# clk_switch_seq

### src/rtl/clk_sw_pkg.sv
// Shared types and helpers for the N-way clock switch sequencer.
package clk_sw_pkg;

  // FSM states of the break-before-make sequencer
  typedef enum logic [1:0] {
    STABLE  = 2'd0,
    DISABLE = 2'd1,
    ENABLE  = 2'd2,
    FAULT   = 2'd3
  } state_t;

  // Default gate_ack synchroniser depth
  localparam int SYNC_N_DEF = 2;

  // One-hot decode; callers truncate to their channel count
  function automatic logic [31:0] onehot(input logic [31:0] idx);
    return 32'd1 << idx;
  endfunction

endpackage

### src/rtl/sync_bits.sv
// N-flop synchroniser for a W-bit vector of independent async bits.
module sync_bits #(
  parameter int W = 1,
  parameter int N = 2
) (
  input  logic         clk,
  input  logic         rst,
  input  logic [W-1:0] d,
  output logic [W-1:0] q
);

  logic [N-1:0][W-1:0] pipe;

  // Shift every bit through N flops before anyone looks at it
  always_ff @(posedge clk) begin
    if (rst) pipe <= '0;
    else     pipe <= {pipe[N-2:0], d};
  end

  assign q = pipe[N-1];

endmodule

### src/rtl/clk_switch_seq.sv
// Break-before-make sequencer driving one-hot enables to N clock gates,
// with request handshake, dead-clock timeout and error status.
module clk_switch_seq
  import clk_sw_pkg::*;
#(
  parameter int NCLK    = 4,
  parameter int SELW    = $clog2(NCLK),
  parameter int RST_SEL = 0,
  parameter int TO_W    = 8,
  parameter int SYNC_N  = SYNC_N_DEF
) (
  input  logic            clk,
  input  logic            rst,
  input  logic [SELW-1:0] sel,
  input  logic            sel_valid,
  output logic            sel_ready,
  input  logic [NCLK-1:0] gate_ack,
  output logic [NCLK-1:0] gate_en,
  output logic [SELW-1:0] cur_sel,
  output logic            busy,
  output logic            err_to,
  output logic            err_range,
  input  logic            err_clr
);

  localparam logic [SELW-1:0] RST_SEL_W = SELW'(RST_SEL);

  logic [NCLK-1:0] ack_s;
  state_t          state, nstate;
  logic [SELW-1:0] tgt, n_tgt, n_cur_sel;
  logic [NCLK-1:0] n_gate_en;
  logic [TO_W-1:0] timer;
  logic            ack_cur, sel_ok, accept, tmo, set_to, n_err_range;

  sync_bits #(.W(NCLK), .N(SYNC_N)) u_sync (
    .clk (clk),
    .rst (rst),
    .d   (gate_ack),
    .q   (ack_s)
  );

  assign sel_ok = (32'(sel) < NCLK);
  assign accept = sel_valid & sel_ready;
  assign tmo    = (timer == '1);

  // Synchronised ack of the currently selected source (loop avoids an oversized index)
  always_comb begin
    ack_cur = 1'b0;
    for (int i = 0; i < NCLK; i++)
      if (cur_sel == SELW'(i)) ack_cur = ack_s[i];
  end

  // Next-state logic; every output is registered from these values
  always_comb begin
    nstate      = state;
    n_tgt       = tgt;
    n_cur_sel   = cur_sel;
    n_gate_en   = gate_en;
    set_to      = 1'b0;
    n_err_range = 1'b0;
    case (state)
      STABLE: begin
        if (accept) begin
          if (!sel_ok) n_err_range = 1'b1;
          else if (sel != cur_sel) begin
            n_tgt     = sel;
            n_gate_en = '0;
            nstate    = DISABLE;
          end
        end
      end
      DISABLE: begin
        // A dead clock keeps ack high forever; with gate_en already low it cannot glitch
        if (!ack_cur || tmo) begin
          set_to    = ack_cur;
          n_cur_sel = tgt;
          n_gate_en = NCLK'(onehot(32'(tgt)));
          nstate    = ENABLE;
        end
      end
      ENABLE: begin
        // gate_en must actually be driven, so a stale ack right after reset is ignored
        if (ack_cur && (gate_en != '0)) nstate = STABLE;
        else if (tmo) begin
          set_to    = 1'b1;
          n_gate_en = '0;
          nstate    = FAULT;
        end else n_gate_en = NCLK'(onehot(32'(cur_sel)));
      end
      FAULT: begin
        n_gate_en = '0;
        if (accept) begin
          if (!sel_ok) n_err_range = 1'b1;
          else begin
            n_cur_sel = sel;
            n_gate_en = NCLK'(onehot(32'(sel)));
            nstate    = ENABLE;
          end
        end
      end
      default: begin
        n_gate_en = '0;
        nstate    = FAULT;
      end
    endcase
  end

  // State, outputs, sticky error and the per-state saturating timer
  always_ff @(posedge clk) begin
    if (rst) begin
      state     <= ENABLE;
      tgt       <= RST_SEL_W;
      cur_sel   <= RST_SEL_W;
      gate_en   <= '0;
      busy      <= 1'b1;
      sel_ready <= 1'b0;
      err_to    <= 1'b0;
      err_range <= 1'b0;
      timer     <= '0;
    end else begin
      state     <= nstate;
      tgt       <= n_tgt;
      cur_sel   <= n_cur_sel;
      gate_en   <= n_gate_en;
      busy      <= (nstate == DISABLE) || (nstate == ENABLE);
      sel_ready <= !((nstate == DISABLE) || (nstate == ENABLE));
      err_range <= n_err_range;
      if (set_to)       err_to <= 1'b1;
      else if (err_clr) err_to <= 1'b0;
      if (nstate != state) timer <= '0;
      else if (((state == DISABLE) || (state == ENABLE)) && !tmo) timer <= timer + 1'b1;
    end
  end

endmodule
### config.mk
export PLATFORM = sky130hd
export DESIGN_NAME = clk_switch_seq
export DESIGN_NICKNAME = d
export VERILOG_FILES = /design/src/rtl/clk_sw_pkg.sv /design/src/rtl/sync_bits.sv /design/src/rtl/clk_switch_seq.sv
export SDC_FILE = /design/constraint.sdc
export NUM_CORES = 1
export LEC_CHECK = 0
export CAP_MARGIN = 30
export CORE_MARGIN = 3
export CORE_UTILIZATION = 50
export CTS_CLUSTER_DIAMETER = 50
export DETAILED_ROUTE_END_ITERATION = 8
export PLACE_DENSITY = 0.73
export SYNTH_ARGS = -nofsm -noshare
export SYNTH_HDL_FRONTEND = slang
export SYNTH_SLANG_ARGS = --single-unit
### constraint.sdc
create_clock -name clk -period 2.3 [get_ports clk]
set_input_delay 0.345 -clock clk [delete_from_list [all_inputs] [get_ports clk]]
set_output_delay 0.345 -clock clk [all_outputs]
set_load 0.02 [all_outputs]
# yz_sequence_monitor

## src/rtl/yz_sequence_monitor.sv

```systemverilog
// yz_sequence_monitor
//   Consumer of the Y/Z outputs of the lab gate-level circuit. Y and Z are
//   registered on CLK. The sampled Y stream is searched for the serial
//   pattern 1011, with overlapping matches allowed. Rising edges on the
//   sampled Z line are detected. Both kinds of event are counted for
//   observation and for the board display.
//
//   Optional build macro: YZ_GLITCH_FILTER_EN
//     When defined, a raw sample stage is added in front of the Y/Z
//     sample registers. The sample registers only take a new value when
//     two consecutive raw samples agree, so single-cycle glitches are
//     rejected. This adds one edge of latency to MATCH and Z_RISE.
//
//   Parameters
//     CNT_W : width of MATCH_CNT and Z_CNT
//     WRAP  : 0 = counters saturate at all-ones, 1 = counters wrap to 0
//
//   Ports
//     CLK       in   system clock, rising edge
//     RST_N     in   asynchronous active-low reset
//     EN        in   monitor enable; low freezes sampling, FSM and counters
//     Y         in   serial data from the upstream circuit
//     Z         in   event line from the upstream circuit
//     CLR_CNT   in   synchronous clear of both counters (works with EN low)
//     MATCH     out  one-cycle pulse when 1011 completes on Y
//     Z_RISE    out  one-cycle pulse per Z rising edge
//     MATCH_CNT out  number of matches
//     Z_CNT     out  number of Z rising edges
//     STATE     out  current FSM state encoding (debug)
module yz_sequence_monitor #(
  parameter int CNT_W = 8,
  parameter int WRAP  = 0
) (
  input  logic             CLK,
  input  logic             RST_N,
  input  logic             EN,
  input  logic             Y,
  input  logic             Z,
  input  logic             CLR_CNT,
  output logic             MATCH,
  output logic             Z_RISE,
  output logic [CNT_W-1:0] MATCH_CNT,
  output logic [CNT_W-1:0] Z_CNT,
  output logic [2:0]       STATE
);

  typedef enum logic [2:0] {
    S0 = 3'd0,
    S1 = 3'd1,
    S2 = 3'd2,
    S3 = 3'd3,
    S4 = 3'd4
  } state_t;

  state_t stateQ;
  state_t stateNext;

  logic ySmp_p1;
  logic zSmp_p1;
  logic zDly_p2;
  logic matchNext;
  logic zRiseNext;

  function automatic logic [CNT_W-1:0] bumpCount(input logic [CNT_W-1:0] cnt);
    if ((WRAP == 0) && (&cnt)) begin
      return cnt;
    end
    return cnt + CNT_W'(1);
  endfunction

`ifdef YZ_GLITCH_FILTER_EN
  logic yRaw_p0;
  logic zRaw_p0;

  // Stage p0 -> p1: raw capture, then accept only values seen on two
  // consecutive edges.
  always_ff @(posedge CLK or negedge RST_N) begin
    if (!RST_N) begin
      yRaw_p0 <= 1'b0;
      zRaw_p0 <= 1'b0;
      ySmp_p1 <= 1'b0;
      zSmp_p1 <= 1'b0;
      zDly_p2 <= 1'b0;
    end else if (EN) begin
      yRaw_p0 <= Y;
      zRaw_p0 <= Z;
      if (Y == yRaw_p0) begin
        ySmp_p1 <= yRaw_p0;
      end
      if (Z == zRaw_p0) begin
        zSmp_p1 <= zRaw_p0;
      end
      zDly_p2 <= zSmp_p1;
    end
  end
`else
  // Stage p1: direct sample of the pins, p2: one-edge delay of Z for edge
  // detection.
  always_ff @(posedge CLK or negedge RST_N) begin
    if (!RST_N) begin
      ySmp_p1 <= 1'b0;
      zSmp_p1 <= 1'b0;
      zDly_p2 <= 1'b0;
    end else if (EN) begin
      ySmp_p1 <= Y;
      zSmp_p1 <= Z;
      zDly_p2 <= zSmp_p1;
    end
  end
`endif

  // FSM state register.
  always_ff @(posedge CLK or negedge RST_N) begin
    if (!RST_N) begin
      stateQ <= S0;
    end else begin
      stateQ <= stateNext;
    end
  end

  // FSM next state. The state tracks the longest suffix of the sampled Y
  // stream that is a prefix of 1011; S4 falls back to S1/S2 so that
  // overlapping matches are found.
  always_comb begin
    stateNext = stateQ;
    if (EN) begin
      case (stateQ)
        S0:      stateNext = ySmp_p1 ? S1 : S0;
        S1:      stateNext = ySmp_p1 ? S1 : S2;
        S2:      stateNext = ySmp_p1 ? S3 : S0;
        S3:      stateNext = ySmp_p1 ? S4 : S2;
        S4:      stateNext = ySmp_p1 ? S1 : S2;
        default: stateNext = S0;
      endcase
    end
  end

  // FSM / event outputs (pre-register).
  always_comb begin
    matchNext = EN && (stateNext == S4);
    zRiseNext = EN && zSmp_p1 && !zDly_p2;
    STATE     = stateQ;
  end

  // Stage p3: registered pulses and event counters. A clear wins over a
  // simultaneous increment but leaves the pulses untouched.
  always_ff @(posedge CLK or negedge RST_N) begin
    if (!RST_N) begin
      MATCH     <= 1'b0;
      Z_RISE    <= 1'b0;
      MATCH_CNT <= '0;
      Z_CNT     <= '0;
    end else begin
      MATCH  <= matchNext;
      Z_RISE <= zRiseNext;
      if (CLR_CNT) begin
        MATCH_CNT <= '0;
        Z_CNT     <= '0;
      end else begin
        if (matchNext) begin
          MATCH_CNT <= bumpCount(MATCH_CNT);
        end
        if (zRiseNext) begin
          Z_CNT <= bumpCount(Z_CNT);
        end
      end
    end
  end

endmodule

```

## config.mk

```make
export PLATFORM = sky130hd
export DESIGN_NAME = yz_sequence_monitor
export DESIGN_NICKNAME = d
export VERILOG_FILES = /design/src/rtl/yz_sequence_monitor.sv
export SDC_FILE = /design/constraint.sdc
export NUM_CORES = 1
export LEC_CHECK = 0
export ABC_AREA = 1
export CORE_MARGIN = 2
export CORE_UTILIZATION = 35
export CTS_BUF_LIST = sky130_fd_sc_hd__clkbuf_4 sky130_fd_sc_hd__clkbuf_8
export DETAILED_ROUTE_END_ITERATION = 7
export GPL_ROUTABILITY_DRIVEN = 0
export HOLD_SLACK_MARGIN = 0.12
export SYNTH_ARGS = -nofsm -noshare
export SYNTH_HDL_FRONTEND = slang
export SYNTH_SLANG_ARGS = --single-unit
```

## constraint.sdc

```tcl
create_clock -name CLK -period 1.2 [get_ports CLK]
set_input_delay 0.3 -clock CLK [delete_from_list [all_inputs] [get_ports CLK]]
set_output_delay 0.3 -clock CLK [all_outputs]
set_load 0.005 [all_outputs]
```

==> clk_switch_seq/ff_map.png <==
Other sequential cells in the stronger gray, the rest of the logic in the fainter gray.
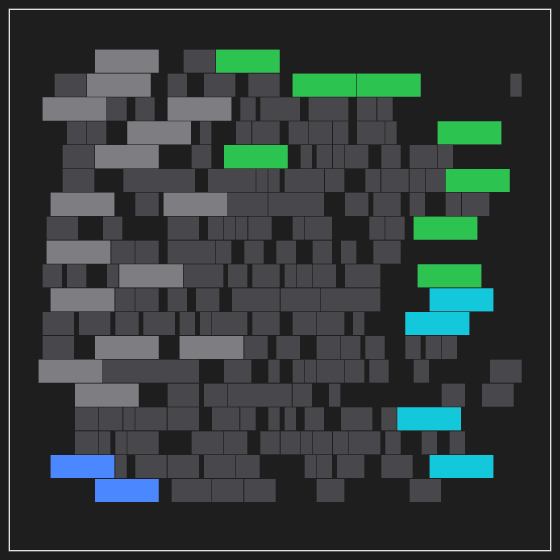
cyan -> gate_en  # sequential cells 4
blue -> tgt  # sequential cells 2
green -> timer  # sequential cells 8
not colored = 15
Seq area share: 30.7%
Seq. cell area: 581 um2
seq pwr: 0.619 mW
Layout Utilization: 66.2%

==> impl_metrics.env, clk_switch_seq <==
# source this file to load flow results
export IMPL_comb_cells=124
export IMPL_numPortBuffers=18
export IMPL_ff_count=29
export IMPL_fin_ws_ps=150
export IMPL_ys_cells=168
export IMPL_ys_top_cells_by_area="dfxtp_1 (38%), nor2b_1 (4.4%), ha_1 (4.0%), mux2i_1 (3.9%), nor3_1 (2.9%)"
export IMPL_via_count=1374
export IMPL_critPathKind="register to register"
export IMPL_gp_routability_congestion=0.856
export IMPL_path_max_fanout=7
export IMPL_mux_share_pct=6.31
export IMPL_p_leak_nw=0.690
export IMPL_min_path_cells=1
export IMPL_status="finished clean"
export IMPL_warnings=29
export IMPL_drt_initial_drc_count=52
export IMPL_vias_per_cell=6.08
export IMPL_die_x_um=61.6
export IMPL_nClkBuffers=5
export IMPL_r2r_end="sel_ready"
export IMPL_chip_area_mm2=0.00380
[clk_switch_seq: layer usage]
layer / part of all wire [%] / GRT usage, % / up-vias / wire, um
li1: - / - / 666 / -
met1: 45 / 23.9 / 651 / 1540
met2: 48 / 34.1 / 45 / 1660
met3: 4.9 / 7.76 / 12 / 170
met4: 2.2 / 7.27 / 0 / 77
met5: 0 / 0 / - / 0
[clk_switch_seq: state kept, by name, indices dropped and copies added (netlist names)]
signal and flops:
cur_sel 2, busy 1, state 2, err_to 1
u_sync.q 4, tgt 2, gate_en 4, timer 8
sel_ready 1, u_sync.pipe 4
[clk_switch_seq: power by group through the flow]
| stage | Clock [mW] | Sequential, mW | Combinational [mW] |
|---|---|---|---|
| floorplan | 0 | 0.657 | 0.381 |
| global placement | 0 | 0.628 | 0.593 |
| detailed placement | 0 | 0.629 | 0.602 |
| CTS | 0.436 | 0.618 | 0.611 |
| global route | 0.454 | 0.627 | 0.679 |
| finish | 0.426 | 0.619 | 0.619 |
[clk_switch_seq: worst max-delay path, stage by stage, from the launching register on]
cell and delay (ps):
dfxtp_1 390, mux4_2 620, a21boi_4 290, a211oi_1 140, a31oi_2 280, mux2_4 330
==> yz_sequence_monitor/class_map.png <==
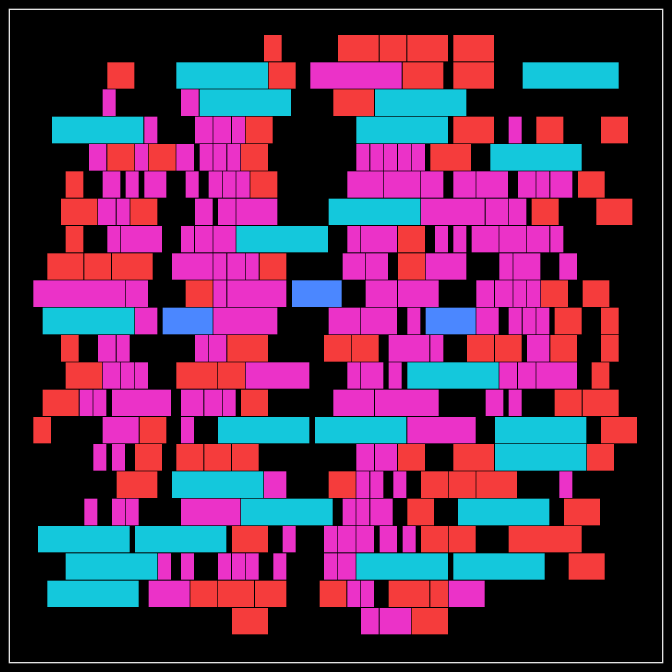
magenta -> remaining logic cells  # cells 150, share of their area 41%
blue -> clock-net drivers  # cells 3, share of their area 1.8%
cyan -> registers  # cells 24, share of their area 26%
red -> remaining buffers and delay cells  # cells 83, share of their area 31%
Layout Utilization: 64.8%
Core Box Area: 0.00361 mm2
row cnt: 22
Seq area share: 25.7%
post-route design area: 0.00234 mm2

==> impl_metrics.env, yz_sequence_monitor <==
# source this file to load flow results
export IMPL_status="finished, violations left"
export IMPL_violations="negative setup slack"
export IMPL_largestClassByArea="multi-input combinational cells"
export IMPL_hpwl_mm=2.39
export IMPL_grt_max_degree=25
export IMPL_layout_cells_non_filler=308
export IMPL_n_all_buffers=83
export IMPL_p_seq_mw=0.858
export IMPL_setup_violations=19
export IMPL_syn_area_mm2=0.00130
export IMPL_critPathKind="register to register"
export IMPL_num_antenna_cells=0
export IMPL_numPortBuffers=26
export IMPL_ys_top_cells_by_area="dfrtp_1 (46%), nand2_1 (18%), nand3_1 (9.6%), o21ai_0 (4.6%), inv_1 (4.3%)"
export IMPL_synthFlopType="dfrtp_1"
export IMPL_fin_ws_ps=-127
export IMPL_worstPathRequired_ps=1360
export IMPL_maxPowerGroup="sequential cells"
export IMPL_mux_share_pct=0
export IMPL_clock_fmax_mhz=753
export IMPL_crit_family="simple AND/OR/NAND/NOR gates"
export IMPL_path_buffers=1
export IMPL_initial_core_util_pct=36.1
export IMPL_ys_sh_adder_pct=1.92
export IMPL_rsz0062_at_grt="yes"
export IMPL_nNonClkInverters=16
export IMPL_synth_edff_count=0
export IMPL_preCtsSetupSlack_ps=-456
export IMPL_peakVddDrop_mv=0.774
export IMPL_p_comb_share_pct=17.8
export IMPL_cts_tree="done"
export IMPL_ys_chip_area_mm2=0.00130
[yz_sequence_monitor: final timing paths]
kind	end	depth (start not counted)	startpoint
worst min register to register	zSmp_p1	2	zSmp_p1
worst max-delay path	Z_CNT[4]	9	Z_CNT[1]
max in group asynchronous	MATCH_CNT[5]	2	RST_N
worst max register to register	Z_CNT[4]	9	Z_CNT[1]
min in group CLK	ySmp_p1	3	EN
worst min-delay path	MATCH	2	RST_N
[yz_sequence_monitor: kinds of logic (layout without fill, tap and decap cells)]
family | count (synthesis) | count (layout)
buf+inv | 18 | 102
xor+xnor | 2 | 2
simple gates | 107 | 108
flops | 24 | 24
compound gates | 21 | 22
fa+ha+maj | 2 | 2
[yz_sequence_monitor: metal layers]
metal,vias to the layer above,share of wire (%),GRT usage (%)
met5,-,0,0
met2,24,54,37.0
met3,2,3.0,4.34
met4,0,0.28,1.60
li1,734,-,-
met1,716,43,23.2
[yz_sequence_monitor: state kept, by name, summed over array words and instances (netlist names)]
| register | flops |
|---|---|
| MATCH | 1 |
| MATCH_CNT | 8 |
| STATE | 3 |
| Z_CNT | 8 |
| Z_RISE | 1 |
| ySmp_p1 | 1 |
| zDly_p2 | 1 |
| zSmp_p1 | 1 |

# reg_cmd_ctrl

$ cat src/rtl/reg_cmd_pkg.sv
// reg_cmd_pkg: shared state encoding, frame opcodes and state-class helpers
// for the register-access command controller.
package reg_cmd_pkg;

    typedef enum logic [2:0] {
        IDLE,
        WR_ADDR,
        WR_DATA,
        WR_EXEC,
        RD_ADDR,
        RD_EXEC,
        RD_WAIT,
        TX_SEND
    } state_t;

    localparam logic [7:0] WR_CMD = 8'hAA;
    localparam logic [7:0] RD_CMD = 8'hBB;
    localparam logic [7:0] WR_ACK = 8'hA5;

    // States that are waiting for the next byte of a frame (frame timer runs).
    function automatic logic in_frame(state_t s);
        return (s == WR_ADDR) || (s == WR_DATA) || (s == RD_ADDR);
    endfunction

    // States in which an incoming RX byte cannot be accepted.
    function automatic logic in_exec(state_t s);
        return (s == WR_EXEC) || (s == RD_EXEC) || (s == RD_WAIT) || (s == TX_SEND);
    endfunction

endpackage

$ cat src/rtl/frame_timer.sv
// frame_timer: loadable down-counter with clear and enable. o_Expire is
// high in the LOAD_VAL-th enabled cycle after a load.
module frame_timer #(
    parameter int LOAD_VAL = 1024
) (
    input  logic i_CLK,
    input  logic i_RST,
    input  logic i_Clr,
    input  logic i_Load,
    input  logic i_En,
    output logic o_Expire
);

    localparam int CW = $clog2(LOAD_VAL + 1);

    logic [CW-1:0] cnt;

    // Clear has priority over load; counting stops at zero.
    always_ff @(posedge i_CLK) begin
        if (!i_RST) begin
            cnt <= '0;
        end else if (i_Clr) begin
            cnt <= '0;
        end else if (i_Load) begin
            cnt <= CW'(LOAD_VAL);
        end else if (i_En && (cnt != '0)) begin
            cnt <= cnt - 1'b1;
        end
    end

    assign o_Expire = i_En && (cnt == CW'(1));

endmodule

$ cat src/rtl/reg_cmd_ctrl.sv
// reg_cmd_ctrl: parses AA/addr/data write frames and BB/addr read frames from
// the UART RX path, strobes the register file, and returns read data on TX.
// Optional feature macro REG_CMD_WR_ACK_EN: every completed write is answered
// with an 8'hA5 acknowledge byte on TX.
module reg_cmd_ctrl
    import reg_cmd_pkg::*;
#(
    parameter int DATA_WIDTH    = 8,
    parameter int ADDR_WIDTH    = 4,
    parameter int FRAME_TIMEOUT = 1024,
    parameter int RD_TIMEOUT    = 4
) (
    input  logic                  i_CLK,
    input  logic                  i_RST,
    input  logic [DATA_WIDTH-1:0] i_RX_Data,
    input  logic                  i_RX_Valid,
    output logic                  o_WrEn,
    output logic                  o_RdEn,
    output logic [ADDR_WIDTH-1:0] o_Address,
    output logic [DATA_WIDTH-1:0] o_WrData,
    input  logic [DATA_WIDTH-1:0] i_RdData,
    input  logic                  i_RdData_Valid,
    output logic [DATA_WIDTH-1:0] o_TX_Data,
    output logic                  o_TX_Valid,
    input  logic                  i_TX_Busy,
    output logic                  o_Frame_Err
);

    state_t state;
    logic   frm_expire;
    logic   rd_expire;
    logic   addr_bad;

    assign addr_bad = |i_RX_Data[DATA_WIDTH-1:ADDR_WIDTH];

    // Inter-byte timer: every RX byte reloads it, it only counts while a
    // frame is partially received and is held cleared otherwise.
    frame_timer #(.LOAD_VAL(FRAME_TIMEOUT)) u_frm_timer (
        .i_CLK    (i_CLK),
        .i_RST    (i_RST),
        .i_Clr    (!in_frame(state) && !i_RX_Valid),
        .i_Load   (i_RX_Valid),
        .i_En     (in_frame(state) && !i_RX_Valid),
        .o_Expire (frm_expire)
    );

    // Read-response timer: loaded while the read strobe is out, counts in RD_WAIT.
    frame_timer #(.LOAD_VAL(RD_TIMEOUT)) u_rd_timer (
        .i_CLK    (i_CLK),
        .i_RST    (i_RST),
        .i_Clr    ((state != RD_EXEC) && (state != RD_WAIT)),
        .i_Load   (state == RD_EXEC),
        .i_En     ((state == RD_WAIT) && !i_RdData_Valid),
        .o_Expire (rd_expire)
    );

    // Frame parser and access sequencer; strobes and error are one-cycle pulses.
    always_ff @(posedge i_CLK) begin
        if (!i_RST) begin
            state       <= IDLE;
            o_WrEn      <= 1'b0;
            o_RdEn      <= 1'b0;
            o_Address   <= '0;
            o_WrData    <= '0;
            o_TX_Data   <= '0;
            o_TX_Valid  <= 1'b0;
            o_Frame_Err <= 1'b0;
        end else begin
            o_WrEn      <= 1'b0;
            o_RdEn      <= 1'b0;
            o_TX_Valid  <= 1'b0;
            o_Frame_Err <= 1'b0;

            case (state)
                IDLE: begin
                    if (i_RX_Valid) begin
                        if (i_RX_Data == DATA_WIDTH'(WR_CMD)) begin
                            state <= WR_ADDR;
                        end else if (i_RX_Data == DATA_WIDTH'(RD_CMD)) begin
                            state <= RD_ADDR;
                        end else begin
                            o_Frame_Err <= 1'b1;
                        end
                    end
                end
                WR_ADDR, RD_ADDR: begin
                    if (i_RX_Valid) begin
                        if (addr_bad) begin
                            o_Frame_Err <= 1'b1;
                            state       <= IDLE;
                        end else begin
                            o_Address <= i_RX_Data[ADDR_WIDTH-1:0];
                            if (state == WR_ADDR) begin
                                state <= WR_DATA;
                            end else begin
                                o_RdEn <= 1'b1;
                                state  <= RD_EXEC;
                            end
                        end
                    end else if (frm_expire) begin
                        o_Frame_Err <= 1'b1;
                        state       <= IDLE;
                    end
                end
                WR_DATA: begin
                    if (i_RX_Valid) begin
                        o_WrData <= i_RX_Data;
                        o_WrEn   <= 1'b1;
                        state    <= WR_EXEC;
                    end else if (frm_expire) begin
                        o_Frame_Err <= 1'b1;
                        state       <= IDLE;
                    end
                end
                WR_EXEC: begin
`ifdef REG_CMD_WR_ACK_EN
                    // Ack goes out next cycle already if TX is free.
                    o_TX_Data  <= DATA_WIDTH'(WR_ACK);
                    o_TX_Valid <= !i_TX_Busy;
                    state      <= TX_SEND;
`else
                    state <= IDLE;
`endif
                end
                RD_EXEC: begin
                    state <= RD_WAIT;
                end
                RD_WAIT: begin
                    if (i_RdData_Valid) begin
                        // Request TX in the same edge so an idle TX sees it next cycle.
                        o_TX_Data  <= i_RdData;
                        o_TX_Valid <= !i_TX_Busy;
                        state      <= TX_SEND;
                    end else if (rd_expire) begin
                        o_Frame_Err <= 1'b1;
                        state       <= IDLE;
                    end
                end
                TX_SEND: begin
                    if (o_TX_Valid) begin
                        state <= IDLE;
                    end else if (!i_TX_Busy) begin
                        o_TX_Valid <= 1'b1;
                    end
                end
                default: state <= IDLE;
            endcase

            // Bytes arriving while an access is in flight are dropped.
            if (i_RX_Valid && in_exec(state)) begin
                o_Frame_Err <= 1'b1;
            end
        end
    end

endmodule

$ cat config.mk
export PLATFORM = sky130hd
export DESIGN_NAME = reg_cmd_ctrl
export DESIGN_NICKNAME = d
export VERILOG_FILES = /design/src/rtl/reg_cmd_pkg.sv /design/src/rtl/frame_timer.sv /design/src/rtl/reg_cmd_ctrl.sv
export SDC_FILE = /design/constraint.sdc
export NUM_CORES = 1
export LEC_CHECK = 0
export CAP_MARGIN = 40
export CORE_UTILIZATION = 38
export CTS_CLUSTER_SIZE = 14
export DETAILED_ROUTE_END_ITERATION = 8
export DONT_BUFFER_PORTS = 1
export SETUP_SLACK_MARGIN = 0.05
export SLEW_MARGIN = 20
export SYNTH_ARGS = -nofsm -noshare
export SYNTH_HDL_FRONTEND = slang
export SYNTH_HIERARCHICAL = 1
export SYNTH_SLANG_ARGS = --single-unit
$ cat constraint.sdc
create_clock -name i_CLK -period 3.66 [get_ports i_CLK]
set_input_delay 0.732 -clock i_CLK [delete_from_list [all_inputs] [get_ports i_CLK]]
set_output_delay 0.732 -clock i_CLK [all_outputs]
set_load 0.005 [all_outputs]
# player_bullet_ctrl

File: config.mk
export PLATFORM = sky130hd
export DESIGN_NAME = player_bullet_ctrl
export DESIGN_NICKNAME = d
export VERILOG_FILES = /design/src/rtl/player_bullet_ctrl.sv
export SDC_FILE = /design/constraint.sdc
export NUM_CORES = 1
export LEC_CHECK = 0
export CAP_MARGIN = 20
export CORE_MARGIN = 2
export CORE_UTILIZATION = 30
export DETAILED_ROUTE_END_ITERATION = 7
export MAX_ROUTING_LAYER = met4
export PLACE_DENSITY = 0.5
export SLEW_MARGIN = 30
export SYNTH_ARGS = -nofsm -noshare
export SYNTH_HDL_FRONTEND = slang
export SYNTH_SLANG_ARGS = --single-unit
File: constraint.sdc
create_clock -name pixel_clk -period 8.5 [get_ports pixel_clk]
set_clock_uncertainty 0.15 [all_clocks]
set_input_delay 2.55 -clock pixel_clk [delete_from_list [all_inputs] [get_ports pixel_clk]]
set_output_delay 2.55 -clock pixel_clk [all_outputs]
set_load 0.1 [all_outputs]
File: src/rtl/player_bullet_ctrl.sv
`default_nettype none
// ============================================================================
// Module      : player_bullet_ctrl
// Description : Owns the player's single bullet.
//               - Captures fire requests and spawns the bullet centred above
//                 the ship on the next frame start (fsync).
//               - Moves the bullet up BULLET_SPEED pixels per frame.
//               - Retires the bullet on alien_hit or when it leaves the top
//                 of the screen.
//               - Blocks new shots for COOLDOWN_FRAMES frames after
//                 retirement.
// Ports       : pixel_clk, rst (sync, active-high), fsync (frame pulse),
//               fire_btn (debounced level), ship_lhpos/ship_rhpos/ship_tvpos
//               (signed ship box), alien_hit (from collision_controller),
//               bullet_active, bullet_left/right/top/bottom (inclusive box),
//               shots_fired (wrapping spawn counter).
// Options     : `define AUTOFIRE_EN makes a held fire_btn count as a pending
//               shot while idle, so the bullet re-fires after each cooldown.
// Revision    : 1.0 - initial release
// ============================================================================
module player_bullet_ctrl #(
    parameter int BULLET_W        = 4,
    parameter int BULLET_H        = 8,
    parameter int BULLET_SPEED    = 4,
    parameter int COOLDOWN_FRAMES = 2
) (
    input  logic               pixel_clk,
    input  logic               rst,
    input  logic               fsync,
    input  logic               fire_btn,
    input  logic signed [11:0] ship_lhpos,
    input  logic signed [11:0] ship_rhpos,
    input  logic signed [11:0] ship_tvpos,
    input  logic               alien_hit,
    output logic               bullet_active,
    output logic signed [11:0] bullet_left,
    output logic signed [11:0] bullet_right,
    output logic signed [11:0] bullet_top,
    output logic signed [11:0] bullet_bottom,
    output logic [15:0]        shots_fired
);

    typedef enum logic [1:0] {
        ST_IDLE     = 2'd0,
        ST_FLYING   = 2'd1,
        ST_COOLDOWN = 2'd2
    } state_t;

    localparam int c_cnt_w = (COOLDOWN_FRAMES > 0) ? $clog2(COOLDOWN_FRAMES + 1) : 1;

    localparam logic [c_cnt_w-1:0] c_cool_load = c_cnt_w'(COOLDOWN_FRAMES);
    localparam logic signed [12:0] c_half_w    = 13'(BULLET_W / 2);
    localparam logic signed [11:0] c_width_m1  = 12'(BULLET_W - 1);
    localparam logic signed [11:0] c_height    = 12'(BULLET_H);
    localparam logic signed [11:0] c_height_m1 = 12'(BULLET_H - 1);
    localparam logic signed [11:0] c_speed     = 12'(BULLET_SPEED);

    state_t               state_q, state_d;
    logic                 fire_btn_q;
    logic                 fire_pending_q, fire_pending_d;
    logic [c_cnt_w-1:0]   cool_cnt_q, cool_cnt_d;
    logic                 bullet_active_q, bullet_active_d;
    logic signed [11:0]   bullet_left_q, bullet_left_d;
    logic signed [11:0]   bullet_right_q, bullet_right_d;
    logic signed [11:0]   bullet_top_q, bullet_top_d;
    logic signed [11:0]   bullet_bottom_q, bullet_bottom_d;
    logic [15:0]          shots_fired_q, shots_fired_d;

    logic                 fire_rise;
    logic                 fire_req;
    logic signed [12:0]   centre_sum;
    logic signed [12:0]   centre_x;
    logic signed [11:0]   spawn_left;
    logic signed [11:0]   spawn_top;
    logic signed [11:0]   moved_top;
    logic signed [11:0]   moved_bottom;

    // Ship edges are summed at 13 bits so the midpoint never overflows; the
    // arithmetic shift rounds toward minus infinity for negative centres.
    assign centre_sum   = {ship_lhpos[11], ship_lhpos} + {ship_rhpos[11], ship_rhpos};
    assign centre_x     = centre_sum >>> 1;
    assign spawn_left   = 12'(centre_x - c_half_w);
    assign spawn_top    = ship_tvpos - c_height;
    assign moved_top    = bullet_top_q - c_speed;
    assign moved_bottom = bullet_bottom_q - c_speed;

    assign fire_rise = fire_btn & ~fire_btn_q;
`ifdef AUTOFIRE_EN
    assign fire_req  = fire_pending_q | fire_rise | fire_btn;
`else
    assign fire_req  = fire_pending_q | fire_rise;
`endif

    always_comb begin
        state_d         = state_q;
        fire_pending_d  = fire_pending_q;
        cool_cnt_d      = cool_cnt_q;
        bullet_active_d = bullet_active_q;
        bullet_left_d   = bullet_left_q;
        bullet_right_d  = bullet_right_q;
        bullet_top_d    = bullet_top_q;
        bullet_bottom_d = bullet_bottom_q;
        shots_fired_d   = shots_fired_q;

        case (state_q)
            ST_IDLE: begin
                if (fsync && fire_req) begin
                    bullet_left_d   = spawn_left;
                    bullet_right_d  = spawn_left + c_width_m1;
                    bullet_top_d    = spawn_top;
                    bullet_bottom_d = spawn_top + c_height_m1;
                    bullet_active_d = 1'b1;
                    shots_fired_d   = shots_fired_q + 16'd1;
                    fire_pending_d  = 1'b0;
                    state_d         = ST_FLYING;
                end else if (fire_rise) begin
                    fire_pending_d  = 1'b1;
                end
            end

            ST_FLYING: begin
                // A hit retires the bullet at once and suppresses any move
                // scheduled for the same cycle.
                if (alien_hit) begin
                    bullet_active_d = 1'b0;
                    cool_cnt_d      = c_cool_load;
                    state_d         = ST_COOLDOWN;
                end else if (fsync) begin
                    bullet_top_d    = moved_top;
                    bullet_bottom_d = moved_bottom;
                    if (moved_bottom[11]) begin
                        bullet_active_d = 1'b0;
                        cool_cnt_d      = c_cool_load;
                        state_d         = ST_COOLDOWN;
                    end
                end
            end

            ST_COOLDOWN: begin
                if (fsync) begin
                    if (cool_cnt_q == '0) begin
                        state_d = ST_IDLE;
                    end else begin
                        cool_cnt_d = cool_cnt_q - 1'b1;
                    end
                end
            end

            default: begin
                state_d = ST_IDLE;
            end
        endcase
    end

    always_ff @(posedge pixel_clk) begin
        if (rst) begin
            state_q         <= ST_IDLE;
            fire_btn_q      <= 1'b0;
            fire_pending_q  <= 1'b0;
            cool_cnt_q      <= '0;
            bullet_active_q <= 1'b0;
            bullet_left_q   <= '0;
            bullet_right_q  <= '0;
            bullet_top_q    <= '0;
            bullet_bottom_q <= '0;
            shots_fired_q   <= '0;
        end else begin
            state_q         <= state_d;
            fire_btn_q      <= fire_btn;
            fire_pending_q  <= fire_pending_d;
            cool_cnt_q      <= cool_cnt_d;
            bullet_active_q <= bullet_active_d;
            bullet_left_q   <= bullet_left_d;
            bullet_right_q  <= bullet_right_d;
            bullet_top_q    <= bullet_top_d;
            bullet_bottom_q <= bullet_bottom_d;
            shots_fired_q   <= shots_fired_d;
        end
    end

    assign bullet_active = bullet_active_q;
    assign bullet_left   = bullet_left_q;
    assign bullet_right  = bullet_right_q;
    assign bullet_top    = bullet_top_q;
    assign bullet_bottom = bullet_bottom_q;
    assign shots_fired   = shots_fired_q;

endmodule
`default_nettype wire

# osd_scm_ctrl_flat

File: src/rtl/osd_scm_ctrl_if.sv
// Status/control register access bus between the debug module and a subnet control block.
interface osd_scm_ctrl_if;
   logic        reg_request;
   logic        reg_write;
   logic [15:0] reg_addr;
   logic        reg_size;
   logic [15:0] reg_wdata;
   logic        reg_ack;
   logic        reg_err;
   logic [15:0] reg_rdata;

   modport master (
      output reg_request, reg_write, reg_addr, reg_size, reg_wdata,
      input  reg_ack, reg_err, reg_rdata
   );

   modport slave (
      input  reg_request, reg_write, reg_addr, reg_size, reg_wdata,
      output reg_ack, reg_err, reg_rdata
   );
endinterface

File: src/rtl/osd_scm_ctrl.sv
// Subnet control module: system ID registers, held/pulsed domain resets and CPU stall.
module osd_scm_ctrl #(
   parameter logic [15:0] SYSTEM_VENDOR   = 16'h0,
   parameter logic [15:0] SYSTEM_DEVICE   = 16'h0,
   parameter int unsigned NUM_MOD         = 0,
   parameter int unsigned MAX_PKT_LEN     = 0,
   parameter int unsigned NUM_RST_DOMAINS = 2,
   parameter int unsigned RST_PULSE_LEN   = 16,
   parameter bit          CPU_STALL_INIT  = 1'b0
) (
   input  logic                       clk,
   input  logic                       rst,
   osd_scm_ctrl_if.slave              bus,
   output logic [NUM_RST_DOMAINS-1:0] sys_rst,
   output logic                       cpu_stall,
   output logic                       rst_busy
);

   localparam int unsigned ND       = NUM_RST_DOMAINS;
   localparam logic [15:0] DOM_MASK = 16'((32'd1 << ND) - 32'd1);
   localparam logic [15:0] PLEN     = 16'(RST_PULSE_LEN);

   typedef enum logic {IDLE, RESP} state_t;

   state_t          state, state_nxt;
   logic            ack_nxt, err_nxt;
   logic [15:0]     rdata_nxt;
   logic [ND-1:0]   hold_mask, hold_nxt;
   logic [ND-1:0]   pulse_mask, pulse_nxt;
   logic [15:0]     count, count_nxt, count_dec;
   logic            stall_nxt;
   logic [15:0]     wdata_trim;

   // Free-running pulse countdown and write data cut down to the implemented domains
   assign count_dec  = (count != 16'd0) ? count - 16'd1 : 16'd0;
   assign wdata_trim = bus.reg_wdata & DOM_MASK;

   // State register and all registered outputs
   always_ff @(posedge clk or posedge rst) begin
      if (rst) begin
         state         <= IDLE;
         bus.reg_ack   <= 1'b0;
         bus.reg_err   <= 1'b0;
         bus.reg_rdata <= 16'd0;
         hold_mask     <= '0;
         pulse_mask    <= '0;
         count         <= 16'd0;
         rst_busy      <= 1'b0;
         sys_rst       <= '0;
         cpu_stall     <= CPU_STALL_INIT;
      end else begin
         state         <= state_nxt;
         bus.reg_ack   <= ack_nxt;
         bus.reg_err   <= err_nxt;
         bus.reg_rdata <= rdata_nxt;
         hold_mask     <= hold_nxt;
         pulse_mask    <= pulse_nxt;
         count         <= count_nxt;
         rst_busy      <= (count_nxt != 16'd0);
         sys_rst       <= hold_nxt | (pulse_nxt & {ND{count_nxt != 16'd0}});
         cpu_stall     <= stall_nxt;
      end
   end

   // Access decode: next state, response and register updates
   always_comb begin
      state_nxt = state;
      ack_nxt   = 1'b0;
      err_nxt   = 1'b0;
      rdata_nxt = 16'd0;
      hold_nxt  = hold_mask;
      pulse_nxt = pulse_mask;
      count_nxt = count_dec;
      stall_nxt = cpu_stall;

      case (state)
         IDLE: begin
            if (bus.reg_request) begin
               state_nxt = RESP;
               ack_nxt   = 1'b1;
               if (bus.reg_size) begin
                  err_nxt = 1'b1;
               end else begin
                  case (bus.reg_addr)
                     16'h0200: if (bus.reg_write) err_nxt = 1'b1;
                               else rdata_nxt = SYSTEM_VENDOR;
                     16'h0201: if (bus.reg_write) err_nxt = 1'b1;
                               else rdata_nxt = SYSTEM_DEVICE;
                     16'h0202: if (bus.reg_write) err_nxt = 1'b1;
                               else rdata_nxt = 16'(NUM_MOD);
                     16'h0203: if (bus.reg_write) err_nxt = 1'b1;
                               else rdata_nxt = 16'(MAX_PKT_LEN);
                     16'h0204: if (bus.reg_write) hold_nxt = wdata_trim[ND-1:0];
                               else rdata_nxt = 16'(hold_mask);
                     16'h0205: begin
                        if (!bus.reg_write) begin
                           // count as it stands in the ack cycle
                           rdata_nxt = count_dec;
                        end else if (rst_busy) begin
                           err_nxt = 1'b1;
                        end else if (wdata_trim != 16'd0) begin
                           pulse_nxt = wdata_trim[ND-1:0];
                           count_nxt = PLEN;
                        end
                     end
                     16'h0206: if (bus.reg_write) stall_nxt = bus.reg_wdata[0];
                               else rdata_nxt = {15'd0, cpu_stall};
                     16'h0207: if (bus.reg_write) err_nxt = 1'b1;
                               else rdata_nxt = {8'(ND), 7'd0, (count_dec != 16'd0)};
                     default:  err_nxt = 1'b1;
                  endcase
               end
            end
         end
         RESP: begin
            state_nxt = IDLE;
         end
         default: begin
            state_nxt = IDLE;
         end
      endcase
   end

endmodule

File: src/flat_wrapper.sv
// flat-port wrapper written by rule: the top's interface ports become plain ports
module osd_scm_ctrl_flat 
#(
   parameter logic [15:0] SYSTEM_VENDOR   = 16'h0,
   parameter logic [15:0] SYSTEM_DEVICE   = 16'h0,
   parameter int unsigned NUM_MOD         = 0,
   parameter int unsigned MAX_PKT_LEN     = 0,
   parameter int unsigned NUM_RST_DOMAINS = 2,
   parameter int unsigned RST_PULSE_LEN   = 16,
   parameter bit          CPU_STALL_INIT  = 1'b0
)
  (clk, rst, sys_rst, cpu_stall, rst_busy, bus_reg_request, bus_reg_write, bus_reg_addr, bus_reg_size, bus_reg_wdata, bus_reg_ack, bus_reg_err, bus_reg_rdata);
  osd_scm_ctrl_if bus_i ();
  input  logic clk;
  input  logic rst;
  output logic [NUM_RST_DOMAINS-1:0] sys_rst;
  output logic cpu_stall;
  output logic rst_busy;
  input wire logic [$bits(bus_i.reg_request)-1:0] bus_reg_request;
  input wire logic [$bits(bus_i.reg_write)-1:0] bus_reg_write;
  input wire logic [$bits(bus_i.reg_addr)-1:0] bus_reg_addr;
  input wire logic [$bits(bus_i.reg_size)-1:0] bus_reg_size;
  input wire logic [$bits(bus_i.reg_wdata)-1:0] bus_reg_wdata;
  output wire logic [$bits(bus_i.reg_ack)-1:0] bus_reg_ack;
  output wire logic [$bits(bus_i.reg_err)-1:0] bus_reg_err;
  output wire logic [$bits(bus_i.reg_rdata)-1:0] bus_reg_rdata;
  assign bus_i.reg_request = bus_reg_request;
  assign bus_i.reg_write = bus_reg_write;
  assign bus_i.reg_addr = bus_reg_addr;
  assign bus_i.reg_size = bus_reg_size;
  assign bus_i.reg_wdata = bus_reg_wdata;
  assign bus_reg_ack = bus_i.reg_ack;
  assign bus_reg_err = bus_i.reg_err;
  assign bus_reg_rdata = bus_i.reg_rdata;
  osd_scm_ctrl #(.SYSTEM_VENDOR(SYSTEM_VENDOR), .SYSTEM_DEVICE(SYSTEM_DEVICE), .NUM_MOD(NUM_MOD), .MAX_PKT_LEN(MAX_PKT_LEN), .NUM_RST_DOMAINS(NUM_RST_DOMAINS), .RST_PULSE_LEN(RST_PULSE_LEN), .CPU_STALL_INIT(CPU_STALL_INIT)) u_core (.clk(clk), .rst(rst), .bus(bus_i), .sys_rst(sys_rst), .cpu_stall(cpu_stall), .rst_busy(rst_busy));
endmodule
File: config.mk
export PLATFORM = sky130hd
export DESIGN_NAME = osd_scm_ctrl_flat
export DESIGN_NICKNAME = d
export VERILOG_FILES = /design/src/rtl/osd_scm_ctrl_if.sv /design/src/rtl/osd_scm_ctrl.sv /design/src/flat_wrapper.sv
export SDC_FILE = /design/constraint.sdc
export NUM_CORES = 1
export LEC_CHECK = 0
export ABC_AREA = 1
export ABC_CLOCK_PERIOD_IN_PS = 3300
export CAP_MARGIN = 25
export CELL_PAD_IN_SITES_DETAIL_PLACEMENT = 1
export CELL_PAD_IN_SITES_GLOBAL_PLACEMENT = 2
export CORE_MARGIN = 5
export CORE_UTILIZATION = 28
export CTS_CLUSTER_SIZE = 20
export DETAILED_ROUTE_END_ITERATION = 8
export GPL_TIMING_DRIVEN = 0
export PLACE_DENSITY_LB_ADDON = 0.1
export RECOVER_POWER = 25
export SLEW_MARGIN = 20
export SYNTH_ARGS = -nofsm -noshare
export SYNTH_HDL_FRONTEND = slang
export SYNTH_SLANG_ARGS = --single-unit
File: constraint.sdc
create_clock -name clk -period 3.3 [get_ports clk]
set_clock_uncertainty 0.05 [all_clocks]
set_input_delay 0.66 -clock clk [delete_from_list [all_inputs] [get_ports clk]]
set_output_delay 0.66 -clock clk [all_outputs]
set_load 0.005 [all_outputs]

==> gallery <==
Clock nets.
shot_01.png
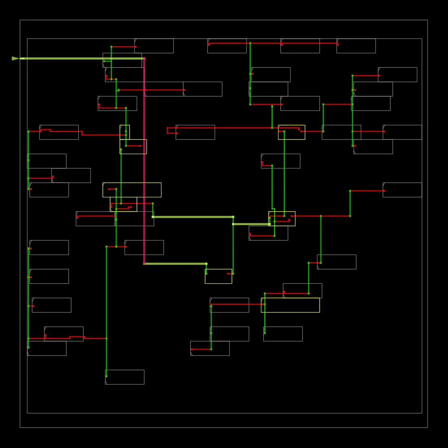
shot_02.png
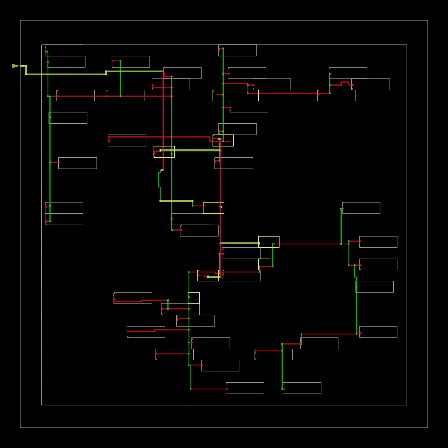
shot_03.png
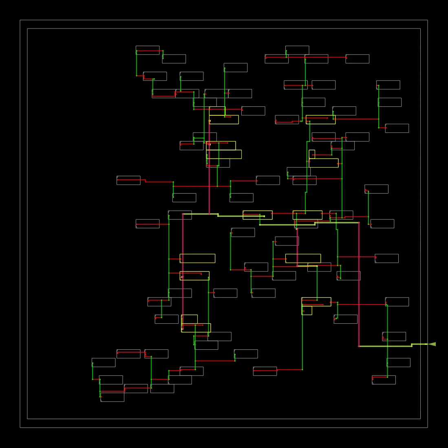
- reg_cmd_ctrl = shot_01.png
- osd_scm_ctrl_flat = shot_02.png
- player_bullet_ctrl = shot_03.png
Of these, most clock buffers: shot_03.png
Of these, most sequential cells: shot_03.png

==> reg_cmd_ctrl/ff_map.png <==
Other sequential cells in the stronger gray, the rest of the logic in the fainter gray.
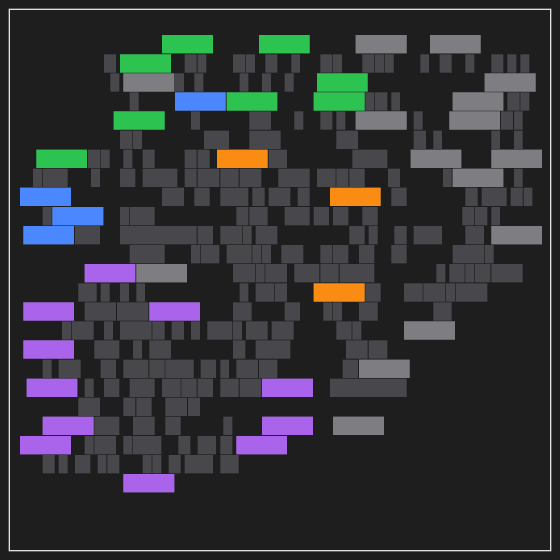
green -> o_WrData  # sequential cells 8
orange -> state  # sequential cells 3
blue -> o_Address  # sequential cells 4
purple -> u_frm_timer/cnt  # sequential cells 11
not colored = 15

==> impl_metrics.env, reg_cmd_ctrl <==
# source this file to load flow results
export IMPL_status="finished clean"
export IMPL_die_x_um=77.0
export IMPL_post_route_period_util_pct=71.0
export IMPL_clk_pin_slew_ps=80
export IMPL_initial_core_util_pct=40.5
export IMPL_fin_nets=282
export IMPL_hold_viol_final=0
export IMPL_total_power_mw=0.896
export IMPL_clock_path_buffers=2
export IMPL_via_count=1802
export IMPL_whs_ps=478
export IMPL_met3WireLength_um=301
export IMPL_top_cells_by_count="dfxtp_1 (41), nand2_1 (41), a21oi_1 (28), nor2_1 (24)"
export IMPL_r2r_cells=6
export IMPL_antenna_left=0
export IMPL_drv_slew=0
-- reg_cmd_ctrl: where the power goes --
group | internal (mW) | switching [mW] | total, mW | leakage, nW
registers | 0.447 | 0.00110 | 0.448 | 0.330
logic | 0.00819 | 0.0111 | 0.0192 | 0.378
clock network | 0.271 | 0.158 | 0.428 | 0.0681
total | 0.726 | 0.170 | 0.896 | 0.777
-- reg_cmd_ctrl: flip-flops by register name (all words and copies together), names as in the netlist --
register,flops
o_Frame_Err,1
u_frm_timer/cnt,11
o_Address,4
o_WrData,8
o_TX_Valid,1
o_WrEn,1
state,3
o_TX_Data,8
o_RdEn,1
u_rd_timer/cnt,3
-- reg_cmd_ctrl: area by class of cell --
class / count / area [um2] / share of cell area [%]
Clock buffer: 5 / 68.8 / 2.97
Clock inverter: 3 / 65.1 / 2.81
Tap cell: 70 / 87.6 / 3.78
Timing Repair Buffer: 1 / 7.51 / 0.324
Inverter: 6 / 22.5 / 0.972
Multi-Input combinational cell: 200 / 1240 / 53.7
Sequential cell: 41 / 821 / 35.4
-- reg_cmd_ctrl: critical path, stage by stage, from the launching register on --
cell     delay [ps]
dfxtp_1         660
nor3b_1         310
o21ba_2         240
or4b_1          490
or2_1           280
or4_1           400
a21oi_1         150
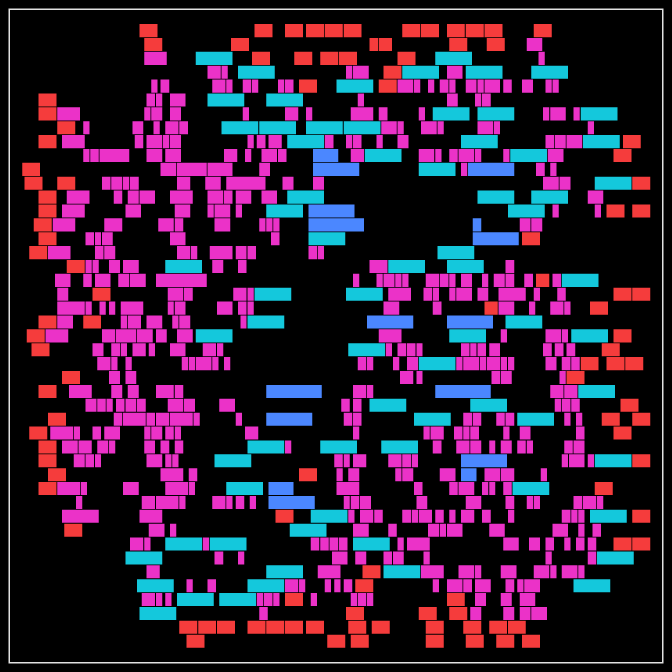
(player_bullet_ctrl/class_map.png)
cyan -> registers  # cells 71, share of their area 24%
blue -> clock drivers and dummy loads  # cells 16, share of their area 6.0%
red -> remaining buffers and delay cells  # cells 108, share of their area 18%
magenta -> remaining logic cells  # cells 498, share of their area 52%

==> player_bullet_ctrl/gates.png <==
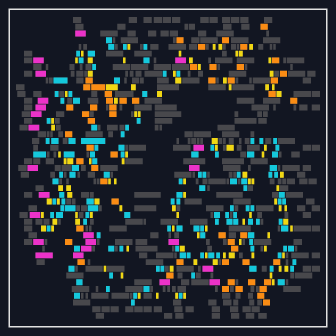
orange -> xor and xnor cells  # cells 55, most used xnor2_1
cyan -> aoi and oai cells  # cells 129, most used a21oi_1
yellow -> nand cells  # cells 101, most used nand2_1, where all over the die
magenta -> fa/ha/maj cells  # cells 23, most used ha_1
Comb/total area: 48.5%
Finished Layout Cells: 881
Commonest Layout Cell: clkdlybuf4s50_1

==> impl_metrics.env, player_bullet_ctrl <==
# source this file to load flow results
export IMPL_status="finished clean"
export IMPL_layout_drive_gt1_share_pct=5.77
export IMPL_synth_top_area_share_pct=30.9
export IMPL_nWellTaps=188
export IMPL_slew_headroom_pct=32.6
export IMPL_largestClassByArea="multi-input combinational cells"
export IMPL_clk_latency_ps=320
export IMPL_root_buffer="clkbuf_16"
export IMPL_period_needed_ps=5930
export IMPL_fin_nets=752
export IMPL_drt_initial_drc_count=245
export IMPL_min_path_type="register to register"
export IMPL_remaining_drc_errors=0
export IMPL_synthFlopType="dfxtp_1"
export IMPL_gp_routability_congestion=0.817
export IMPL_post_route_period_util_pct=69.7
export IMPL_gr_total_overflow=0
export IMPL_syn_avg_cell_area_um2=7.70
export IMPL_wl_met2_mm=6.00
export IMPL_preCtsSetupSlack_ps=2190
export IMPL_synthDistinctLibCells=63
export IMPL_fp_dieH_um=128
export IMPL_clock_sink_count=71
export IMPL_postCtsSetupBuffers=0
export IMPL_comb_cells=473
export IMPL_setup_violations=0
export IMPL_peakVddDrop_mv=0.107
export IMPL_grtUsageMet3_pct=2.21
export IMPL_met3WireLength_um=352
export IMPL_top_cells_by_count="nor2_1 (77), dfxtp_1 (71), nand2_1 (64), a21oi_1 (42), xnor2_1 (31)"
export IMPL_wl_met1_mm=5.71
export IMPL_max_stage_delay_ps=510
export IMPL_largest_reg_flops=16
export IMPL_vias_per_cell=5.02
export IMPL_clock_path_buffers=2
export IMPL_hold_viol_final=0
export IMPL_grt_pass1_wl_mm=20.0
export IMPL_track_usage_pct=15.4
export IMPL_ff_count=71
export IMPL_grt_busiest_layer="met2"
export IMPL_holdBufCountCts=0
export IMPL_worstMarginPinSlew_ps=1010
export IMPL_die_x_um=128
export IMPL_ys_warn_count=0
export IMPL_rows=45
export IMPL_yosysSeqAreaShare_pct=30.9
[player_bullet_ctrl: worst paths after layout]
kind | startpoint | to | depth (start not counted)
hold / removal | bullet_right[7] | bullet_right[7] | 2
setup / recovery | ship_lhpos[1] | bullet_right[11] | 13
setup reg to reg | bullet_bottom[2] | cool_cnt_q[1] | 8
hold reg to reg | bullet_right[7] | bullet_right[7] | 2
[player_bullet_ctrl: placed cells by master, fill, tap and decap left out, types with 12 or more instances in the layout]
cell / netlist / final
nor2_1: 77 / 77
nand3_1: 14 / 14
inv_1: 24 / 24
nand2b_1: 13 / 12
nand2_1: 64 / 64
xnor2_1: 31 / 31
dfxtp_1: 71 / 71
nor3_1: 27 / 27
a211oi_1: 20 / 20
a21oi_1: 42 / 41
ha_1: 22 / 22
or3_1: 12 / 12
xor2_1: 23 / 23
o21ai_0: 25 / 25
clkdlybuf4s50_1: 0 / 104
[player_bullet_ctrl: where the power goes]
group          total, mW  internal (mW)  switching [mW]
Sequential         0.379          0.358          0.0209
Combinational      0.497          0.151           0.346
Clock              0.449          0.303           0.146
Total               1.32          0.812           0.513
==> osd_scm_ctrl_flat/ff_map.png <==
Other sequential cells in the stronger gray, the rest of the logic in the fainter gray.
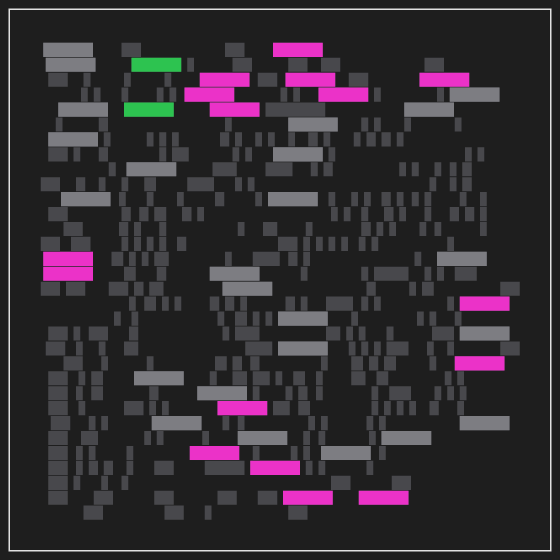
magenta -> u_core.bus.reg_rdata  # sequential cells 16
green -> u_core.pulse_mask  # sequential cells 2
not colored = 24
seq pwr: 0.517 mW
Seq area share: 36.4%

==> impl_metrics.env, osd_scm_ctrl_flat <==
# source this file to load flow results
export IMPL_status="finished clean"
export IMPL_n_all_buffers=48
export IMPL_setup_violations=0
export IMPL_hold_viol_final=0
export IMPL_synth_top_area_share_pct=48.1
export IMPL_holdBufCountCts=0
export IMPL_regArea_mm2=0.00105
export IMPL_hpwl_mm=4.85
export IMPL_fin_ws_ps=791
export IMPL_clk_pin_slew_ps=90
export IMPL_fp_dieH_um=98.4
export IMPL_total_power_mw=0.992
export IMPL_gp_routability_congestion=0.793
export IMPL_logic_area_um2=932
export IMPL_num_antenna_cells=0
export IMPL_synthTopLogicFamily="simple AND/OR/NAND/NOR gates"
export IMPL_remaining_drc_errors=0
export IMPL_tns_ps=0
export IMPL_cp_common_cell="nor2_1"
export IMPL_ys_warn_count=0
export IMPL_antenna_left=0
export IMPL_root_buffer="clkbuf_8"
export IMPL_drt_pre_antenna_iters=4
export IMPL_warnings=40
export IMPL_async_flop_share_pct=100
export IMPL_clock_fmax_mhz=399
export IMPL_slew_headroom_pct=60.2
export IMPL_utilization_pct=37.6
export IMPL_grt_pass1_wl_mm=10.4
export IMPL_path_max_fanout=10
export IMPL_track_usage_pct=13.3
export IMPL_io_pins=59
export IMPL_chip_area_mm2=0.00968
export IMPL_design_area_mm2=0.00289
export IMPL_numPortBuffers=44
export IMPL_slowest_stage="clkdlybuf4s50_1"
export IMPL_worstMarginPinSlew_ps=592
export IMPL_via_count=1959
export IMPL_nNonClkInverters=48
export IMPL_syn_avg_cell_area_um2=7.44
export IMPL_cp_start_kind="input pin"
export IMPL_syn_inst=294
export IMPL_sh_comb_area_pct=32.3
export IMPL_preCtsSetupSlack_ps=398
export IMPL_largestClassByArea="sequential cells"
==> osd_scm_ctrl_flat: flip-flops by register name, summed over array words and instances, names as in the netlist <==
| register | cells |
|---|---|
| u_core.cpu_stall | 1 |
| u_core.bus.reg_rdata | 16 |
| u_core.bus.reg_ack | 1 |
| u_core.rst_busy | 1 |
| u_core.bus.reg_err | 1 |
| u_core.pulse_mask | 2 |
| u_core.count | 16 |
| u_core.hold_mask | 2 |
| u_core.sys_rst | 2 |
==> osd_scm_ctrl_flat: path summary, 6_finish.rpt <==
path	from	to	slack (ps)	depth (start not counted)
setup reg to reg	u_core.count[0]	u_core.sys_rst[1]	1010	12
hold reg to reg	u_core.count[0]	u_core.count[0]	390	1
setup / recovery	bus_reg_addr[10]	u_core.count[9]	790	10
max in group asynchronous	rst	u_core.rst_busy	1830	3
min in group asynchronous	rst	u_core.bus.reg_rdata[6]	810	2
hold / removal	u_core.count[0]	u_core.count[0]	390	1
==> osd_scm_ctrl_flat: routing by layer <==
metal	share of wire [%]	global-route usage (%)	vias up
li1	-	-	1011
met1	47	17.4	905
met2	49	22.7	36
met3	3.2	2.71	7
met4	0.96	3.15	0
met5	0	0	-

# program_loader

## config.mk

```make
export PLATFORM = sky130hd
export DESIGN_NAME = program_loader
export DESIGN_NICKNAME = d
export VERILOG_FILES = /design/src/rtl/program_loader.sv
export SDC_FILE = /design/constraint.sdc
export NUM_CORES = 1
export LEC_CHECK = 0
export CAP_MARGIN = 10
export CORE_UTILIZATION = 40
export CTS_BUF_LIST = sky130_fd_sc_hd__clkbuf_8
export CTS_CLUSTER_SIZE = 20
export DETAILED_ROUTE_END_ITERATION = 10
export HOLD_SLACK_MARGIN = 0.06
export SETUP_SLACK_MARGIN = 0.05
export SYNTH_ARGS = -nofsm -noshare
export SYNTH_HDL_FRONTEND = slang
export SYNTH_SLANG_ARGS = --single-unit
```

## constraint.sdc

```tcl
create_clock -name i_clk -period 5.95 [get_ports i_clk]
set_clock_uncertainty 0.15 [all_clocks]
set_input_delay 1.19 -clock i_clk [delete_from_list [all_inputs] [get_ports i_clk]]
set_output_delay 1.19 -clock i_clk [all_outputs]
set_load 0.005 [all_outputs]
```

## src/rtl/program_loader.sv

```systemverilog
// Packs a big-endian byte stream into instruction words and writes them to program memory
// from address 0 until HALT_WORD is written or the memory is full. LOADER_CHECKSUM_EN adds o_checksum.
module program_loader #(
  parameter int unsigned           DATA_WIDTH = 32,
  parameter int unsigned           BYTE_WIDTH = 8,
  parameter int unsigned           ADDR_WIDTH = 11,
  parameter logic [DATA_WIDTH-1:0] HALT_WORD  = {DATA_WIDTH{1'b1}}
) (
  input  logic                  i_clk,
  input  logic                  i_reset,
  input  logic                  i_start,
  input  logic [BYTE_WIDTH-1:0] i_rx_data,
  input  logic                  i_rx_valid,
  output logic                  o_wr_en,
  output logic [ADDR_WIDTH-1:0] o_wr_addr,
  output logic [DATA_WIDTH-1:0] o_wr_data,
  output logic                  o_busy,
  output logic                  o_done,
  output logic                  o_overflow,
  output logic [ADDR_WIDTH:0]   o_word_count
`ifdef LOADER_CHECKSUM_EN
  ,
  output logic [DATA_WIDTH-1:0] o_checksum
`endif
);

  localparam int unsigned BYTES = DATA_WIDTH / BYTE_WIDTH;
  localparam int unsigned CNT_W = $clog2(BYTES) + 1;
  localparam logic [CNT_W-1:0]      LAST_BYTE = CNT_W'(BYTES - 1);
  localparam logic [ADDR_WIDTH-1:0] MAX_ADDR  = {ADDR_WIDTH{1'b1}};

  typedef enum logic [1:0] {StIdle, StLoad, StWrite, StDone} state_e;

  state_e                state_q, state_d;
  logic [CNT_W-1:0]      byte_cnt_q, byte_cnt_d;
  logic [DATA_WIDTH-1:0] shift_q, shift_d;
  logic [ADDR_WIDTH-1:0] addr_q, addr_d;
  logic                  wr_en_d, busy_d, done_d, overflow_d;
  logic [ADDR_WIDTH-1:0] wr_addr_d;
  logic [DATA_WIDTH-1:0] wr_data_d;
  logic [ADDR_WIDTH:0]   word_count_d;
  logic                  accept;
`ifdef LOADER_CHECKSUM_EN
  logic [DATA_WIDTH-1:0] checksum_d;
`endif

  always_comb begin
    state_d      = state_q;
    byte_cnt_d   = byte_cnt_q;
    shift_d      = shift_q;
    addr_d       = addr_q;
    wr_en_d      = 1'b0;
    wr_addr_d    = o_wr_addr;
    wr_data_d    = o_wr_data;
    done_d       = o_done;
    overflow_d   = o_overflow;
    word_count_d = o_word_count;
    accept       = 1'b0;
`ifdef LOADER_CHECKSUM_EN
    checksum_d   = o_checksum;
`endif
    unique case (state_q)
      StIdle, StDone: begin
        if (i_start) begin
          state_d      = StLoad;
          addr_d       = '0;
          byte_cnt_d   = '0;
          word_count_d = '0;
          done_d       = 1'b0;
          overflow_d   = 1'b0;
`ifdef LOADER_CHECKSUM_EN
          checksum_d   = '0;
`endif
        end
      end
      StLoad: accept = i_rx_valid;
      StWrite: begin
        if (o_wr_data == HALT_WORD) begin
          state_d = StDone;
          done_d  = 1'b1;
        end else if (addr_q == MAX_ADDR) begin
          state_d    = StDone;
          done_d     = 1'b1;
          overflow_d = 1'b1;
        end else begin
          // A byte arriving in the write cycle starts the next word.
          state_d    = StLoad;
          addr_d     = addr_q + 1'b1;
          byte_cnt_d = '0;
          accept     = i_rx_valid;
        end
      end
      default: state_d = StIdle;
    endcase

    if (accept) begin
      shift_d = (shift_q << BYTE_WIDTH) | DATA_WIDTH'(i_rx_data);
      if (byte_cnt_d == LAST_BYTE) begin
        state_d      = StWrite;
        byte_cnt_d   = '0;
        wr_en_d      = 1'b1;
        wr_addr_d    = addr_d;
        wr_data_d    = shift_d;
        word_count_d = o_word_count + 1'b1;
`ifdef LOADER_CHECKSUM_EN
        checksum_d   = o_checksum ^ shift_d;
`endif
      end else begin
        byte_cnt_d = byte_cnt_d + 1'b1;
      end
    end

    busy_d = (state_d == StLoad) || (state_d == StWrite);
  end

  always_ff @(posedge i_clk or posedge i_reset) begin
    if (i_reset) begin
      state_q      <= StIdle;
      byte_cnt_q   <= '0;
      shift_q      <= '0;
      addr_q       <= '0;
      o_wr_en      <= 1'b0;
      o_wr_addr    <= '0;
      o_wr_data    <= '0;
      o_busy       <= 1'b0;
      o_done       <= 1'b0;
      o_overflow   <= 1'b0;
      o_word_count <= '0;
`ifdef LOADER_CHECKSUM_EN
      o_checksum   <= '0;
`endif
    end else begin
      state_q      <= state_d;
      byte_cnt_q   <= byte_cnt_d;
      shift_q      <= shift_d;
      addr_q       <= addr_d;
      o_wr_en      <= wr_en_d;
      o_wr_addr    <= wr_addr_d;
      o_wr_data    <= wr_data_d;
      o_busy       <= busy_d;
      o_done       <= done_d;
      o_overflow   <= overflow_d;
      o_word_count <= word_count_d;
`ifdef LOADER_CHECKSUM_EN
      o_checksum   <= checksum_d;
`endif
    end
  end

endmodule

```

# fifo_buffer_flat

`src/rtl/fifo_buffer_if.sv`:
```
// Push/pop handshake bundle for fifo_buffer: the producer drives it through the master modport,
// and the FIFO drives the data and status lines through the slave modport.
interface fifo_buffer_if #(
    parameter int DATA_W = 8,
    parameter int DEPTH  = 16
);
    localparam int CW = $clog2(DEPTH) + 1;

    logic              push;
    logic              pop;
    logic              clr_err;
    logic [DATA_W-1:0] wdata;
    logic [DATA_W-1:0] rdata;
    logic              full;
    logic              empty;
    logic              almost_full;
    logic [CW-1:0]     count;
    logic              overflow;
    logic              underflow;

    modport master (
        output push, pop, clr_err, wdata,
        input  rdata, full, empty, almost_full, count, overflow, underflow
    );

    modport slave (
        input  push, pop, clr_err, wdata,
        output rdata, full, empty, almost_full, count, overflow, underflow
    );
endinterface

```
`src/rtl/fifo_buffer.sv`:
```
// Single-clock FIFO with registered read data, almost-full level and sticky overflow/underflow flags.
// Define FIFO_BUFFER_ASSERT_EN to compile in immediate assertions on illegal push/pop and occupancy.
module fifo_buffer #(
    parameter int DATA_W    = 8,
    parameter int DEPTH     = 16,
    parameter int AFULL_LVL = 12
) (
    input  logic          clk,
    input  logic          rst,
    fifo_buffer_if.slave  bus
);
    localparam int AW = $clog2(DEPTH);
    localparam int CW = AW + 1;

    logic [DATA_W-1:0] mem [DEPTH];

    logic [AW-1:0]     wr_ptr_q, wr_ptr_d;
    logic [AW-1:0]     rd_ptr_q, rd_ptr_d;
    logic [CW-1:0]     count_q, count_d;
    logic [DATA_W-1:0] rdata_q, rdata_d;
    logic              full_q, full_d;
    logic              empty_q, empty_d;
    logic              afull_q, afull_d;
    logic              ovf_q, ovf_d;
    logic              unf_q, unf_d;
    logic              push_ok, pop_ok;

    always_comb begin
        // A push into a full FIFO still succeeds when a pop frees the head slot in the same edge.
        push_ok  = bus.push && (!full_q || bus.pop);
        pop_ok   = bus.pop && !empty_q;

        wr_ptr_d = wr_ptr_q + AW'(push_ok);
        rd_ptr_d = rd_ptr_q + AW'(pop_ok);
        count_d  = count_q + CW'(push_ok) - CW'(pop_ok);
        rdata_d  = pop_ok ? mem[rd_ptr_q] : rdata_q;

        full_d   = (count_d == CW'(DEPTH));
        empty_d  = (count_d == '0);
        afull_d  = (count_d >= CW'(AFULL_LVL));

        ovf_d    = (ovf_q && !bus.clr_err) || (bus.push && !push_ok);
        unf_d    = (unf_q && !bus.clr_err) || (bus.pop && !pop_ok);
    end

    always_ff @(posedge clk or posedge rst) begin
        if (rst) begin
            wr_ptr_q <= '0;
            rd_ptr_q <= '0;
            count_q  <= '0;
            rdata_q  <= '0;
            full_q   <= 1'b0;
            empty_q  <= 1'b1;
            afull_q  <= 1'b0;
            ovf_q    <= 1'b0;
            unf_q    <= 1'b0;
        end else begin
            wr_ptr_q <= wr_ptr_d;
            rd_ptr_q <= rd_ptr_d;
            count_q  <= count_d;
            rdata_q  <= rdata_d;
            full_q   <= full_d;
            empty_q  <= empty_d;
            afull_q  <= afull_d;
            ovf_q    <= ovf_d;
            unf_q    <= unf_d;
        end
    end

    // Storage is deliberately left out of reset so it maps onto plain RAM.
    always_ff @(posedge clk) begin
        if (push_ok) begin
            mem[wr_ptr_q] <= bus.wdata;
        end
    end

    assign bus.rdata       = rdata_q;
    assign bus.full        = full_q;
    assign bus.empty       = empty_q;
    assign bus.almost_full = afull_q;
    assign bus.count       = count_q;
    assign bus.overflow    = ovf_q;
    assign bus.underflow   = unf_q;

`ifdef FIFO_BUFFER_ASSERT_EN
    logic [AW-1:0] ptr_diff;
    assign ptr_diff = wr_ptr_q - rd_ptr_q;

    always @(posedge clk) begin
        if (!rst) begin
            assert (!(bus.push && full_q && !bus.pop))
                else $error("[FAIL] push when fifo full !");
            assert (!(bus.pop && empty_q))
                else $error("[FAIL] pop when fifo empty !");
            // Equal pointers are ambiguous; the full flag decides between 0 and DEPTH.
            assert (full_q ? (count_q == CW'(DEPTH) && ptr_diff == '0)
                           : (count_q == {1'b0, ptr_diff}))
                else $error("[FAIL] count does not match pointer difference !");
        end
    end
`endif
endmodule

```
`src/flat_wrapper.sv`:
```
// flat-port wrapper written by rule: the top's interface ports become plain ports
module fifo_buffer_flat 
#(
    parameter int DATA_W    = 8,
    parameter int DEPTH     = 16,
    parameter int AFULL_LVL = 12
)
  (clk, rst, bus_push, bus_pop, bus_clr_err, bus_wdata, bus_rdata, bus_full, bus_empty, bus_almost_full, bus_count, bus_overflow, bus_underflow);
  fifo_buffer_if #(.DATA_W(DATA_W), .DEPTH(DEPTH)) bus_i ();
  input  logic clk;
  input  logic rst;
  input wire logic [$bits(bus_i.push)-1:0] bus_push;
  input wire logic [$bits(bus_i.pop)-1:0] bus_pop;
  input wire logic [$bits(bus_i.clr_err)-1:0] bus_clr_err;
  input wire logic [$bits(bus_i.wdata)-1:0] bus_wdata;
  output wire logic [$bits(bus_i.rdata)-1:0] bus_rdata;
  output wire logic [$bits(bus_i.full)-1:0] bus_full;
  output wire logic [$bits(bus_i.empty)-1:0] bus_empty;
  output wire logic [$bits(bus_i.almost_full)-1:0] bus_almost_full;
  output wire logic [$bits(bus_i.count)-1:0] bus_count;
  output wire logic [$bits(bus_i.overflow)-1:0] bus_overflow;
  output wire logic [$bits(bus_i.underflow)-1:0] bus_underflow;
  assign bus_i.push = bus_push;
  assign bus_i.pop = bus_pop;
  assign bus_i.clr_err = bus_clr_err;
  assign bus_i.wdata = bus_wdata;
  assign bus_rdata = bus_i.rdata;
  assign bus_full = bus_i.full;
  assign bus_empty = bus_i.empty;
  assign bus_almost_full = bus_i.almost_full;
  assign bus_count = bus_i.count;
  assign bus_overflow = bus_i.overflow;
  assign bus_underflow = bus_i.underflow;
  fifo_buffer #(.DATA_W(DATA_W), .DEPTH(DEPTH), .AFULL_LVL(AFULL_LVL)) u_core (.clk(clk), .rst(rst), .bus(bus_i));
endmodule
```
`config.mk`:
```
export PLATFORM = sky130hd
export DESIGN_NAME = fifo_buffer_flat
export DESIGN_NICKNAME = d
export VERILOG_FILES = /design/src/rtl/fifo_buffer_if.sv /design/src/rtl/fifo_buffer.sv /design/src/flat_wrapper.sv
export SDC_FILE = /design/constraint.sdc
export NUM_CORES = 1
export LEC_CHECK = 0
export ABC_AREA = 0
export CORE_UTILIZATION = 30
export DETAILED_ROUTE_END_ITERATION = 10
export HOLD_SLACK_MARGIN = 0.08
export PLACE_DENSITY_LB_ADDON = 0.2
export SYNTH_ARGS = -nofsm -noshare
export SYNTH_HDL_FRONTEND = slang
export SYNTH_SLANG_ARGS = --single-unit
```
`constraint.sdc`:
```
create_clock -name clk -period 4.9 [get_ports clk]
set_input_delay 0.49 -clock clk [delete_from_list [all_inputs] [get_ports clk]]
set_output_delay 0.49 -clock clk [all_outputs]
set_load 0.01 [all_outputs]
```
==> fifo_buffer_flat/clock_nets.png <==
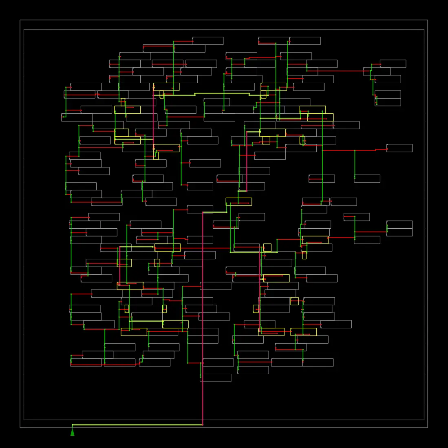
clkbuf count: 23
Num CTS Buffers: 17
Clock group: 1.15 mW
clk sinks: 154
Fin Clk Skew: 9.86 ps

==> impl_metrics.env, fifo_buffer_flat <==
# source this file to load flow results
export IMPL_min_delay_start="u_core.rd_ptr_q[3]"
export IMPL_rsz0062_at_grt="no"
export IMPL_syn_nets=342
export IMPL_num_antenna_cells=0
export IMPL_vias_per_cell=4.60
export IMPL_slew_headroom_pct=26.6
export IMPL_htreeDepth=4
export IMPL_design_area_mm2=0.00728
export IMPL_synthTopLogicFamily="multiplexers"
export IMPL_peakVddDrop_mv=0.217
export IMPL_utilization_pct=36.9
export IMPL_layout_cells_non_filler=644
export IMPL_min_path_type="register to register"
export IMPL_most_common_layout_cells="edfxtp_1 (128), clkdlybuf4s50_1 (30), dfrtp_1 (24)"
export IMPL_fin_nets=387
export IMPL_io_pins=31
export IMPL_clock_path_buffers=2
export IMPL_ys_sh_adder_pct=1.76
export IMPL_gp_routability_congestion=0.780
export IMPL_clock_area_share_pct=7.14
export IMPL_maxCapViolations=0
export IMPL_r2r_end="u_core.bus.full"
export IMPL_worstPathRequired_ps=5210
export IMPL_hold_viol_final=0
export IMPL_remaining_drc_errors=0
export IMPL_sh_comb_area_pct=20.6
export IMPL_rrSetupSlack_ps=2280
export IMPL_period_needed_ps=2850
export IMPL_cp_endpoint="u_core.bus.full"
export IMPL_whs_ps=497
export IMPL_top_cells_by_count="edfxtp_1 (128), dfrtp_1 (25), mux4_2 (22), inv_1 (15), nor2_1 (13)"
export IMPL_holdBufCountCts=0
export IMPL_grt_pass1_wl_mm=19.0
export IMPL_status="finished clean"
export IMPL_critPathKind="input pin to register"
export IMPL_synthDistinctLibCells=37
export IMPL_regArea_mm2=0.00450
export IMPL_ctsResizeCount=0
[fifo_buffer_flat: layer usage]
metal | up-vias | wire (um) | GRT usage (%)
met5 | - | 0 | 0
met4 | 0 | 201 | 5.87
met3 | 15 | 411 | 3.55
met2 | 55 | 6290 | 21.9
met1 | 1529 | 5670 | 16.5
li1 | 1362 | - | -
[fifo_buffer_flat: flip-flops by register name (all words and copies together), names as in the netlist]
| name | count |
|---|---|
| u_core.wr_ptr_q | 4 |
| u_core.bus.empty | 1 |
| u_core.bus.almost_full | 1 |
| u_core.bus.overflow | 1 |
| u_core.mem | 128 |
| u_core.bus.count | 5 |
| u_core.bus.full | 1 |
| u_core.bus.rdata | 8 |
| u_core.bus.underflow | 1 |
| u_core.rd_ptr_q | 4 |
[fifo_buffer_flat: where the power goes]
part / switching [mW] / internal [mW]
combinational: 0.618 / 0.645
sequential: 0.219 / 1.65
clock: 0.488 / 0.667
[fifo_buffer_flat: worst max-delay path, cell delays in order]
cell             delay (ps)
clkdlybuf4s50_1         510
nor2b_1                 520
nand2b_1                180
nand2_1                 100
ha_1                    160
inv_1                    50
fa_1                    390
nor2b_1                 120
o21ai_0                 100
and3_1                  240
nor4_1                  300
==> program_loader/clock_nets.png <==
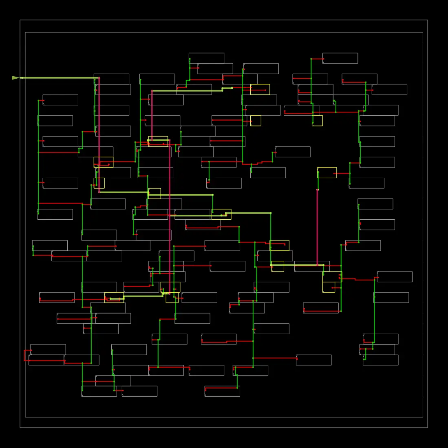
Num CTS Buffers: 9
Late-Pin Clk Latency: 370 ps
clkbuf count: 9
Clock group: 0.405 mW

==> impl_metrics.env, program_loader <==
# source this file to load flow results
export IMPL_status="finished clean"
export IMPL_gp_routability_congestion=0.808
export IMPL_nonClkBufAreaFrac_pct=13.4
export IMPL_path_buffers=1
export IMPL_nNonClkInverters=9
export IMPL_setup_violations=0
export IMPL_utilization_pct=51.4
export IMPL_grt_pass1_vias=3090
export IMPL_ff_count=99
export IMPL_ys_sh_xor_pct=0.400
export IMPL_num_antenna_cells=0
export IMPL_critical_path_arrival_ps=4750
export IMPL_pwr_share_seq_pct=53.1
export IMPL_numPortBuffers=70
export IMPL_root_buffer="clkbuf_8"
export IMPL_pwr_share_clk_pct=23.8
export IMPL_grt_pass1_wl_mm=15.7
export IMPL_top_regs="o_wr_data (32), shift_q (24), o_word_count (12)"
export IMPL_netSwitchingFraction_pct=29.8
export IMPL_clock_fmax_mhz=216
export IMPL_intPower_mw=1.19
export IMPL_logic_area_mm2=0.00179
export IMPL_area_growth_pct=23.0
export IMPL_p_comb_share_pct=23.0
export IMPL_rsz0062_at_grt="no"
export IMPL_remaining_drc_errors=0
## program_loader: synth_stat cells, types with 6 or more instances
| cell type | number |
|---|---|
| buf_2 | 7 |
| a21oi_1 | 6 |
| nand2b_1 | 6 |
| dfrtp_1 | 99 |
| nor3_1 | 10 |
| nor2b_1 | 7 |
| ha_1 | 6 |
| nand4_1 | 11 |
| inv_1 | 8 |
| mux2_1 | 9 |
| nand3_1 | 14 |
| nand2_1 | 25 |
| mux2_2 | 60 |
| nor2_1 | 22 |
| a221o_1 | 8 |
## program_loader: layer usage
layer | GRT usage [%] | share of wire (%) | vias up
met5 | 0 | 0 | -
met4 | 5.68 | 1.3 | 0
met3 | 4.92 | 3.9 | 11
met2 | 28.0 | 47 | 69
met1 | 24.3 | 48 | 1542
li1 | - | - | 1422
## program_loader: path summary, 6_finish.rpt
| check | startpoint | end | slack (ps) |
|---|---|---|---|
| max | addr_q[0] | o_word_count[7] | 1310 |
| min | o_wr_addr[0] | o_wr_addr[0] | 340 |
| max reg2reg | addr_q[0] | o_word_count[7] | 1310 |
| min reg2reg | o_wr_addr[0] | o_wr_addr[0] | 340 |
| max in group asynchronous | i_reset | o_word_count[11] | 3490 |
| min in group asynchronous | i_reset | o_wr_data[4] | 1120 |

==> gallery <==
Where the registers sit.
Other sequential cells in the stronger gray, the rest of the logic in the fainter gray.
image #1
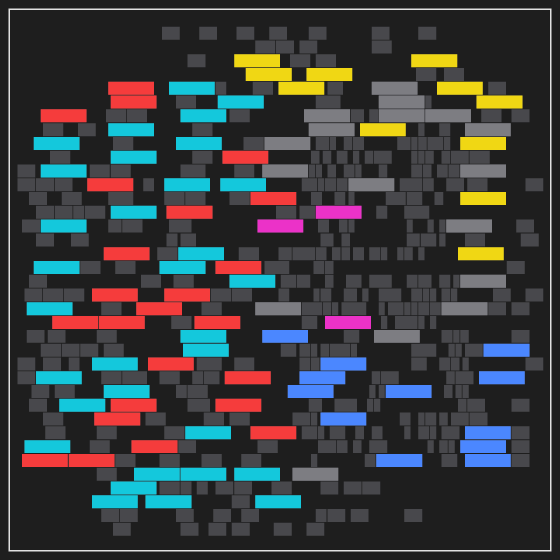
image #2
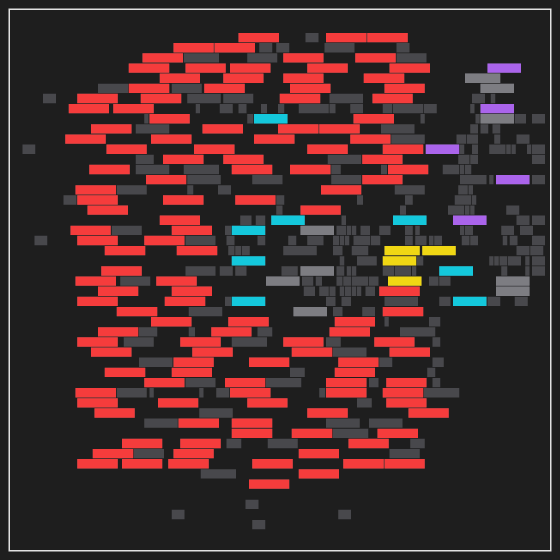
| picture | from |
|---|---|
| image #1 | program_loader |
| image #2 | fifo_buffer_flat |
The one with the most sequential cells is image #2.


# grid_scheduler

### src/rtl/grid_scheduler.sv
// grid_scheduler: frame-level controller for the shared single-port 40x30 grid.
// A free-running tick counter paces the game. Each tick runs the player updater,
// enemy updater and renderer in that fixed order through start/done handshakes,
// routing the granted client's address/write signals onto the grid bus. A
// per-client watchdog abandons a client that never reports done.
module grid_scheduler #(
  parameter int TICK_CYCLES = 2000000,
  parameter int TIMEOUT     = 65536
) (
  input  logic       clock,
  input  logic       reset,
  input  logic [2:0] client_en,
  input  logic       err_clear,
  output logic       c0_start,
  output logic       c1_start,
  output logic       c2_start,
  input  logic       c0_done,
  input  logic       c1_done,
  input  logic       c2_done,
  input  logic [5:0] c0_grid_x,
  input  logic [5:0] c1_grid_x,
  input  logic [5:0] c2_grid_x,
  input  logic [4:0] c0_grid_y,
  input  logic [4:0] c1_grid_y,
  input  logic [4:0] c2_grid_y,
  input  logic       c0_grid_write,
  input  logic       c1_grid_write,
  input  logic       c2_grid_write,
  input  logic [2:0] c0_grid_in,
  input  logic [2:0] c1_grid_in,
  input  logic [2:0] c2_grid_in,
  output logic [5:0] grid_x,
  output logic [4:0] grid_y,
  output logic       grid_write,
  output logic [2:0] grid_in,
  output logic       busy,
  output logic       frame_done,
  output logic       overrun_err,
  output logic       timeout_err,
  output logic [1:0] active
);

  // Counter widths; the watchdog keeps at least one bit so TIMEOUT=1 still builds.
  localparam int TICK_W = $clog2(TICK_CYCLES);
  localparam int WD_W   = (TIMEOUT > 1) ? $clog2(TIMEOUT) : 1;

  localparam logic [TICK_W-1:0] TICK_RELOAD = TICK_W'(TICK_CYCLES - 1);
  localparam logic [WD_W-1:0]   WD_LAST     = WD_W'(TIMEOUT - 1);

  // Index value meaning "all three clients have been visited".
  localparam logic [1:0] IDX_END = 2'd3;

  typedef enum logic [2:0] {
    S_IDLE,
    S_SCAN,
    S_START,
    S_WAIT,
    S_FRAME_DONE
  } state_t;

  state_t            r_state;
  state_t            w_state_nxt;
  logic [1:0]        r_idx;
  logic [1:0]        w_idx_nxt;
  logic [TICK_W-1:0] r_tick_cnt;
  logic [WD_W-1:0]   r_wd_cnt;
  logic [WD_W-1:0]   w_wd_nxt;
  logic              r_pending;
  logic              r_overrun_err;
  logic              r_timeout_err;

  logic              w_tick;
  logic              w_sel_en;
  logic              w_sel_done;
  logic              w_timeout_set;
  logic              w_overrun_set;
  logic              w_granted;

  assign w_tick        = (r_tick_cnt == '0);
  assign w_overrun_set = w_tick && (r_state != S_IDLE);
  assign w_granted     = (r_state == S_START) || (r_state == S_WAIT);

  // Free-running tick counter: counts down and reloads, period TICK_CYCLES.
  always_ff @(posedge clock or posedge reset) begin
    // NOTE: registered state is always written with non-blocking assignments so
    // every flop samples its inputs from the same pre-edge snapshot.
    if (reset) begin
      r_tick_cnt <= TICK_RELOAD;
    end else if (w_tick) begin
      r_tick_cnt <= TICK_RELOAD;
    end else begin
      r_tick_cnt <= r_tick_cnt - 1'b1;
    end
  end

  // Select the enable and done of the client currently pointed at by idx.
  always_comb begin
    // NOTE: every combinational output gets a default before any branch; a path
    // that leaves a variable unassigned would otherwise infer a latch.
    w_sel_en   = 1'b0;
    w_sel_done = 1'b0;
    case (r_idx)
      2'd0: begin
        w_sel_en   = client_en[0];
        w_sel_done = c0_done;
      end
      2'd1: begin
        w_sel_en   = client_en[1];
        w_sel_done = c1_done;
      end
      2'd2: begin
        w_sel_en   = client_en[2];
        w_sel_done = c2_done;
      end
      default: begin
        w_sel_en   = 1'b0;
        w_sel_done = 1'b0;
      end
    endcase
  end

  // FSM state, client index and watchdog registers.
  always_ff @(posedge clock or posedge reset) begin
    if (reset) begin
      r_state  <= S_IDLE;
      r_idx    <= 2'd0;
      r_wd_cnt <= '0;
    end else begin
      r_state  <= w_state_nxt;
      r_idx    <= w_idx_nxt;
      r_wd_cnt <= w_wd_nxt;
    end
  end

  // Next-state logic: walk the clients in order, one handshake each.
  always_comb begin
    w_state_nxt   = r_state;
    w_idx_nxt     = r_idx;
    w_wd_nxt      = r_wd_cnt;
    w_timeout_set = 1'b0;
    case (r_state)
      S_IDLE: begin
        if (w_tick || r_pending) begin
          w_idx_nxt   = 2'd0;
          w_state_nxt = S_SCAN;
        end
      end
      S_SCAN: begin
        if (r_idx == IDX_END) begin
          w_state_nxt = S_FRAME_DONE;
        end else if (w_sel_en) begin
          w_state_nxt = S_START;
        end else begin
          w_idx_nxt = r_idx + 2'd1;
        end
      end
      S_START: begin
        w_wd_nxt    = '0;
        w_state_nxt = S_WAIT;
      end
      S_WAIT: begin
        // A done arriving on the last watchdog cycle still counts as success.
        if (w_sel_done) begin
          w_idx_nxt   = r_idx + 2'd1;
          w_state_nxt = S_SCAN;
        end else if (r_wd_cnt == WD_LAST) begin
          w_timeout_set = 1'b1;
          w_idx_nxt     = r_idx + 2'd1;
          w_state_nxt   = S_SCAN;
        end else begin
          w_wd_nxt = r_wd_cnt + 1'b1;
        end
      end
      S_FRAME_DONE: begin
        w_state_nxt = S_IDLE;
      end
      default: begin
        w_state_nxt = S_IDLE;
      end
    endcase
  end

  // Remember at most one tick that arrived while a frame was still running.
  always_ff @(posedge clock or posedge reset) begin
    if (reset) begin
      r_pending <= 1'b0;
    end else if (r_state == S_IDLE) begin
      // In IDLE a pending tick is consumed immediately by leaving IDLE.
      r_pending <= 1'b0;
    end else if (w_tick) begin
      r_pending <= 1'b1;
    end
  end

  // Sticky error flags; a new error event takes priority over err_clear.
  always_ff @(posedge clock or posedge reset) begin
    if (reset) begin
      r_overrun_err <= 1'b0;
      r_timeout_err <= 1'b0;
    end else begin
      if (w_overrun_set) begin
        r_overrun_err <= 1'b1;
      end else if (err_clear) begin
        r_overrun_err <= 1'b0;
      end
      if (w_timeout_set) begin
        r_timeout_err <= 1'b1;
      end else if (err_clear) begin
        r_timeout_err <= 1'b0;
      end
    end
  end

  // Grid bus mux: only the granted client reaches the grid, otherwise all zero.
  always_comb begin
    grid_x     = 6'd0;
    grid_y     = 5'd0;
    grid_write = 1'b0;
    grid_in    = 3'd0;
    active     = IDX_END;
    if (w_granted) begin
      case (r_idx)
        2'd0: begin
          grid_x     = c0_grid_x;
          grid_y     = c0_grid_y;
          grid_write = c0_grid_write;
          grid_in    = c0_grid_in;
          active     = 2'd0;
        end
        2'd1: begin
          grid_x     = c1_grid_x;
          grid_y     = c1_grid_y;
          grid_write = c1_grid_write;
          grid_in    = c1_grid_in;
          active     = 2'd1;
        end
        2'd2: begin
          grid_x     = c2_grid_x;
          grid_y     = c2_grid_y;
          grid_write = c2_grid_write;
          grid_in    = c2_grid_in;
          active     = 2'd2;
        end
        default: begin
          active = IDX_END;
        end
      endcase
    end
  end

  // Status and handshake outputs decoded from the registered state.
  always_comb begin
    busy        = (r_state != S_IDLE);
    frame_done  = (r_state == S_FRAME_DONE);
    c0_start    = (r_state == S_START) && (r_idx == 2'd0);
    c1_start    = (r_state == S_START) && (r_idx == 2'd1);
    c2_start    = (r_state == S_START) && (r_idx == 2'd2);
    overrun_err = r_overrun_err;
    timeout_err = r_timeout_err;
  end

endmodule

### config.mk
export PLATFORM = sky130hd
export DESIGN_NAME = grid_scheduler
export DESIGN_NICKNAME = d
export VERILOG_FILES = /design/src/rtl/grid_scheduler.sv
export SDC_FILE = /design/constraint.sdc
export NUM_CORES = 1
export LEC_CHECK = 0
export ABC_CLOCK_PERIOD_IN_PS = 3140
export CAP_MARGIN = 10
export CORE_MARGIN = 5
export CORE_UTILIZATION = 50
export DETAILED_ROUTE_END_ITERATION = 6
export DONT_BUFFER_PORTS = 1
export GPL_TIMING_DRIVEN = 0
export PLACE_DENSITY_LB_ADDON = 0.15
export SETUP_SLACK_MARGIN = 0.5
export SYNTH_ARGS = -nofsm -noshare
export SYNTH_HDL_FRONTEND = slang
export SYNTH_SLANG_ARGS = --single-unit
### constraint.sdc
create_clock -name clock -period 3.14 [get_ports clock]
set_input_delay 0.314 -clock clock [delete_from_list [all_inputs] [get_ports clock]]
set_output_delay 0.314 -clock clock [all_outputs]
set_load 0.05 [all_outputs]
# multi_en_reg_bank

[src/rtl/multi_en_reg_bank.sv]
// Bank of NREG enabled WIDTH-bit registers with registered readback, write tracking,
// sticky conflict flag and a full scan chain. Define MULTI_EN_REG_BANK_PARITY_EN for per-register parity.
module multi_en_reg_bank #(
  parameter int WIDTH = 4,
  parameter int NREG  = 16,
  parameter int IDXW  = $clog2(NREG)
) (
  input  logic             clk,
  input  logic             rst,
  input  logic [WIDTH-1:0] d_in,
  input  logic [NREG-1:0]  en,
  input  logic [IDXW-1:0]  rd_sel,
  output logic [WIDTH-1:0] d_out,
  output logic             wr_valid,
  output logic [IDXW-1:0]  last_wr,
  output logic             conflict,
  input  logic             scan_en,
  input  logic             scan_in,
  output logic             scan_out,
  output logic             scan_done
`ifdef MULTI_EN_REG_BANK_PARITY_EN
  ,
  output logic             parity_err
`endif
);

`ifdef MULTI_EN_REG_BANK_PARITY_EN
  localparam int RW = WIDTH + 1;
`else
  localparam int RW = WIDTH;
`endif
  localparam int L  = NREG * RW;
  localparam int CW = $clog2(L);

  // Register i occupies r_chain[i*RW +: RW]; parity (if present) is its top bit.
  logic [L-1:0]     r_chain;
  logic [WIDTH-1:0] r_dout;
  logic             r_wr_valid;
  logic [IDXW-1:0]  r_last_wr;
  logic             r_conflict;
  logic [CW-1:0]    r_cnt;
  logic             r_scan_done;

  logic [WIDTH-1:0] w_rd_data;
  logic [IDXW-1:0]  w_last_idx;
  logic             w_multi;
  logic             w_cnt_wrap;
`ifdef MULTI_EN_REG_BANK_PARITY_EN
  logic             r_perr;
  logic             w_rd_perr;
`endif

  always_comb begin
    w_rd_data = '0;
`ifdef MULTI_EN_REG_BANK_PARITY_EN
    w_rd_perr = 1'b0;
`endif
    for (int i = 0; i < NREG; i++) begin
      if (rd_sel == IDXW'(i)) begin
        w_rd_data = r_chain[i*RW +: WIDTH];
`ifdef MULTI_EN_REG_BANK_PARITY_EN
        w_rd_perr = r_chain[i*RW + WIDTH] ^ (^r_chain[i*RW +: WIDTH]);
`endif
      end
    end
  end

  always_comb begin
    w_last_idx = r_last_wr;
    for (int i = 0; i < NREG; i++) begin
      if (en[i]) w_last_idx = IDXW'(i);
    end
  end

  // More than one bit set iff clearing the lowest set bit leaves something.
  assign w_multi    = |(en & (en - NREG'(1)));
  assign w_cnt_wrap = (r_cnt == CW'(L - 1));

  always_ff @(posedge clk) begin
    if (rst) begin
      r_chain     <= '0;
      r_dout      <= '0;
      r_wr_valid  <= 1'b0;
      r_last_wr   <= '0;
      r_conflict  <= 1'b0;
      r_cnt       <= '0;
      r_scan_done <= 1'b0;
`ifdef MULTI_EN_REG_BANK_PARITY_EN
      r_perr      <= 1'b0;
`endif
    end else if (scan_en) begin
      r_chain     <= {r_chain[L-2:0], scan_in};
      r_wr_valid  <= 1'b0;
      r_scan_done <= w_cnt_wrap;
      r_cnt       <= w_cnt_wrap ? '0 : r_cnt + CW'(1);
    end else begin
      for (int i = 0; i < NREG; i++) begin
        if (en[i]) begin
          r_chain[i*RW +: WIDTH] <= d_in;
`ifdef MULTI_EN_REG_BANK_PARITY_EN
          r_chain[i*RW + WIDTH]  <= ^d_in;
`endif
        end
      end
      r_dout      <= w_rd_data;
      r_wr_valid  <= |en;
      r_last_wr   <= w_last_idx;
      if (w_multi) r_conflict <= 1'b1;
      r_cnt       <= '0;
      r_scan_done <= 1'b0;
`ifdef MULTI_EN_REG_BANK_PARITY_EN
      r_perr      <= w_rd_perr;
`endif
    end
  end

  assign d_out     = r_dout;
  assign wr_valid  = r_wr_valid;
  assign last_wr   = r_last_wr;
  assign conflict  = r_conflict;
  assign scan_out  = r_chain[L-1];
  assign scan_done = r_scan_done;
`ifdef MULTI_EN_REG_BANK_PARITY_EN
  assign parity_err = r_perr;
`endif

endmodule

[config.mk]
export PLATFORM = sky130hd
export DESIGN_NAME = multi_en_reg_bank
export DESIGN_NICKNAME = d
export VERILOG_FILES = /design/src/rtl/multi_en_reg_bank.sv
export SDC_FILE = /design/constraint.sdc
export NUM_CORES = 1
export LEC_CHECK = 0
export CORE_AREA = 2 2 94 96
export CTS_CLUSTER_SIZE = 25
export DETAILED_ROUTE_END_ITERATION = 10
export DIE_AREA = 0 0 96 98
export GPL_TIMING_DRIVEN = 0
export PLACE_DENSITY = 0.78
export SYNTH_ARGS = -nofsm -noshare
export SYNTH_HDL_FRONTEND = slang
export SYNTH_SLANG_ARGS = --single-unit
[constraint.sdc]
create_clock -name clk -period 4.1 [get_ports clk]
set_clock_uncertainty 0.1 [all_clocks]
set_input_delay 0.41 -clock clk [delete_from_list [all_inputs] [get_ports clk]]
set_output_delay 0.41 -clock clk [all_outputs]
set_load 0.02 [all_outputs]
# fifo_wr_rr_arbiter

### config.mk
export PLATFORM = sky130hd
export DESIGN_NAME = fifo_wr_rr_arbiter
export DESIGN_NICKNAME = d
export VERILOG_FILES = /design/src/rtl/fifo_wr_rr_arbiter.sv
export SDC_FILE = /design/constraint.sdc
export NUM_CORES = 1
export LEC_CHECK = 0
export CAP_MARGIN = 20
export CORE_UTILIZATION = 29
export DETAILED_ROUTE_END_ITERATION = 6
export PLACE_DENSITY = 0.81
export SYNTH_ARGS = -nofsm -noshare
export SYNTH_HDL_FRONTEND = slang
export SYNTH_SLANG_ARGS = --single-unit
### constraint.sdc
create_clock -name clk -period 1.75 [get_ports clk]
set_input_delay 0.2625 -clock clk [delete_from_list [all_inputs] [get_ports clk]]
set_output_delay 0.2625 -clock clk [all_outputs]
set_load 0.005 [all_outputs]
### src/rtl/fifo_wr_rr_arbiter.sv
// Round-robin write arbiter: N_REQ producers share one FIFO write port, bursts of up to MAX_BURST beats.
// Latency: one IDLE decision cycle before the first write of each grant; writes are combinational in BURST.
// Backpressure: fifo_full clears the granted req_ready and stalls the burst in place; it never ends a grant.
module fifo_wr_rr_arbiter #(
  parameter int N_REQ     = 4,
  parameter int F_WIDTH   = 32,
  parameter int MAX_BURST = 4,
  parameter int ID_W      = $clog2(N_REQ)
) (
  input  logic                     clk,
  input  logic                     rst_n,
  input  logic [N_REQ-1:0]         req_valid,
  input  logic [N_REQ*F_WIDTH-1:0] req_data,
  output logic [N_REQ-1:0]         req_ready,
  input  logic                     fifo_full,
  output logic                     fifo_wr_en,
  output logic [F_WIDTH-1:0]       fifo_wr_data,
  output logic                     grant_valid,
  output logic [ID_W-1:0]          grant_id
);

  localparam int CNT_W = $clog2(MAX_BURST + 1);

  typedef enum logic {
    IDLE  = 1'b0,
    BURST = 1'b1
  } state_t;

  state_t           state;
  state_t           state_nxt;
  logic [ID_W-1:0]  rr_ptr;
  logic [ID_W-1:0]  rr_ptr_nxt;
  logic [ID_W-1:0]  grant_id_nxt;
  logic [CNT_W-1:0] burst_cnt;
  logic [CNT_W-1:0] burst_cnt_nxt;
  logic [ID_W-1:0]  pick_id;
  logic             pick_vld;
  logic [ID_W-1:0]  next_id;

  // Round-robin search: scan from the highest offset down so the lowest offset from rr_ptr wins.
  always_comb begin
    pick_id  = rr_ptr;
    pick_vld = 1'b0;
    for (int k = N_REQ - 1; k >= 0; k--) begin
      if (req_valid[(int'(rr_ptr) + k) % N_REQ]) begin
        pick_id  = ID_W'((int'(rr_ptr) + k) % N_REQ);
        pick_vld = 1'b1;
      end
    end
  end

  // Write data follows grant_id in every state; it only matters while fifo_wr_en is high.
  always_comb begin
    fifo_wr_data = req_data[F_WIDTH-1:0];
    for (int i = 0; i < N_REQ; i++) begin
      if (grant_id == ID_W'(i)) begin
        fifo_wr_data = req_data[i*F_WIDTH +: F_WIDTH];
      end
    end
  end

  // Pointer to the requester after the current grant, wrapping N_REQ-1 back to 0.
  always_comb begin
    next_id = (grant_id == ID_W'(N_REQ - 1)) ? '0 : grant_id + 1'b1;
  end

  // Next-state and handshake outputs; handshakes are held low while reset is asserted.
  always_comb begin
    state_nxt     = state;
    rr_ptr_nxt    = rr_ptr;
    grant_id_nxt  = grant_id;
    burst_cnt_nxt = burst_cnt;
    req_ready     = '0;
    fifo_wr_en    = 1'b0;
    grant_valid   = 1'b0;
    case (state)
      IDLE: begin
        if (pick_vld) begin
          grant_id_nxt  = pick_id;
          burst_cnt_nxt = '0;
          state_nxt     = BURST;
        end
      end
      BURST: begin
        grant_valid         = 1'b1;
        req_ready[grant_id] = ~fifo_full;
        fifo_wr_en          = req_valid[grant_id] & ~fifo_full;
        if (!req_valid[grant_id]) begin
          // Producer went idle: release the grant without taking a beat.
          state_nxt  = IDLE;
          rr_ptr_nxt = next_id;
        end else if (fifo_wr_en) begin
          if (burst_cnt == CNT_W'(MAX_BURST - 1)) begin
            state_nxt  = IDLE;
            rr_ptr_nxt = next_id;
          end else begin
            burst_cnt_nxt = burst_cnt + 1'b1;
          end
        end
      end
      default: state_nxt = IDLE;
    endcase
    if (!rst_n) begin
      req_ready   = '0;
      fifo_wr_en  = 1'b0;
      grant_valid = 1'b0;
    end
  end

  // State register with synchronous active-low reset.
  always_ff @(posedge clk) begin
    if (!rst_n) begin
      state     <= IDLE;
      rr_ptr    <= '0;
      grant_id  <= '0;
      burst_cnt <= '0;
    end else begin
      state     <= state_nxt;
      rr_ptr    <= rr_ptr_nxt;
      grant_id  <= grant_id_nxt;
      burst_cnt <= burst_cnt_nxt;
    end
  end

endmodule

==> grid_scheduler/class_map.png <==
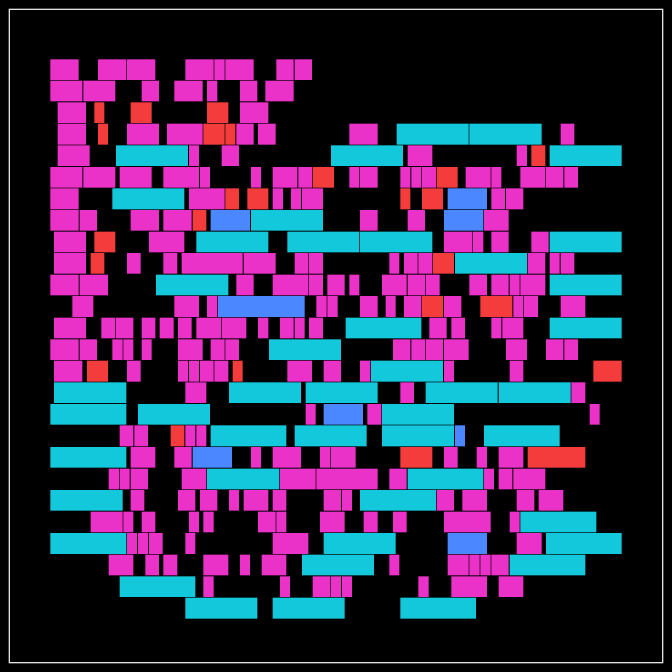
red -> remaining buffers and delay cells  # cells 25, share of their area 6.1%
cyan -> registers  # cells 45, share of their area 39%
magenta -> remaining logic cells  # cells 226, share of their area 51%
blue -> clock drivers and dummy loads  # cells 8, share of their area 3.9%

==> grid_scheduler/clock_wires.png <==
The bar under the picture is 20 um long.
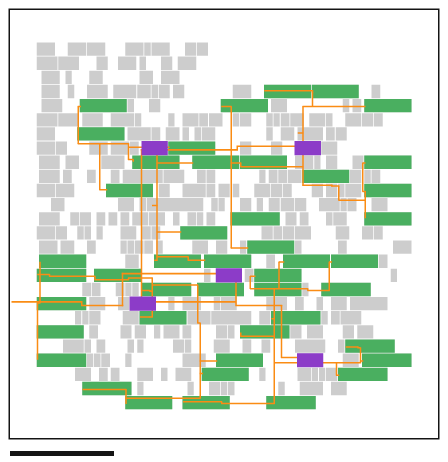
purple -> clock-net drivers  # count 5
orange -> clock wires  # length 574 um
green -> flip-flops  # count 45
flops lie = all over the die

==> impl_metrics.env, grid_scheduler <==
# source this file to load flow results
export IMPL_grt_pass1_vias=2134
export IMPL_switching_power_mw=1.30
export IMPL_critical_path_arrival_ps=2330
export IMPL_sh_comb_area_pct=48.3
export IMPL_ff_count=45
export IMPL_die_x_um=82.3
export IMPL_place_inst=357
export IMPL_syn_inst=285
export IMPL_hold_viol_final=0
export IMPL_vias_per_cell=6.04
export IMPL_regArea_mm2=0.00114
export IMPL_aoi_share_pct=15.5
export IMPL_htreeDepth=2
export IMPL_largestClassByArea="multi-input combinational cells"
export IMPL_wl_met2_mm=2.96
export IMPL_comb_cells=214
export IMPL_clock_area_share_pct=3.83
export IMPL_gr_usage_met2_pct=29.6
export IMPL_clock_power_mw=0.456
export IMPL_mux_share_pct=2.39
export IMPL_path_buffers=3
export IMPL_preCtsSetupSlack_ps=477
export IMPL_peakVddDrop_mv=0.804
export IMPL_drv_slew=0
export IMPL_via_count=2259
export IMPL_grt_pass1_wl_mm=9.96
export IMPL_ys_chip_area_mm2=0.00262
export IMPL_layout_drive_gt1_share_pct=23.0
export IMPL_gp_routability_congestion=0.788
export IMPL_intPower_mw=1.32
export IMPL_post_route_period_util_pct=84.1
export IMPL_holdBufCountCts=1
export IMPL_n_all_buffers=25
export IMPL_comb_power_mw=1.49
export IMPL_min_path_type="input pin to register"
export IMPL_clk_pin_slew_ps=80
export IMPL_logic_area_mm2=0.00147
export IMPL_status="finished clean"
export IMPL_crit_reg2reg_launch="r_idx[0]"
export IMPL_critPathKind="register to output pin"
export IMPL_p_seq_mw=0.684
export IMPL_p_leak_nw=1.24
export IMPL_worstPathCellList="inv_2 -> ha_1 -> buf_4 -> clkbuf_1 -> a222oi_1 -> nor2_1"
export IMPL_top_regs="r_tick_cnt (21), r_wd_cnt (16), r_state (3)"
export IMPL_antenna_found_initial=0
export IMPL_synthTopLogicFamily="simple AND/OR/NAND/NOR gates"
export IMPL_num_antenna_cells=0
## grid_scheduler: Yosys cell counts (2+ instances only)
master     n  area, um2
and3_1     6       37.5
nor4_1     8       50.1
mux2_2     2       22.5
clkbuf_1   7       26.3
or3_1      8       50.1
xnor2_1   10       87.6
and2_1     3       18.8
nand4_1    6       37.5
o31ai_1    3       22.5
nand3_1    7       35.0
and4_1     2       17.5
a21oi_1   18       90.1
ha_1       6       75.1
dfrtp_1   32        801
mux2i_1    4       40.0
nand2_1   24       90.1
nor3_1    13       65.1
a31o_2     3       26.3
nand2b_1   3       18.8
inv_1     12       45.0
dfstp_2   13        342
xor2_1     7       61.3
or2_2      2       12.5
nor2_1    38        143
o22ai_1    2       12.5
buf_2      5       25.0
o21ai_0    9       45.0
a222oi_1  16        160
## grid_scheduler: worst register-to-register path: stages (launching register included)
cell and delay, ps:
dfrtp_1 390, inv_2 70, ha_1 190, buf_4 160
a222oi_1 320, buf_4 190, o31ai_4 90, a211o_1 340
buf_4 150, or3_1 340, a21oi_1 150
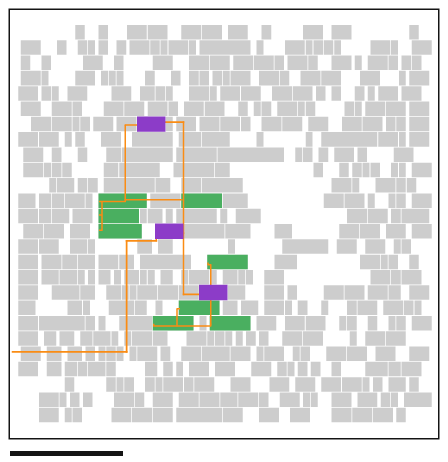
(fifo_wr_rr_arbiter/clock_wires.png)
The bar under the picture is 20 um long.
purple -> clock-net drivers  # count 3
orange -> clock wires  # length 158 um
green -> flip-flops  # count 8
flops lie = center
routed clock nets = 4

==> impl_metrics.env, fifo_wr_rr_arbiter <==
# source this file to load flow results
export IMPL_status="finished, violations left"
export IMPL_violations="negative setup slack"
export IMPL_synth_largest_area_cell="mux2i_1"
export IMPL_path_depth=9
export IMPL_warnings=31
export IMPL_min_path_type="register to register"
export IMPL_initial_core_util_pct=30.5
export IMPL_fin_ws_ps=-168
export IMPL_layout_cells_non_filler=511
export IMPL_grt_pass1_wl_mm=11.5
export IMPL_syn_nets=395
export IMPL_synthFlopType="dfxtp_1"
export IMPL_critical_path_arrival_ps=1660
export IMPL_post_route_period_util_pct=110
export IMPL_path_max_fanout=8
export IMPL_setup_violations=33
export IMPL_chip_area_mm2=0.00578
export IMPL_vias_per_cell=4.86
export IMPL_ys_warn_count=0
export IMPL_most_common_layout_cells="clkdlybuf4s50_1 (136), nand2_1 (41), nor2_1 (38)"
export IMPL_top_cells_by_count="nor2_1 (42), nand2_1 (41), mux2i_1 (36), a21oi_1 (35), o21ai_0 (33)"
export IMPL_synth_most_common_cell="nor2_1"
export IMPL_worstMarginPinSlew_ps=584
export IMPL_hold_path_end="rr_ptr[0]"
export IMPL_syn_inst=254
export IMPL_grt_pass1_vias=2456
export IMPL_antenna_left=0
export IMPL_synthDistinctLibCells=28
export IMPL_routedWlPerCell_um=13.7
export IMPL_clock_sink_count=8
export IMPL_design_area_mm2=0.00371
export IMPL_slew_headroom_pct=60.1
## fifo_wr_rr_arbiter: report_power, final
group	internal, mW	switching [mW]
sequential	0.195	0.0127
combinational	0.629	0.380
clock	0.149	0.0746
total	0.973	0.467
## fifo_wr_rr_arbiter: registers in the layout, indices dropped and copies added (netlist names)
| name | flops |
|---|---|
| grant_id | 2 |
| rr_ptr | 2 |
| state | 1 |
| burst_cnt | 3 |
## fifo_wr_rr_arbiter: worst min-delay path, delay by kind of cell, from the launching register on
family,cells,cell delay [ps]
flops,1,340
simple gates,1,70
mux,1,50
## fifo_wr_rr_arbiter: what timing repair did
item | in CTS | in global routing
gates resized | 177 | 19
endpoints found under the setup margin | 37 | 36
buffers inserted | 5 | 1
gates cloned | 3 | 1
pin swaps | 16 | 19
hold buffers | 0 | 0
## fifo_wr_rr_arbiter: cell type report
type                            instances  area (um2)
Clock buffer                            3        41.3
Fill cell                             410        1490
Inverter                                6        22.5
Multi-Input combinational cell        220        1430
Tap cell                               70        87.6
Timing Repair Buffer                  204        1970
Sequential cell                         8         165
## fifo_wr_rr_arbiter: per-layer routing
layer  part of all wire [%]  track usage, %
met4                    2.3            7.88
met3                    5.8            3.23
met2                     50            44.3
met5                      0               0
met1                     41            28.5
==> multi_en_reg_bank/gates.png <==
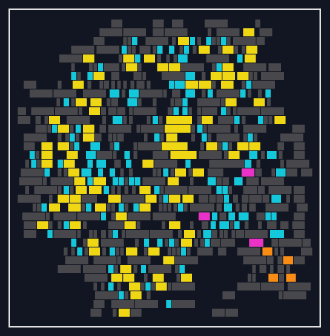
orange -> xor and xnor cells  # cells 4, most used xnor2_1, where south-east
magenta -> fa/ha/maj cells  # cells 3
cyan -> aoi and oai cells  # cells 114, most used a21oi_1
yellow -> mux cells  # cells 88, most used mux2i_1
Finished Layout Cells: 696
Comb/total area: 50.1%
Commonest Layout Cell: nor2_1

==> impl_metrics.env, multi_en_reg_bank <==
# source this file to load flow results
export IMPL_worstMarginPinSlew_ps=683
export IMPL_synth_largest_area_cell="dfxtp_1"
export IMPL_via_count=4102
export IMPL_nNonClkInverters=10
export IMPL_hold_viol_final=0
export IMPL_slew_headroom_pct=54.5
export IMPL_largestClassByArea="multi-input combinational cells"
export IMPL_n_all_buffers=73
export IMPL_total_power_mw=1.75
export IMPL_chip_area_mm2=0.00941
export IMPL_clock_sink_count=81
export IMPL_track_usage_pct=26.5
export IMPL_wl_met1_mm=5.08
export IMPL_regArea_mm2=0.00162
export IMPL_clk_latency_ps=350
export IMPL_netSwitchingFraction_pct=29.2
export IMPL_rsz0062_at_grt="no"
export IMPL_p_leak_nw=2.08
export IMPL_cp_endpoint="d_out[0]"
export IMPL_drt_initial_drc_count=372
export IMPL_status="finished clean"
export IMPL_top_regs="r_chain (64), r_cnt (6)"
export IMPL_met1_usage_pct=34.7
export IMPL_hold_path_end="last_wr[0]"
export IMPL_p_comb_share_pct=17.8
export IMPL_design_area_mm2=0.00506
export IMPL_p_per_area_mw_per_mm2=345
export IMPL_ys_top_cells_by_area="dfxtp_1 (36%), mux2i_1 (17%), nor2_1 (13%), a21oi_1 (8.1%), buf_6 (3.2%)"
export IMPL_initial_core_util_pct=53.4
export IMPL_crit_family="buffers and inverters"
[multi_en_reg_bank: power groups by stage]
stage / Combinational [mW] / Clock, mW / Sequential, mW
after floorplan: 0.216 / 0 / 0.870
after global routing: 0.338 / 0.618 / 0.860
after detailed placement: 0.305 / 0 / 0.873
after global placement: 0.298 / 0 / 0.872
after CTS: 0.307 / 0.584 / 0.854
final: 0.311 / 0.580 / 0.856
[multi_en_reg_bank: layout by cell type (no fill, tap or decap), types with 6 or more instances in the layout]
master,netlist,layout
buf_4,6,6
clkdlybuf4s50_1,0,22
clkbuf_1,20,22
o221ai_1,8,8
dfxtp_1,81,81
mux2i_1,76,76
a21oi_1,73,73
nand2b_1,8,8
nor2_1,151,151
o21ai_0,16,16
a311oi_1,7,7
inv_1,10,10
buf_6,13,13
clkbuf_8,0,9
buf_1,7,7
mux2_2,8,8
nand2_1,10,10
[multi_en_reg_bank: through the flow]
stage | setup WS [ps] | hold slack [ps]
floorplan | 2350 | 313
global route | 2030 | 278
global placement | 1800 | 322
CTS | 2130 | 252
detailed placement | 1790 | 335
finish | 2110 | 260

==> notes/layouts.md <==
Pictures saved along the way, in no particular order.

Clock nets.
(a)
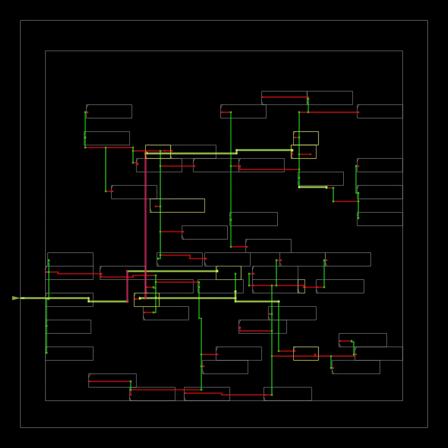
(b)
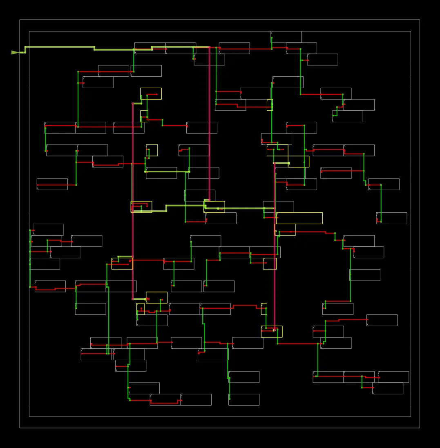
(c)
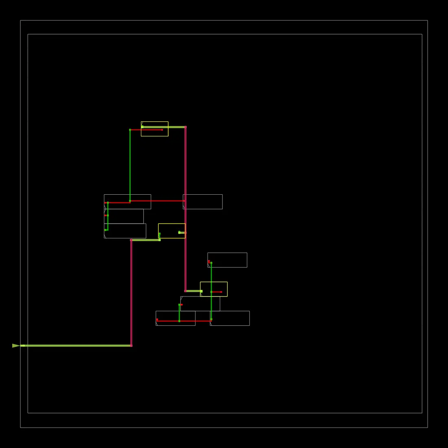
| from | picture |
|---|---|
| multi_en_reg_bank | (b) |
| fifo_wr_rr_arbiter | (c) |
| grid_scheduler | (a) |


# ac97_frame_tx

==> ac97_frame_tx/gates.png <==
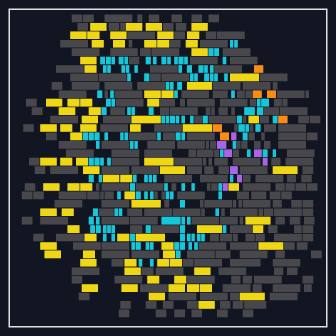
==> ac97_frame_tx/clock_wires.png <==
The bar under the picture is 20 um long.
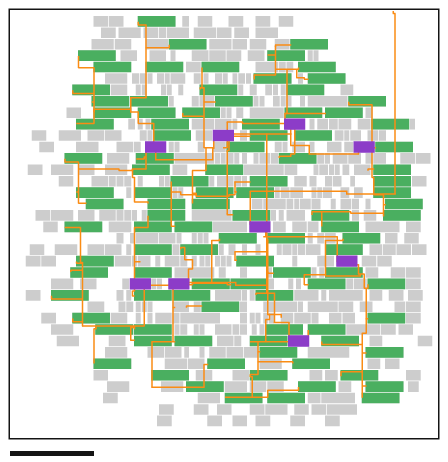
==> ac97_frame_tx/class_map.png <==
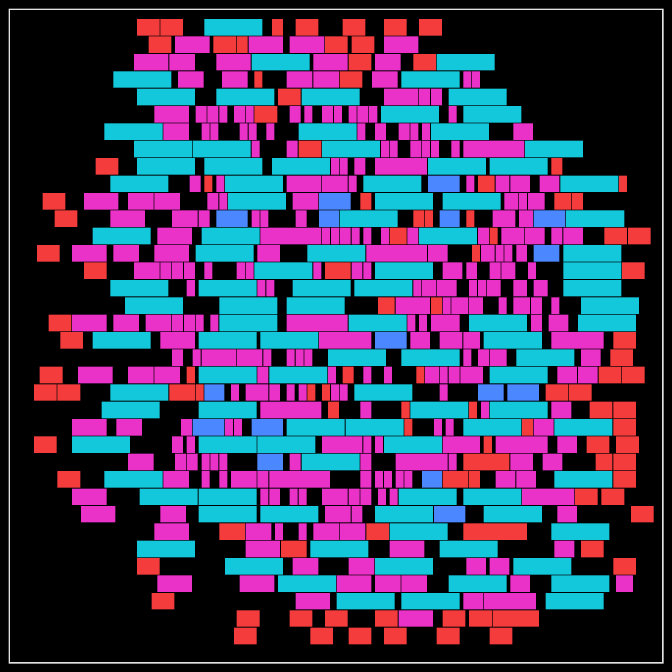
--- src/rtl/ac97_frame_tx.sv ---
// AC97 output frame serializer: builds the 256-bit tag/command/PCM frame once per frame
// and shifts it out MSB first on SDATA_OUT with SYNC, all in the BIT_CLK domain.
module ac97_frame_tx #(
  parameter int unsigned N_CH          = 2,
  parameter int unsigned SAMPLE_W      = 16,
  parameter int unsigned UNDERRUN_ZERO = 0
) (
  input  logic                     BIT_CLK,
  input  logic                     reset,
  input  logic                     enable,
  input  logic [N_CH*SAMPLE_W-1:0] smp_data,
  input  logic                     smp_valid,
  output logic                     smp_ready,
  input  logic                     cmd_valid,
  input  logic                     cmd_rd,
  input  logic [6:0]               cmd_addr,
  input  logic [15:0]              cmd_data,
  output logic                     cmd_ready,
  output logic                     SYNC,
  output logic                     SDATA_OUT,
  output logic                     frame_start,
  output logic                     underrun
);

  localparam int unsigned SmpW = N_CH * SAMPLE_W;

  logic [7:0]      cnt_q;
  logic [255:0]    frm_q, frm_d;
  logic [SmpW-1:0] last_q;
  logic [SmpW-1:0] pcm;
  logic            load, smp_xfer, cmd_xfer, pcm_on;

  // PCM channel index to AC97 slot number (slot 5 is skipped).
  function automatic int unsigned ch_slot(input int unsigned ch);
    case (ch)
      0:       ch_slot = 3;
      1:       ch_slot = 4;
      2:       ch_slot = 6;
      3:       ch_slot = 7;
      4:       ch_slot = 8;
      default: ch_slot = 9;
    endcase
  endfunction

  assign load      = (cnt_q == 8'd255);
  assign smp_ready = load && enable;
  assign cmd_ready = load && enable;
  assign smp_xfer  = smp_valid && smp_ready;
  assign cmd_xfer  = cmd_valid && cmd_ready;
  assign pcm       = smp_xfer ? smp_data : last_q;
  assign pcm_on    = enable && (smp_xfer || (UNDERRUN_ZERO == 0));

  // Slot s (1..12) starts at frame bit 259-20*s; its tag flag sits at frame bit 255-s.
  always_comb begin
    frm_d      = '0;
    frm_d[255] = enable;
    if (cmd_xfer) begin
      frm_d[254]     = 1'b1;
      frm_d[239]     = cmd_rd;
      frm_d[238:232] = cmd_addr;
      if (!cmd_rd) begin
        frm_d[253]     = 1'b1;
        frm_d[219:204] = cmd_data;
      end
    end
    if (pcm_on) begin
      for (int unsigned i = 0; i < N_CH; i++) begin
        frm_d[255 - ch_slot(i)]                    = 1'b1;
        frm_d[259 - 20*ch_slot(i) -: SAMPLE_W]     = pcm[i*SAMPLE_W +: SAMPLE_W];
      end
    end
  end

  always_ff @(posedge BIT_CLK or posedge reset) begin
    if (reset) begin
      cnt_q       <= '0;
      frm_q       <= '0;
      last_q      <= '0;
      SYNC        <= 1'b0;
      SDATA_OUT   <= 1'b0;
      frame_start <= 1'b0;
      underrun    <= 1'b0;
    end else begin
      cnt_q       <= cnt_q + 8'd1;
      SDATA_OUT   <= frm_q[~cnt_q];
      SYNC        <= (cnt_q < 8'd16);
      frame_start <= (cnt_q == 8'd0);
      underrun    <= load && enable && !smp_valid;
      if (load) begin
        frm_q <= frm_d;
        if (smp_xfer) last_q <= smp_data;
      end
    end
  end

endmodule

--- config.mk ---
export PLATFORM = sky130hd
export DESIGN_NAME = ac97_frame_tx
export DESIGN_NICKNAME = d
export VERILOG_FILES = /design/src/rtl/ac97_frame_tx.sv
export SDC_FILE = /design/constraint.sdc
export NUM_CORES = 1
export LEC_CHECK = 0
export CAP_MARGIN = 20
export CORE_UTILIZATION = 50
export DETAILED_ROUTE_END_ITERATION = 8
export GPL_TIMING_DRIVEN = 0
export PLACE_DENSITY = 0.81
export SETUP_SLACK_MARGIN = 0.1
export SLEW_MARGIN = 30
export SYNTH_ARGS = -nofsm -noshare
export SYNTH_HDL_FRONTEND = slang
export SYNTH_SLANG_ARGS = --single-unit
--- constraint.sdc ---
create_clock -name BIT_CLK -period 3.8 [get_ports BIT_CLK]
set_input_delay 1.14 -clock BIT_CLK [delete_from_list [all_inputs] [get_ports BIT_CLK]]
set_output_delay 1.14 -clock BIT_CLK [all_outputs]
set_load 0.005 [all_outputs]
==> impl_metrics.env <==
# source this file to load flow results
export IMPL_cts_buffers=9
export IMPL_fp_dieH_um=102
export IMPL_die_x_um=102
export IMPL_synth_most_common_cell="dfrtp_1"
export IMPL_post_route_period_util_pct=94.0
export IMPL_p_leak_nw=2.84
export IMPL_syn_inst=417
export IMPL_path_depth=9
export IMPL_cp_common_cell="buf_4"
export IMPL_top_layer="met4"
export IMPL_maxCapViolations=0
export IMPL_mux_share_pct=24.0
export IMPL_largestClassByArea="sequential cells"
export IMPL_wl_met1_mm=4.69
export IMPL_initial_core_util_pct=51.4
export IMPL_crit_family="buffers and inverters"
export IMPL_htreeDepth=3
export IMPL_yosysSeqAreaShare_pct=51.6
export IMPL_worst_setup_path_end_kind="output pin"
export IMPL_nNonClkInverters=4
export IMPL_remaining_drc_errors=0
export IMPL_root_buffer="clkbuf_8"
export IMPL_sh_seq_area_pct=42.3
export IMPL_synthDistinctLibCells=39
export IMPL_ys_ff=103
export IMPL_routed_wl_mm=11.0
export IMPL_chip_area_mm2=0.0104
export IMPL_vias_per_cell=5.51
export IMPL_p_comb_share_pct=7.8
export IMPL_p_per_area_mw_per_mm2=316
export IMPL_nonClkBufAreaFrac_pct=15.1
export IMPL_via_count=3497
export IMPL_area_growth_pct=21.8
export IMPL_aoi_share_pct=4.35
export IMPL_synthTopLogicFamily="multiplexers"
export IMPL_clk_pin_slew_ps=100
export IMPL_routedWlPerCell_um=17.3
export IMPL_ys_chip_area_mm2=0.00500
export IMPL_clock_path_buffers=2
export IMPL_hold_viol_final=0
export IMPL_ff_count=103
export IMPL_gp_routability_congestion=0.914
export IMPL_regArea_mm2=0.00258
export IMPL_status="finished clean"
export IMPL_peakVddDrop_mv=0.206
export IMPL_intPower_mw=1.45
export IMPL_syn_nets=480
export IMPL_netSwitchingFraction_pct=24.8
export IMPL_wl_met2_mm=5.47
export IMPL_rsz0062_at_grt="no"
export IMPL_gr_total_overflow=0
export IMPL_top_cells_by_count="dfrtp_1 (103), nand2_1 (91), nand3_1 (46), mux2_2 (34), mux2_4 (30)"
export IMPL_utilization_pct=62.6
export IMPL_ys_sh_adder_pct=0.501
export IMPL_rows=36
export IMPL_postCtsSetupBuffers=0
export IMPL_grt_pass1_vias=3580
export IMPL_tns_ps=0
## Picture notes: ac97_frame_tx/gates.png
orange -> xor and xnor cells  # cells 6
cyan -> nand cells  # cells 142, most used nand2_1
purple -> aoi and oai cells  # cells 8, most used a21oi_1
yellow -> mux cells  # cells 82, most used mux2_2

## Picture notes: ac97_frame_tx/clock_wires.png
green -> flip-flops  # count 103
purple -> clock-net drivers  # count 9
orange -> clock wires  # length 1070 um
routed clock nets = 10
Fin Clk Skew: 17.2 ps
Clock group: 0.672 mW

## Picture notes: ac97_frame_tx/class_map.png
blue -> clock drivers and dummy loads  # cells 16, share of their area 3.3%
red -> remaining buffers and delay cells  # cells 104, share of their area 15%
magenta -> remaining logic cells  # cells 279, share of their area 38%
cyan -> registers  # cells 103, share of their area 44%

[sequential cells by signal (all words and copies together) (netlist names)]
signal / count
cnt_q: 8
last_q: 32
underrun: 1
SYNC: 1
SDATA_OUT: 1
frm_q: 59
frame_start: 1
[metrics by stage]
stage / setup WS, ps / instance area, um2 / hold WS, ps / total power, mW / std cells
2_1_floorplan: 1080 / 5000 / 430 / 1.18 / 417
3_3_place_gp: 463 / 5810 / 443 / 1.26 / 614
3_5_place_dp: 453 / 5880 / 453 / 1.27 / 617
4_1_cts: 141 / 6070 / 477 / 1.94 / 633
5_1_grt: 95.2 / 6090 / 487 / 1.99 / 635
6_report: 228 / 6090 / 475 / 1.93 / 635
[layout by cell type, fill, tap and decap left out, drive strengths merged, types with 2 or more instances in the layout]
cell type,instances
nor2,6
dfrtp,103
nand2,91
a21oi,3
clkbuf,23
and2,2
and3,3
nand3,48
mux2,64
a22o,16
clkdlybuf4s50,64
ha,2
mux4,13
buf,26
nor4,2
inv,9
xnor2,3
xor2,3
mux2i,5
nand4,2
[routing by layer]
metal,vias up,track usage (%)
met5,-,0
met4,0,9.01
met3,18,5.68
met2,118,37.6
met1,1738,29.5
li1,1623,-


==> screenshots <==
Placed cells, one color a class.
picture 1
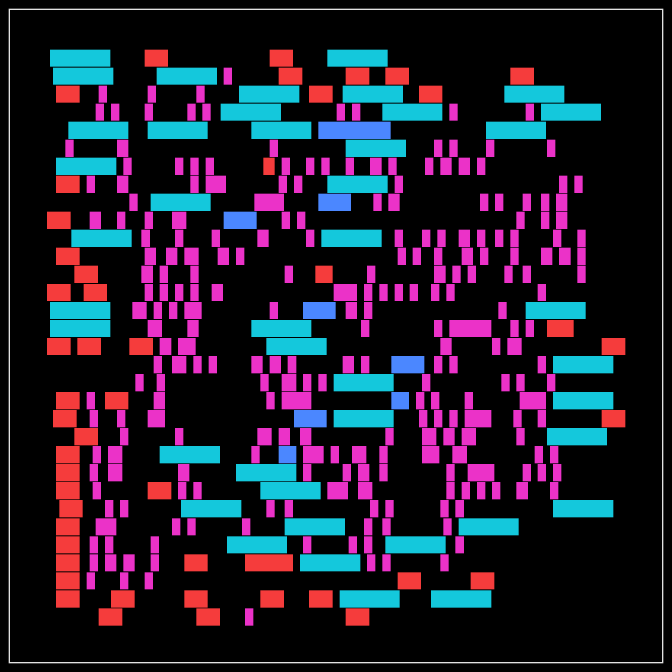
picture 2
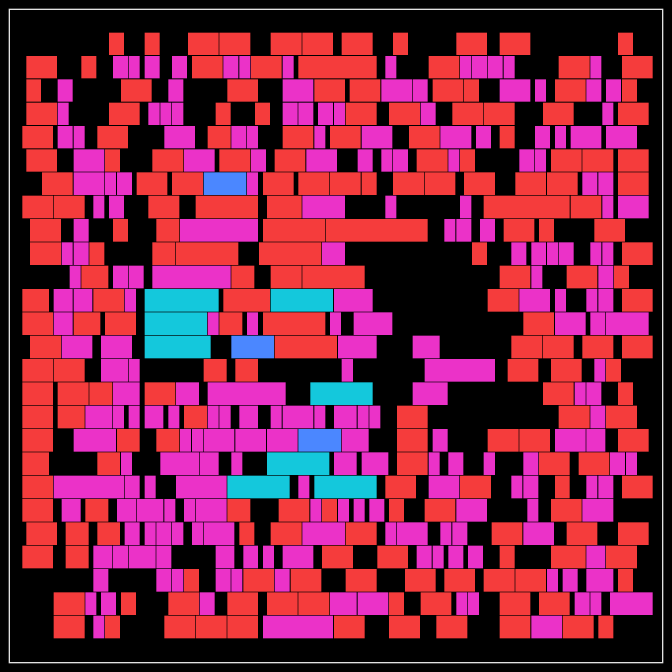
picture 3
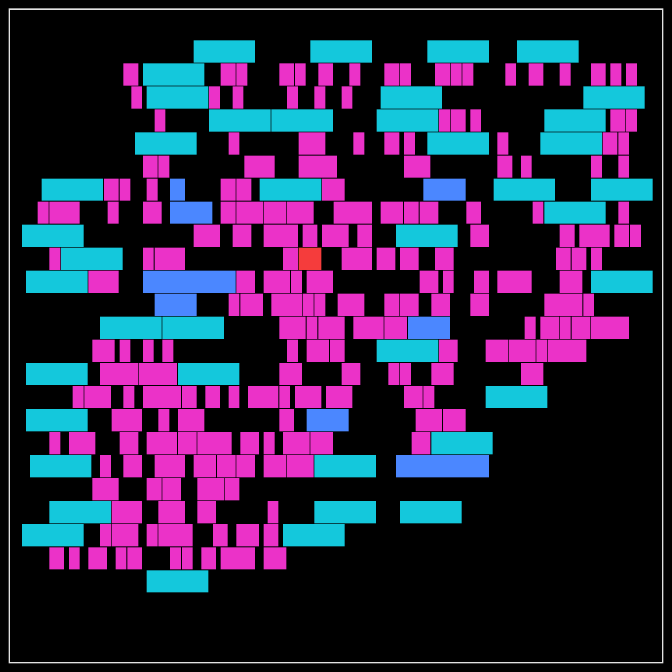
picture 4
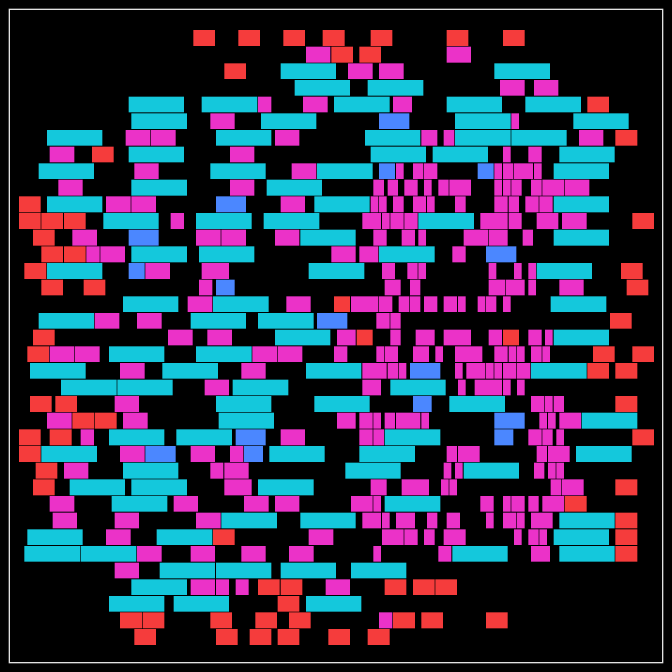
picture 5
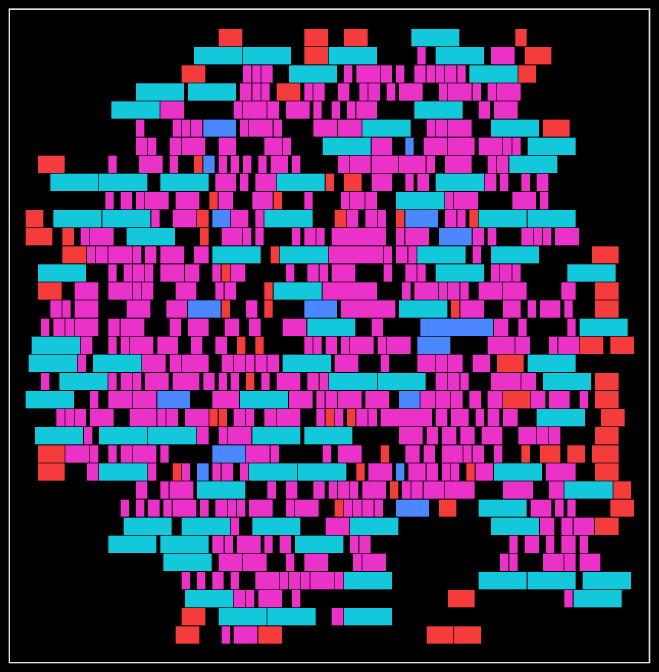
picture 6
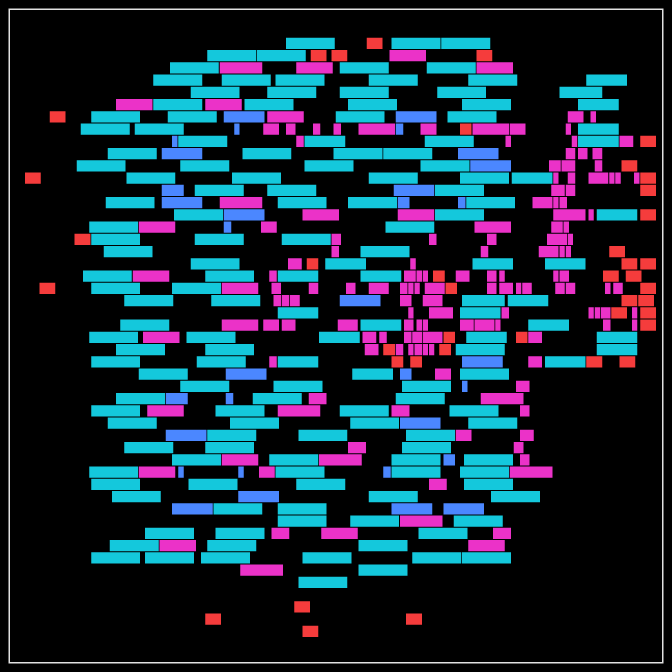
| picture | from |
|---|---|
| picture 1 | osd_scm_ctrl_flat |
| picture 2 | fifo_wr_rr_arbiter |
| picture 5 | multi_en_reg_bank |
| picture 4 | program_loader |
| picture 6 | fifo_buffer_flat |
| picture 3 | reg_cmd_ctrl |
Of these, fewest cells: picture 3
Of these, most sequential cells: picture 6

Key to picture 3:
red -> remaining buffers and delay cells  # cells 1, share of their area 0.34%
magenta -> remaining logic cells  # cells 206, share of their area 57%
blue -> clock drivers and dummy loads  # cells 8, share of their area 6.0%
cyan -> registers  # cells 41, share of their area 37%


==> gallery <==
Clock nets.
Plate I
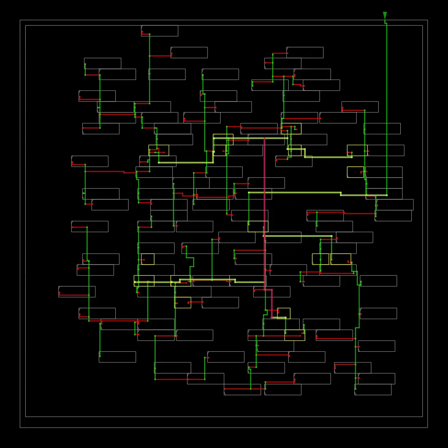
Plate II
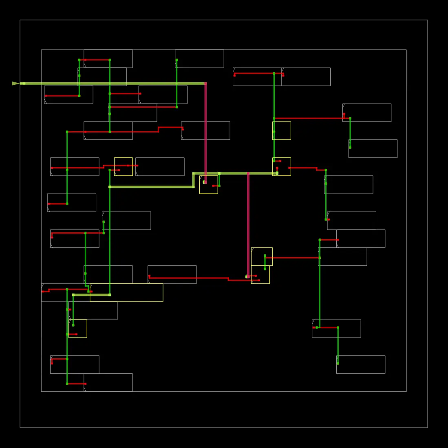
Plate III
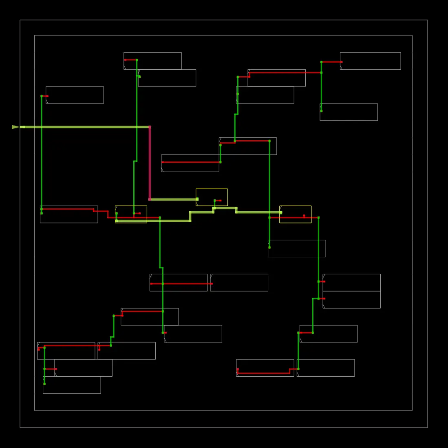
Plate II: clk_switch_seq
Plate I: ac97_frame_tx
Plate III: yz_sequence_monitor
The one with the most clock buffers is Plate I.
The one with the most sequential cells is Plate I.

No activity file was given, so power comes from the tool's default toggle rates.
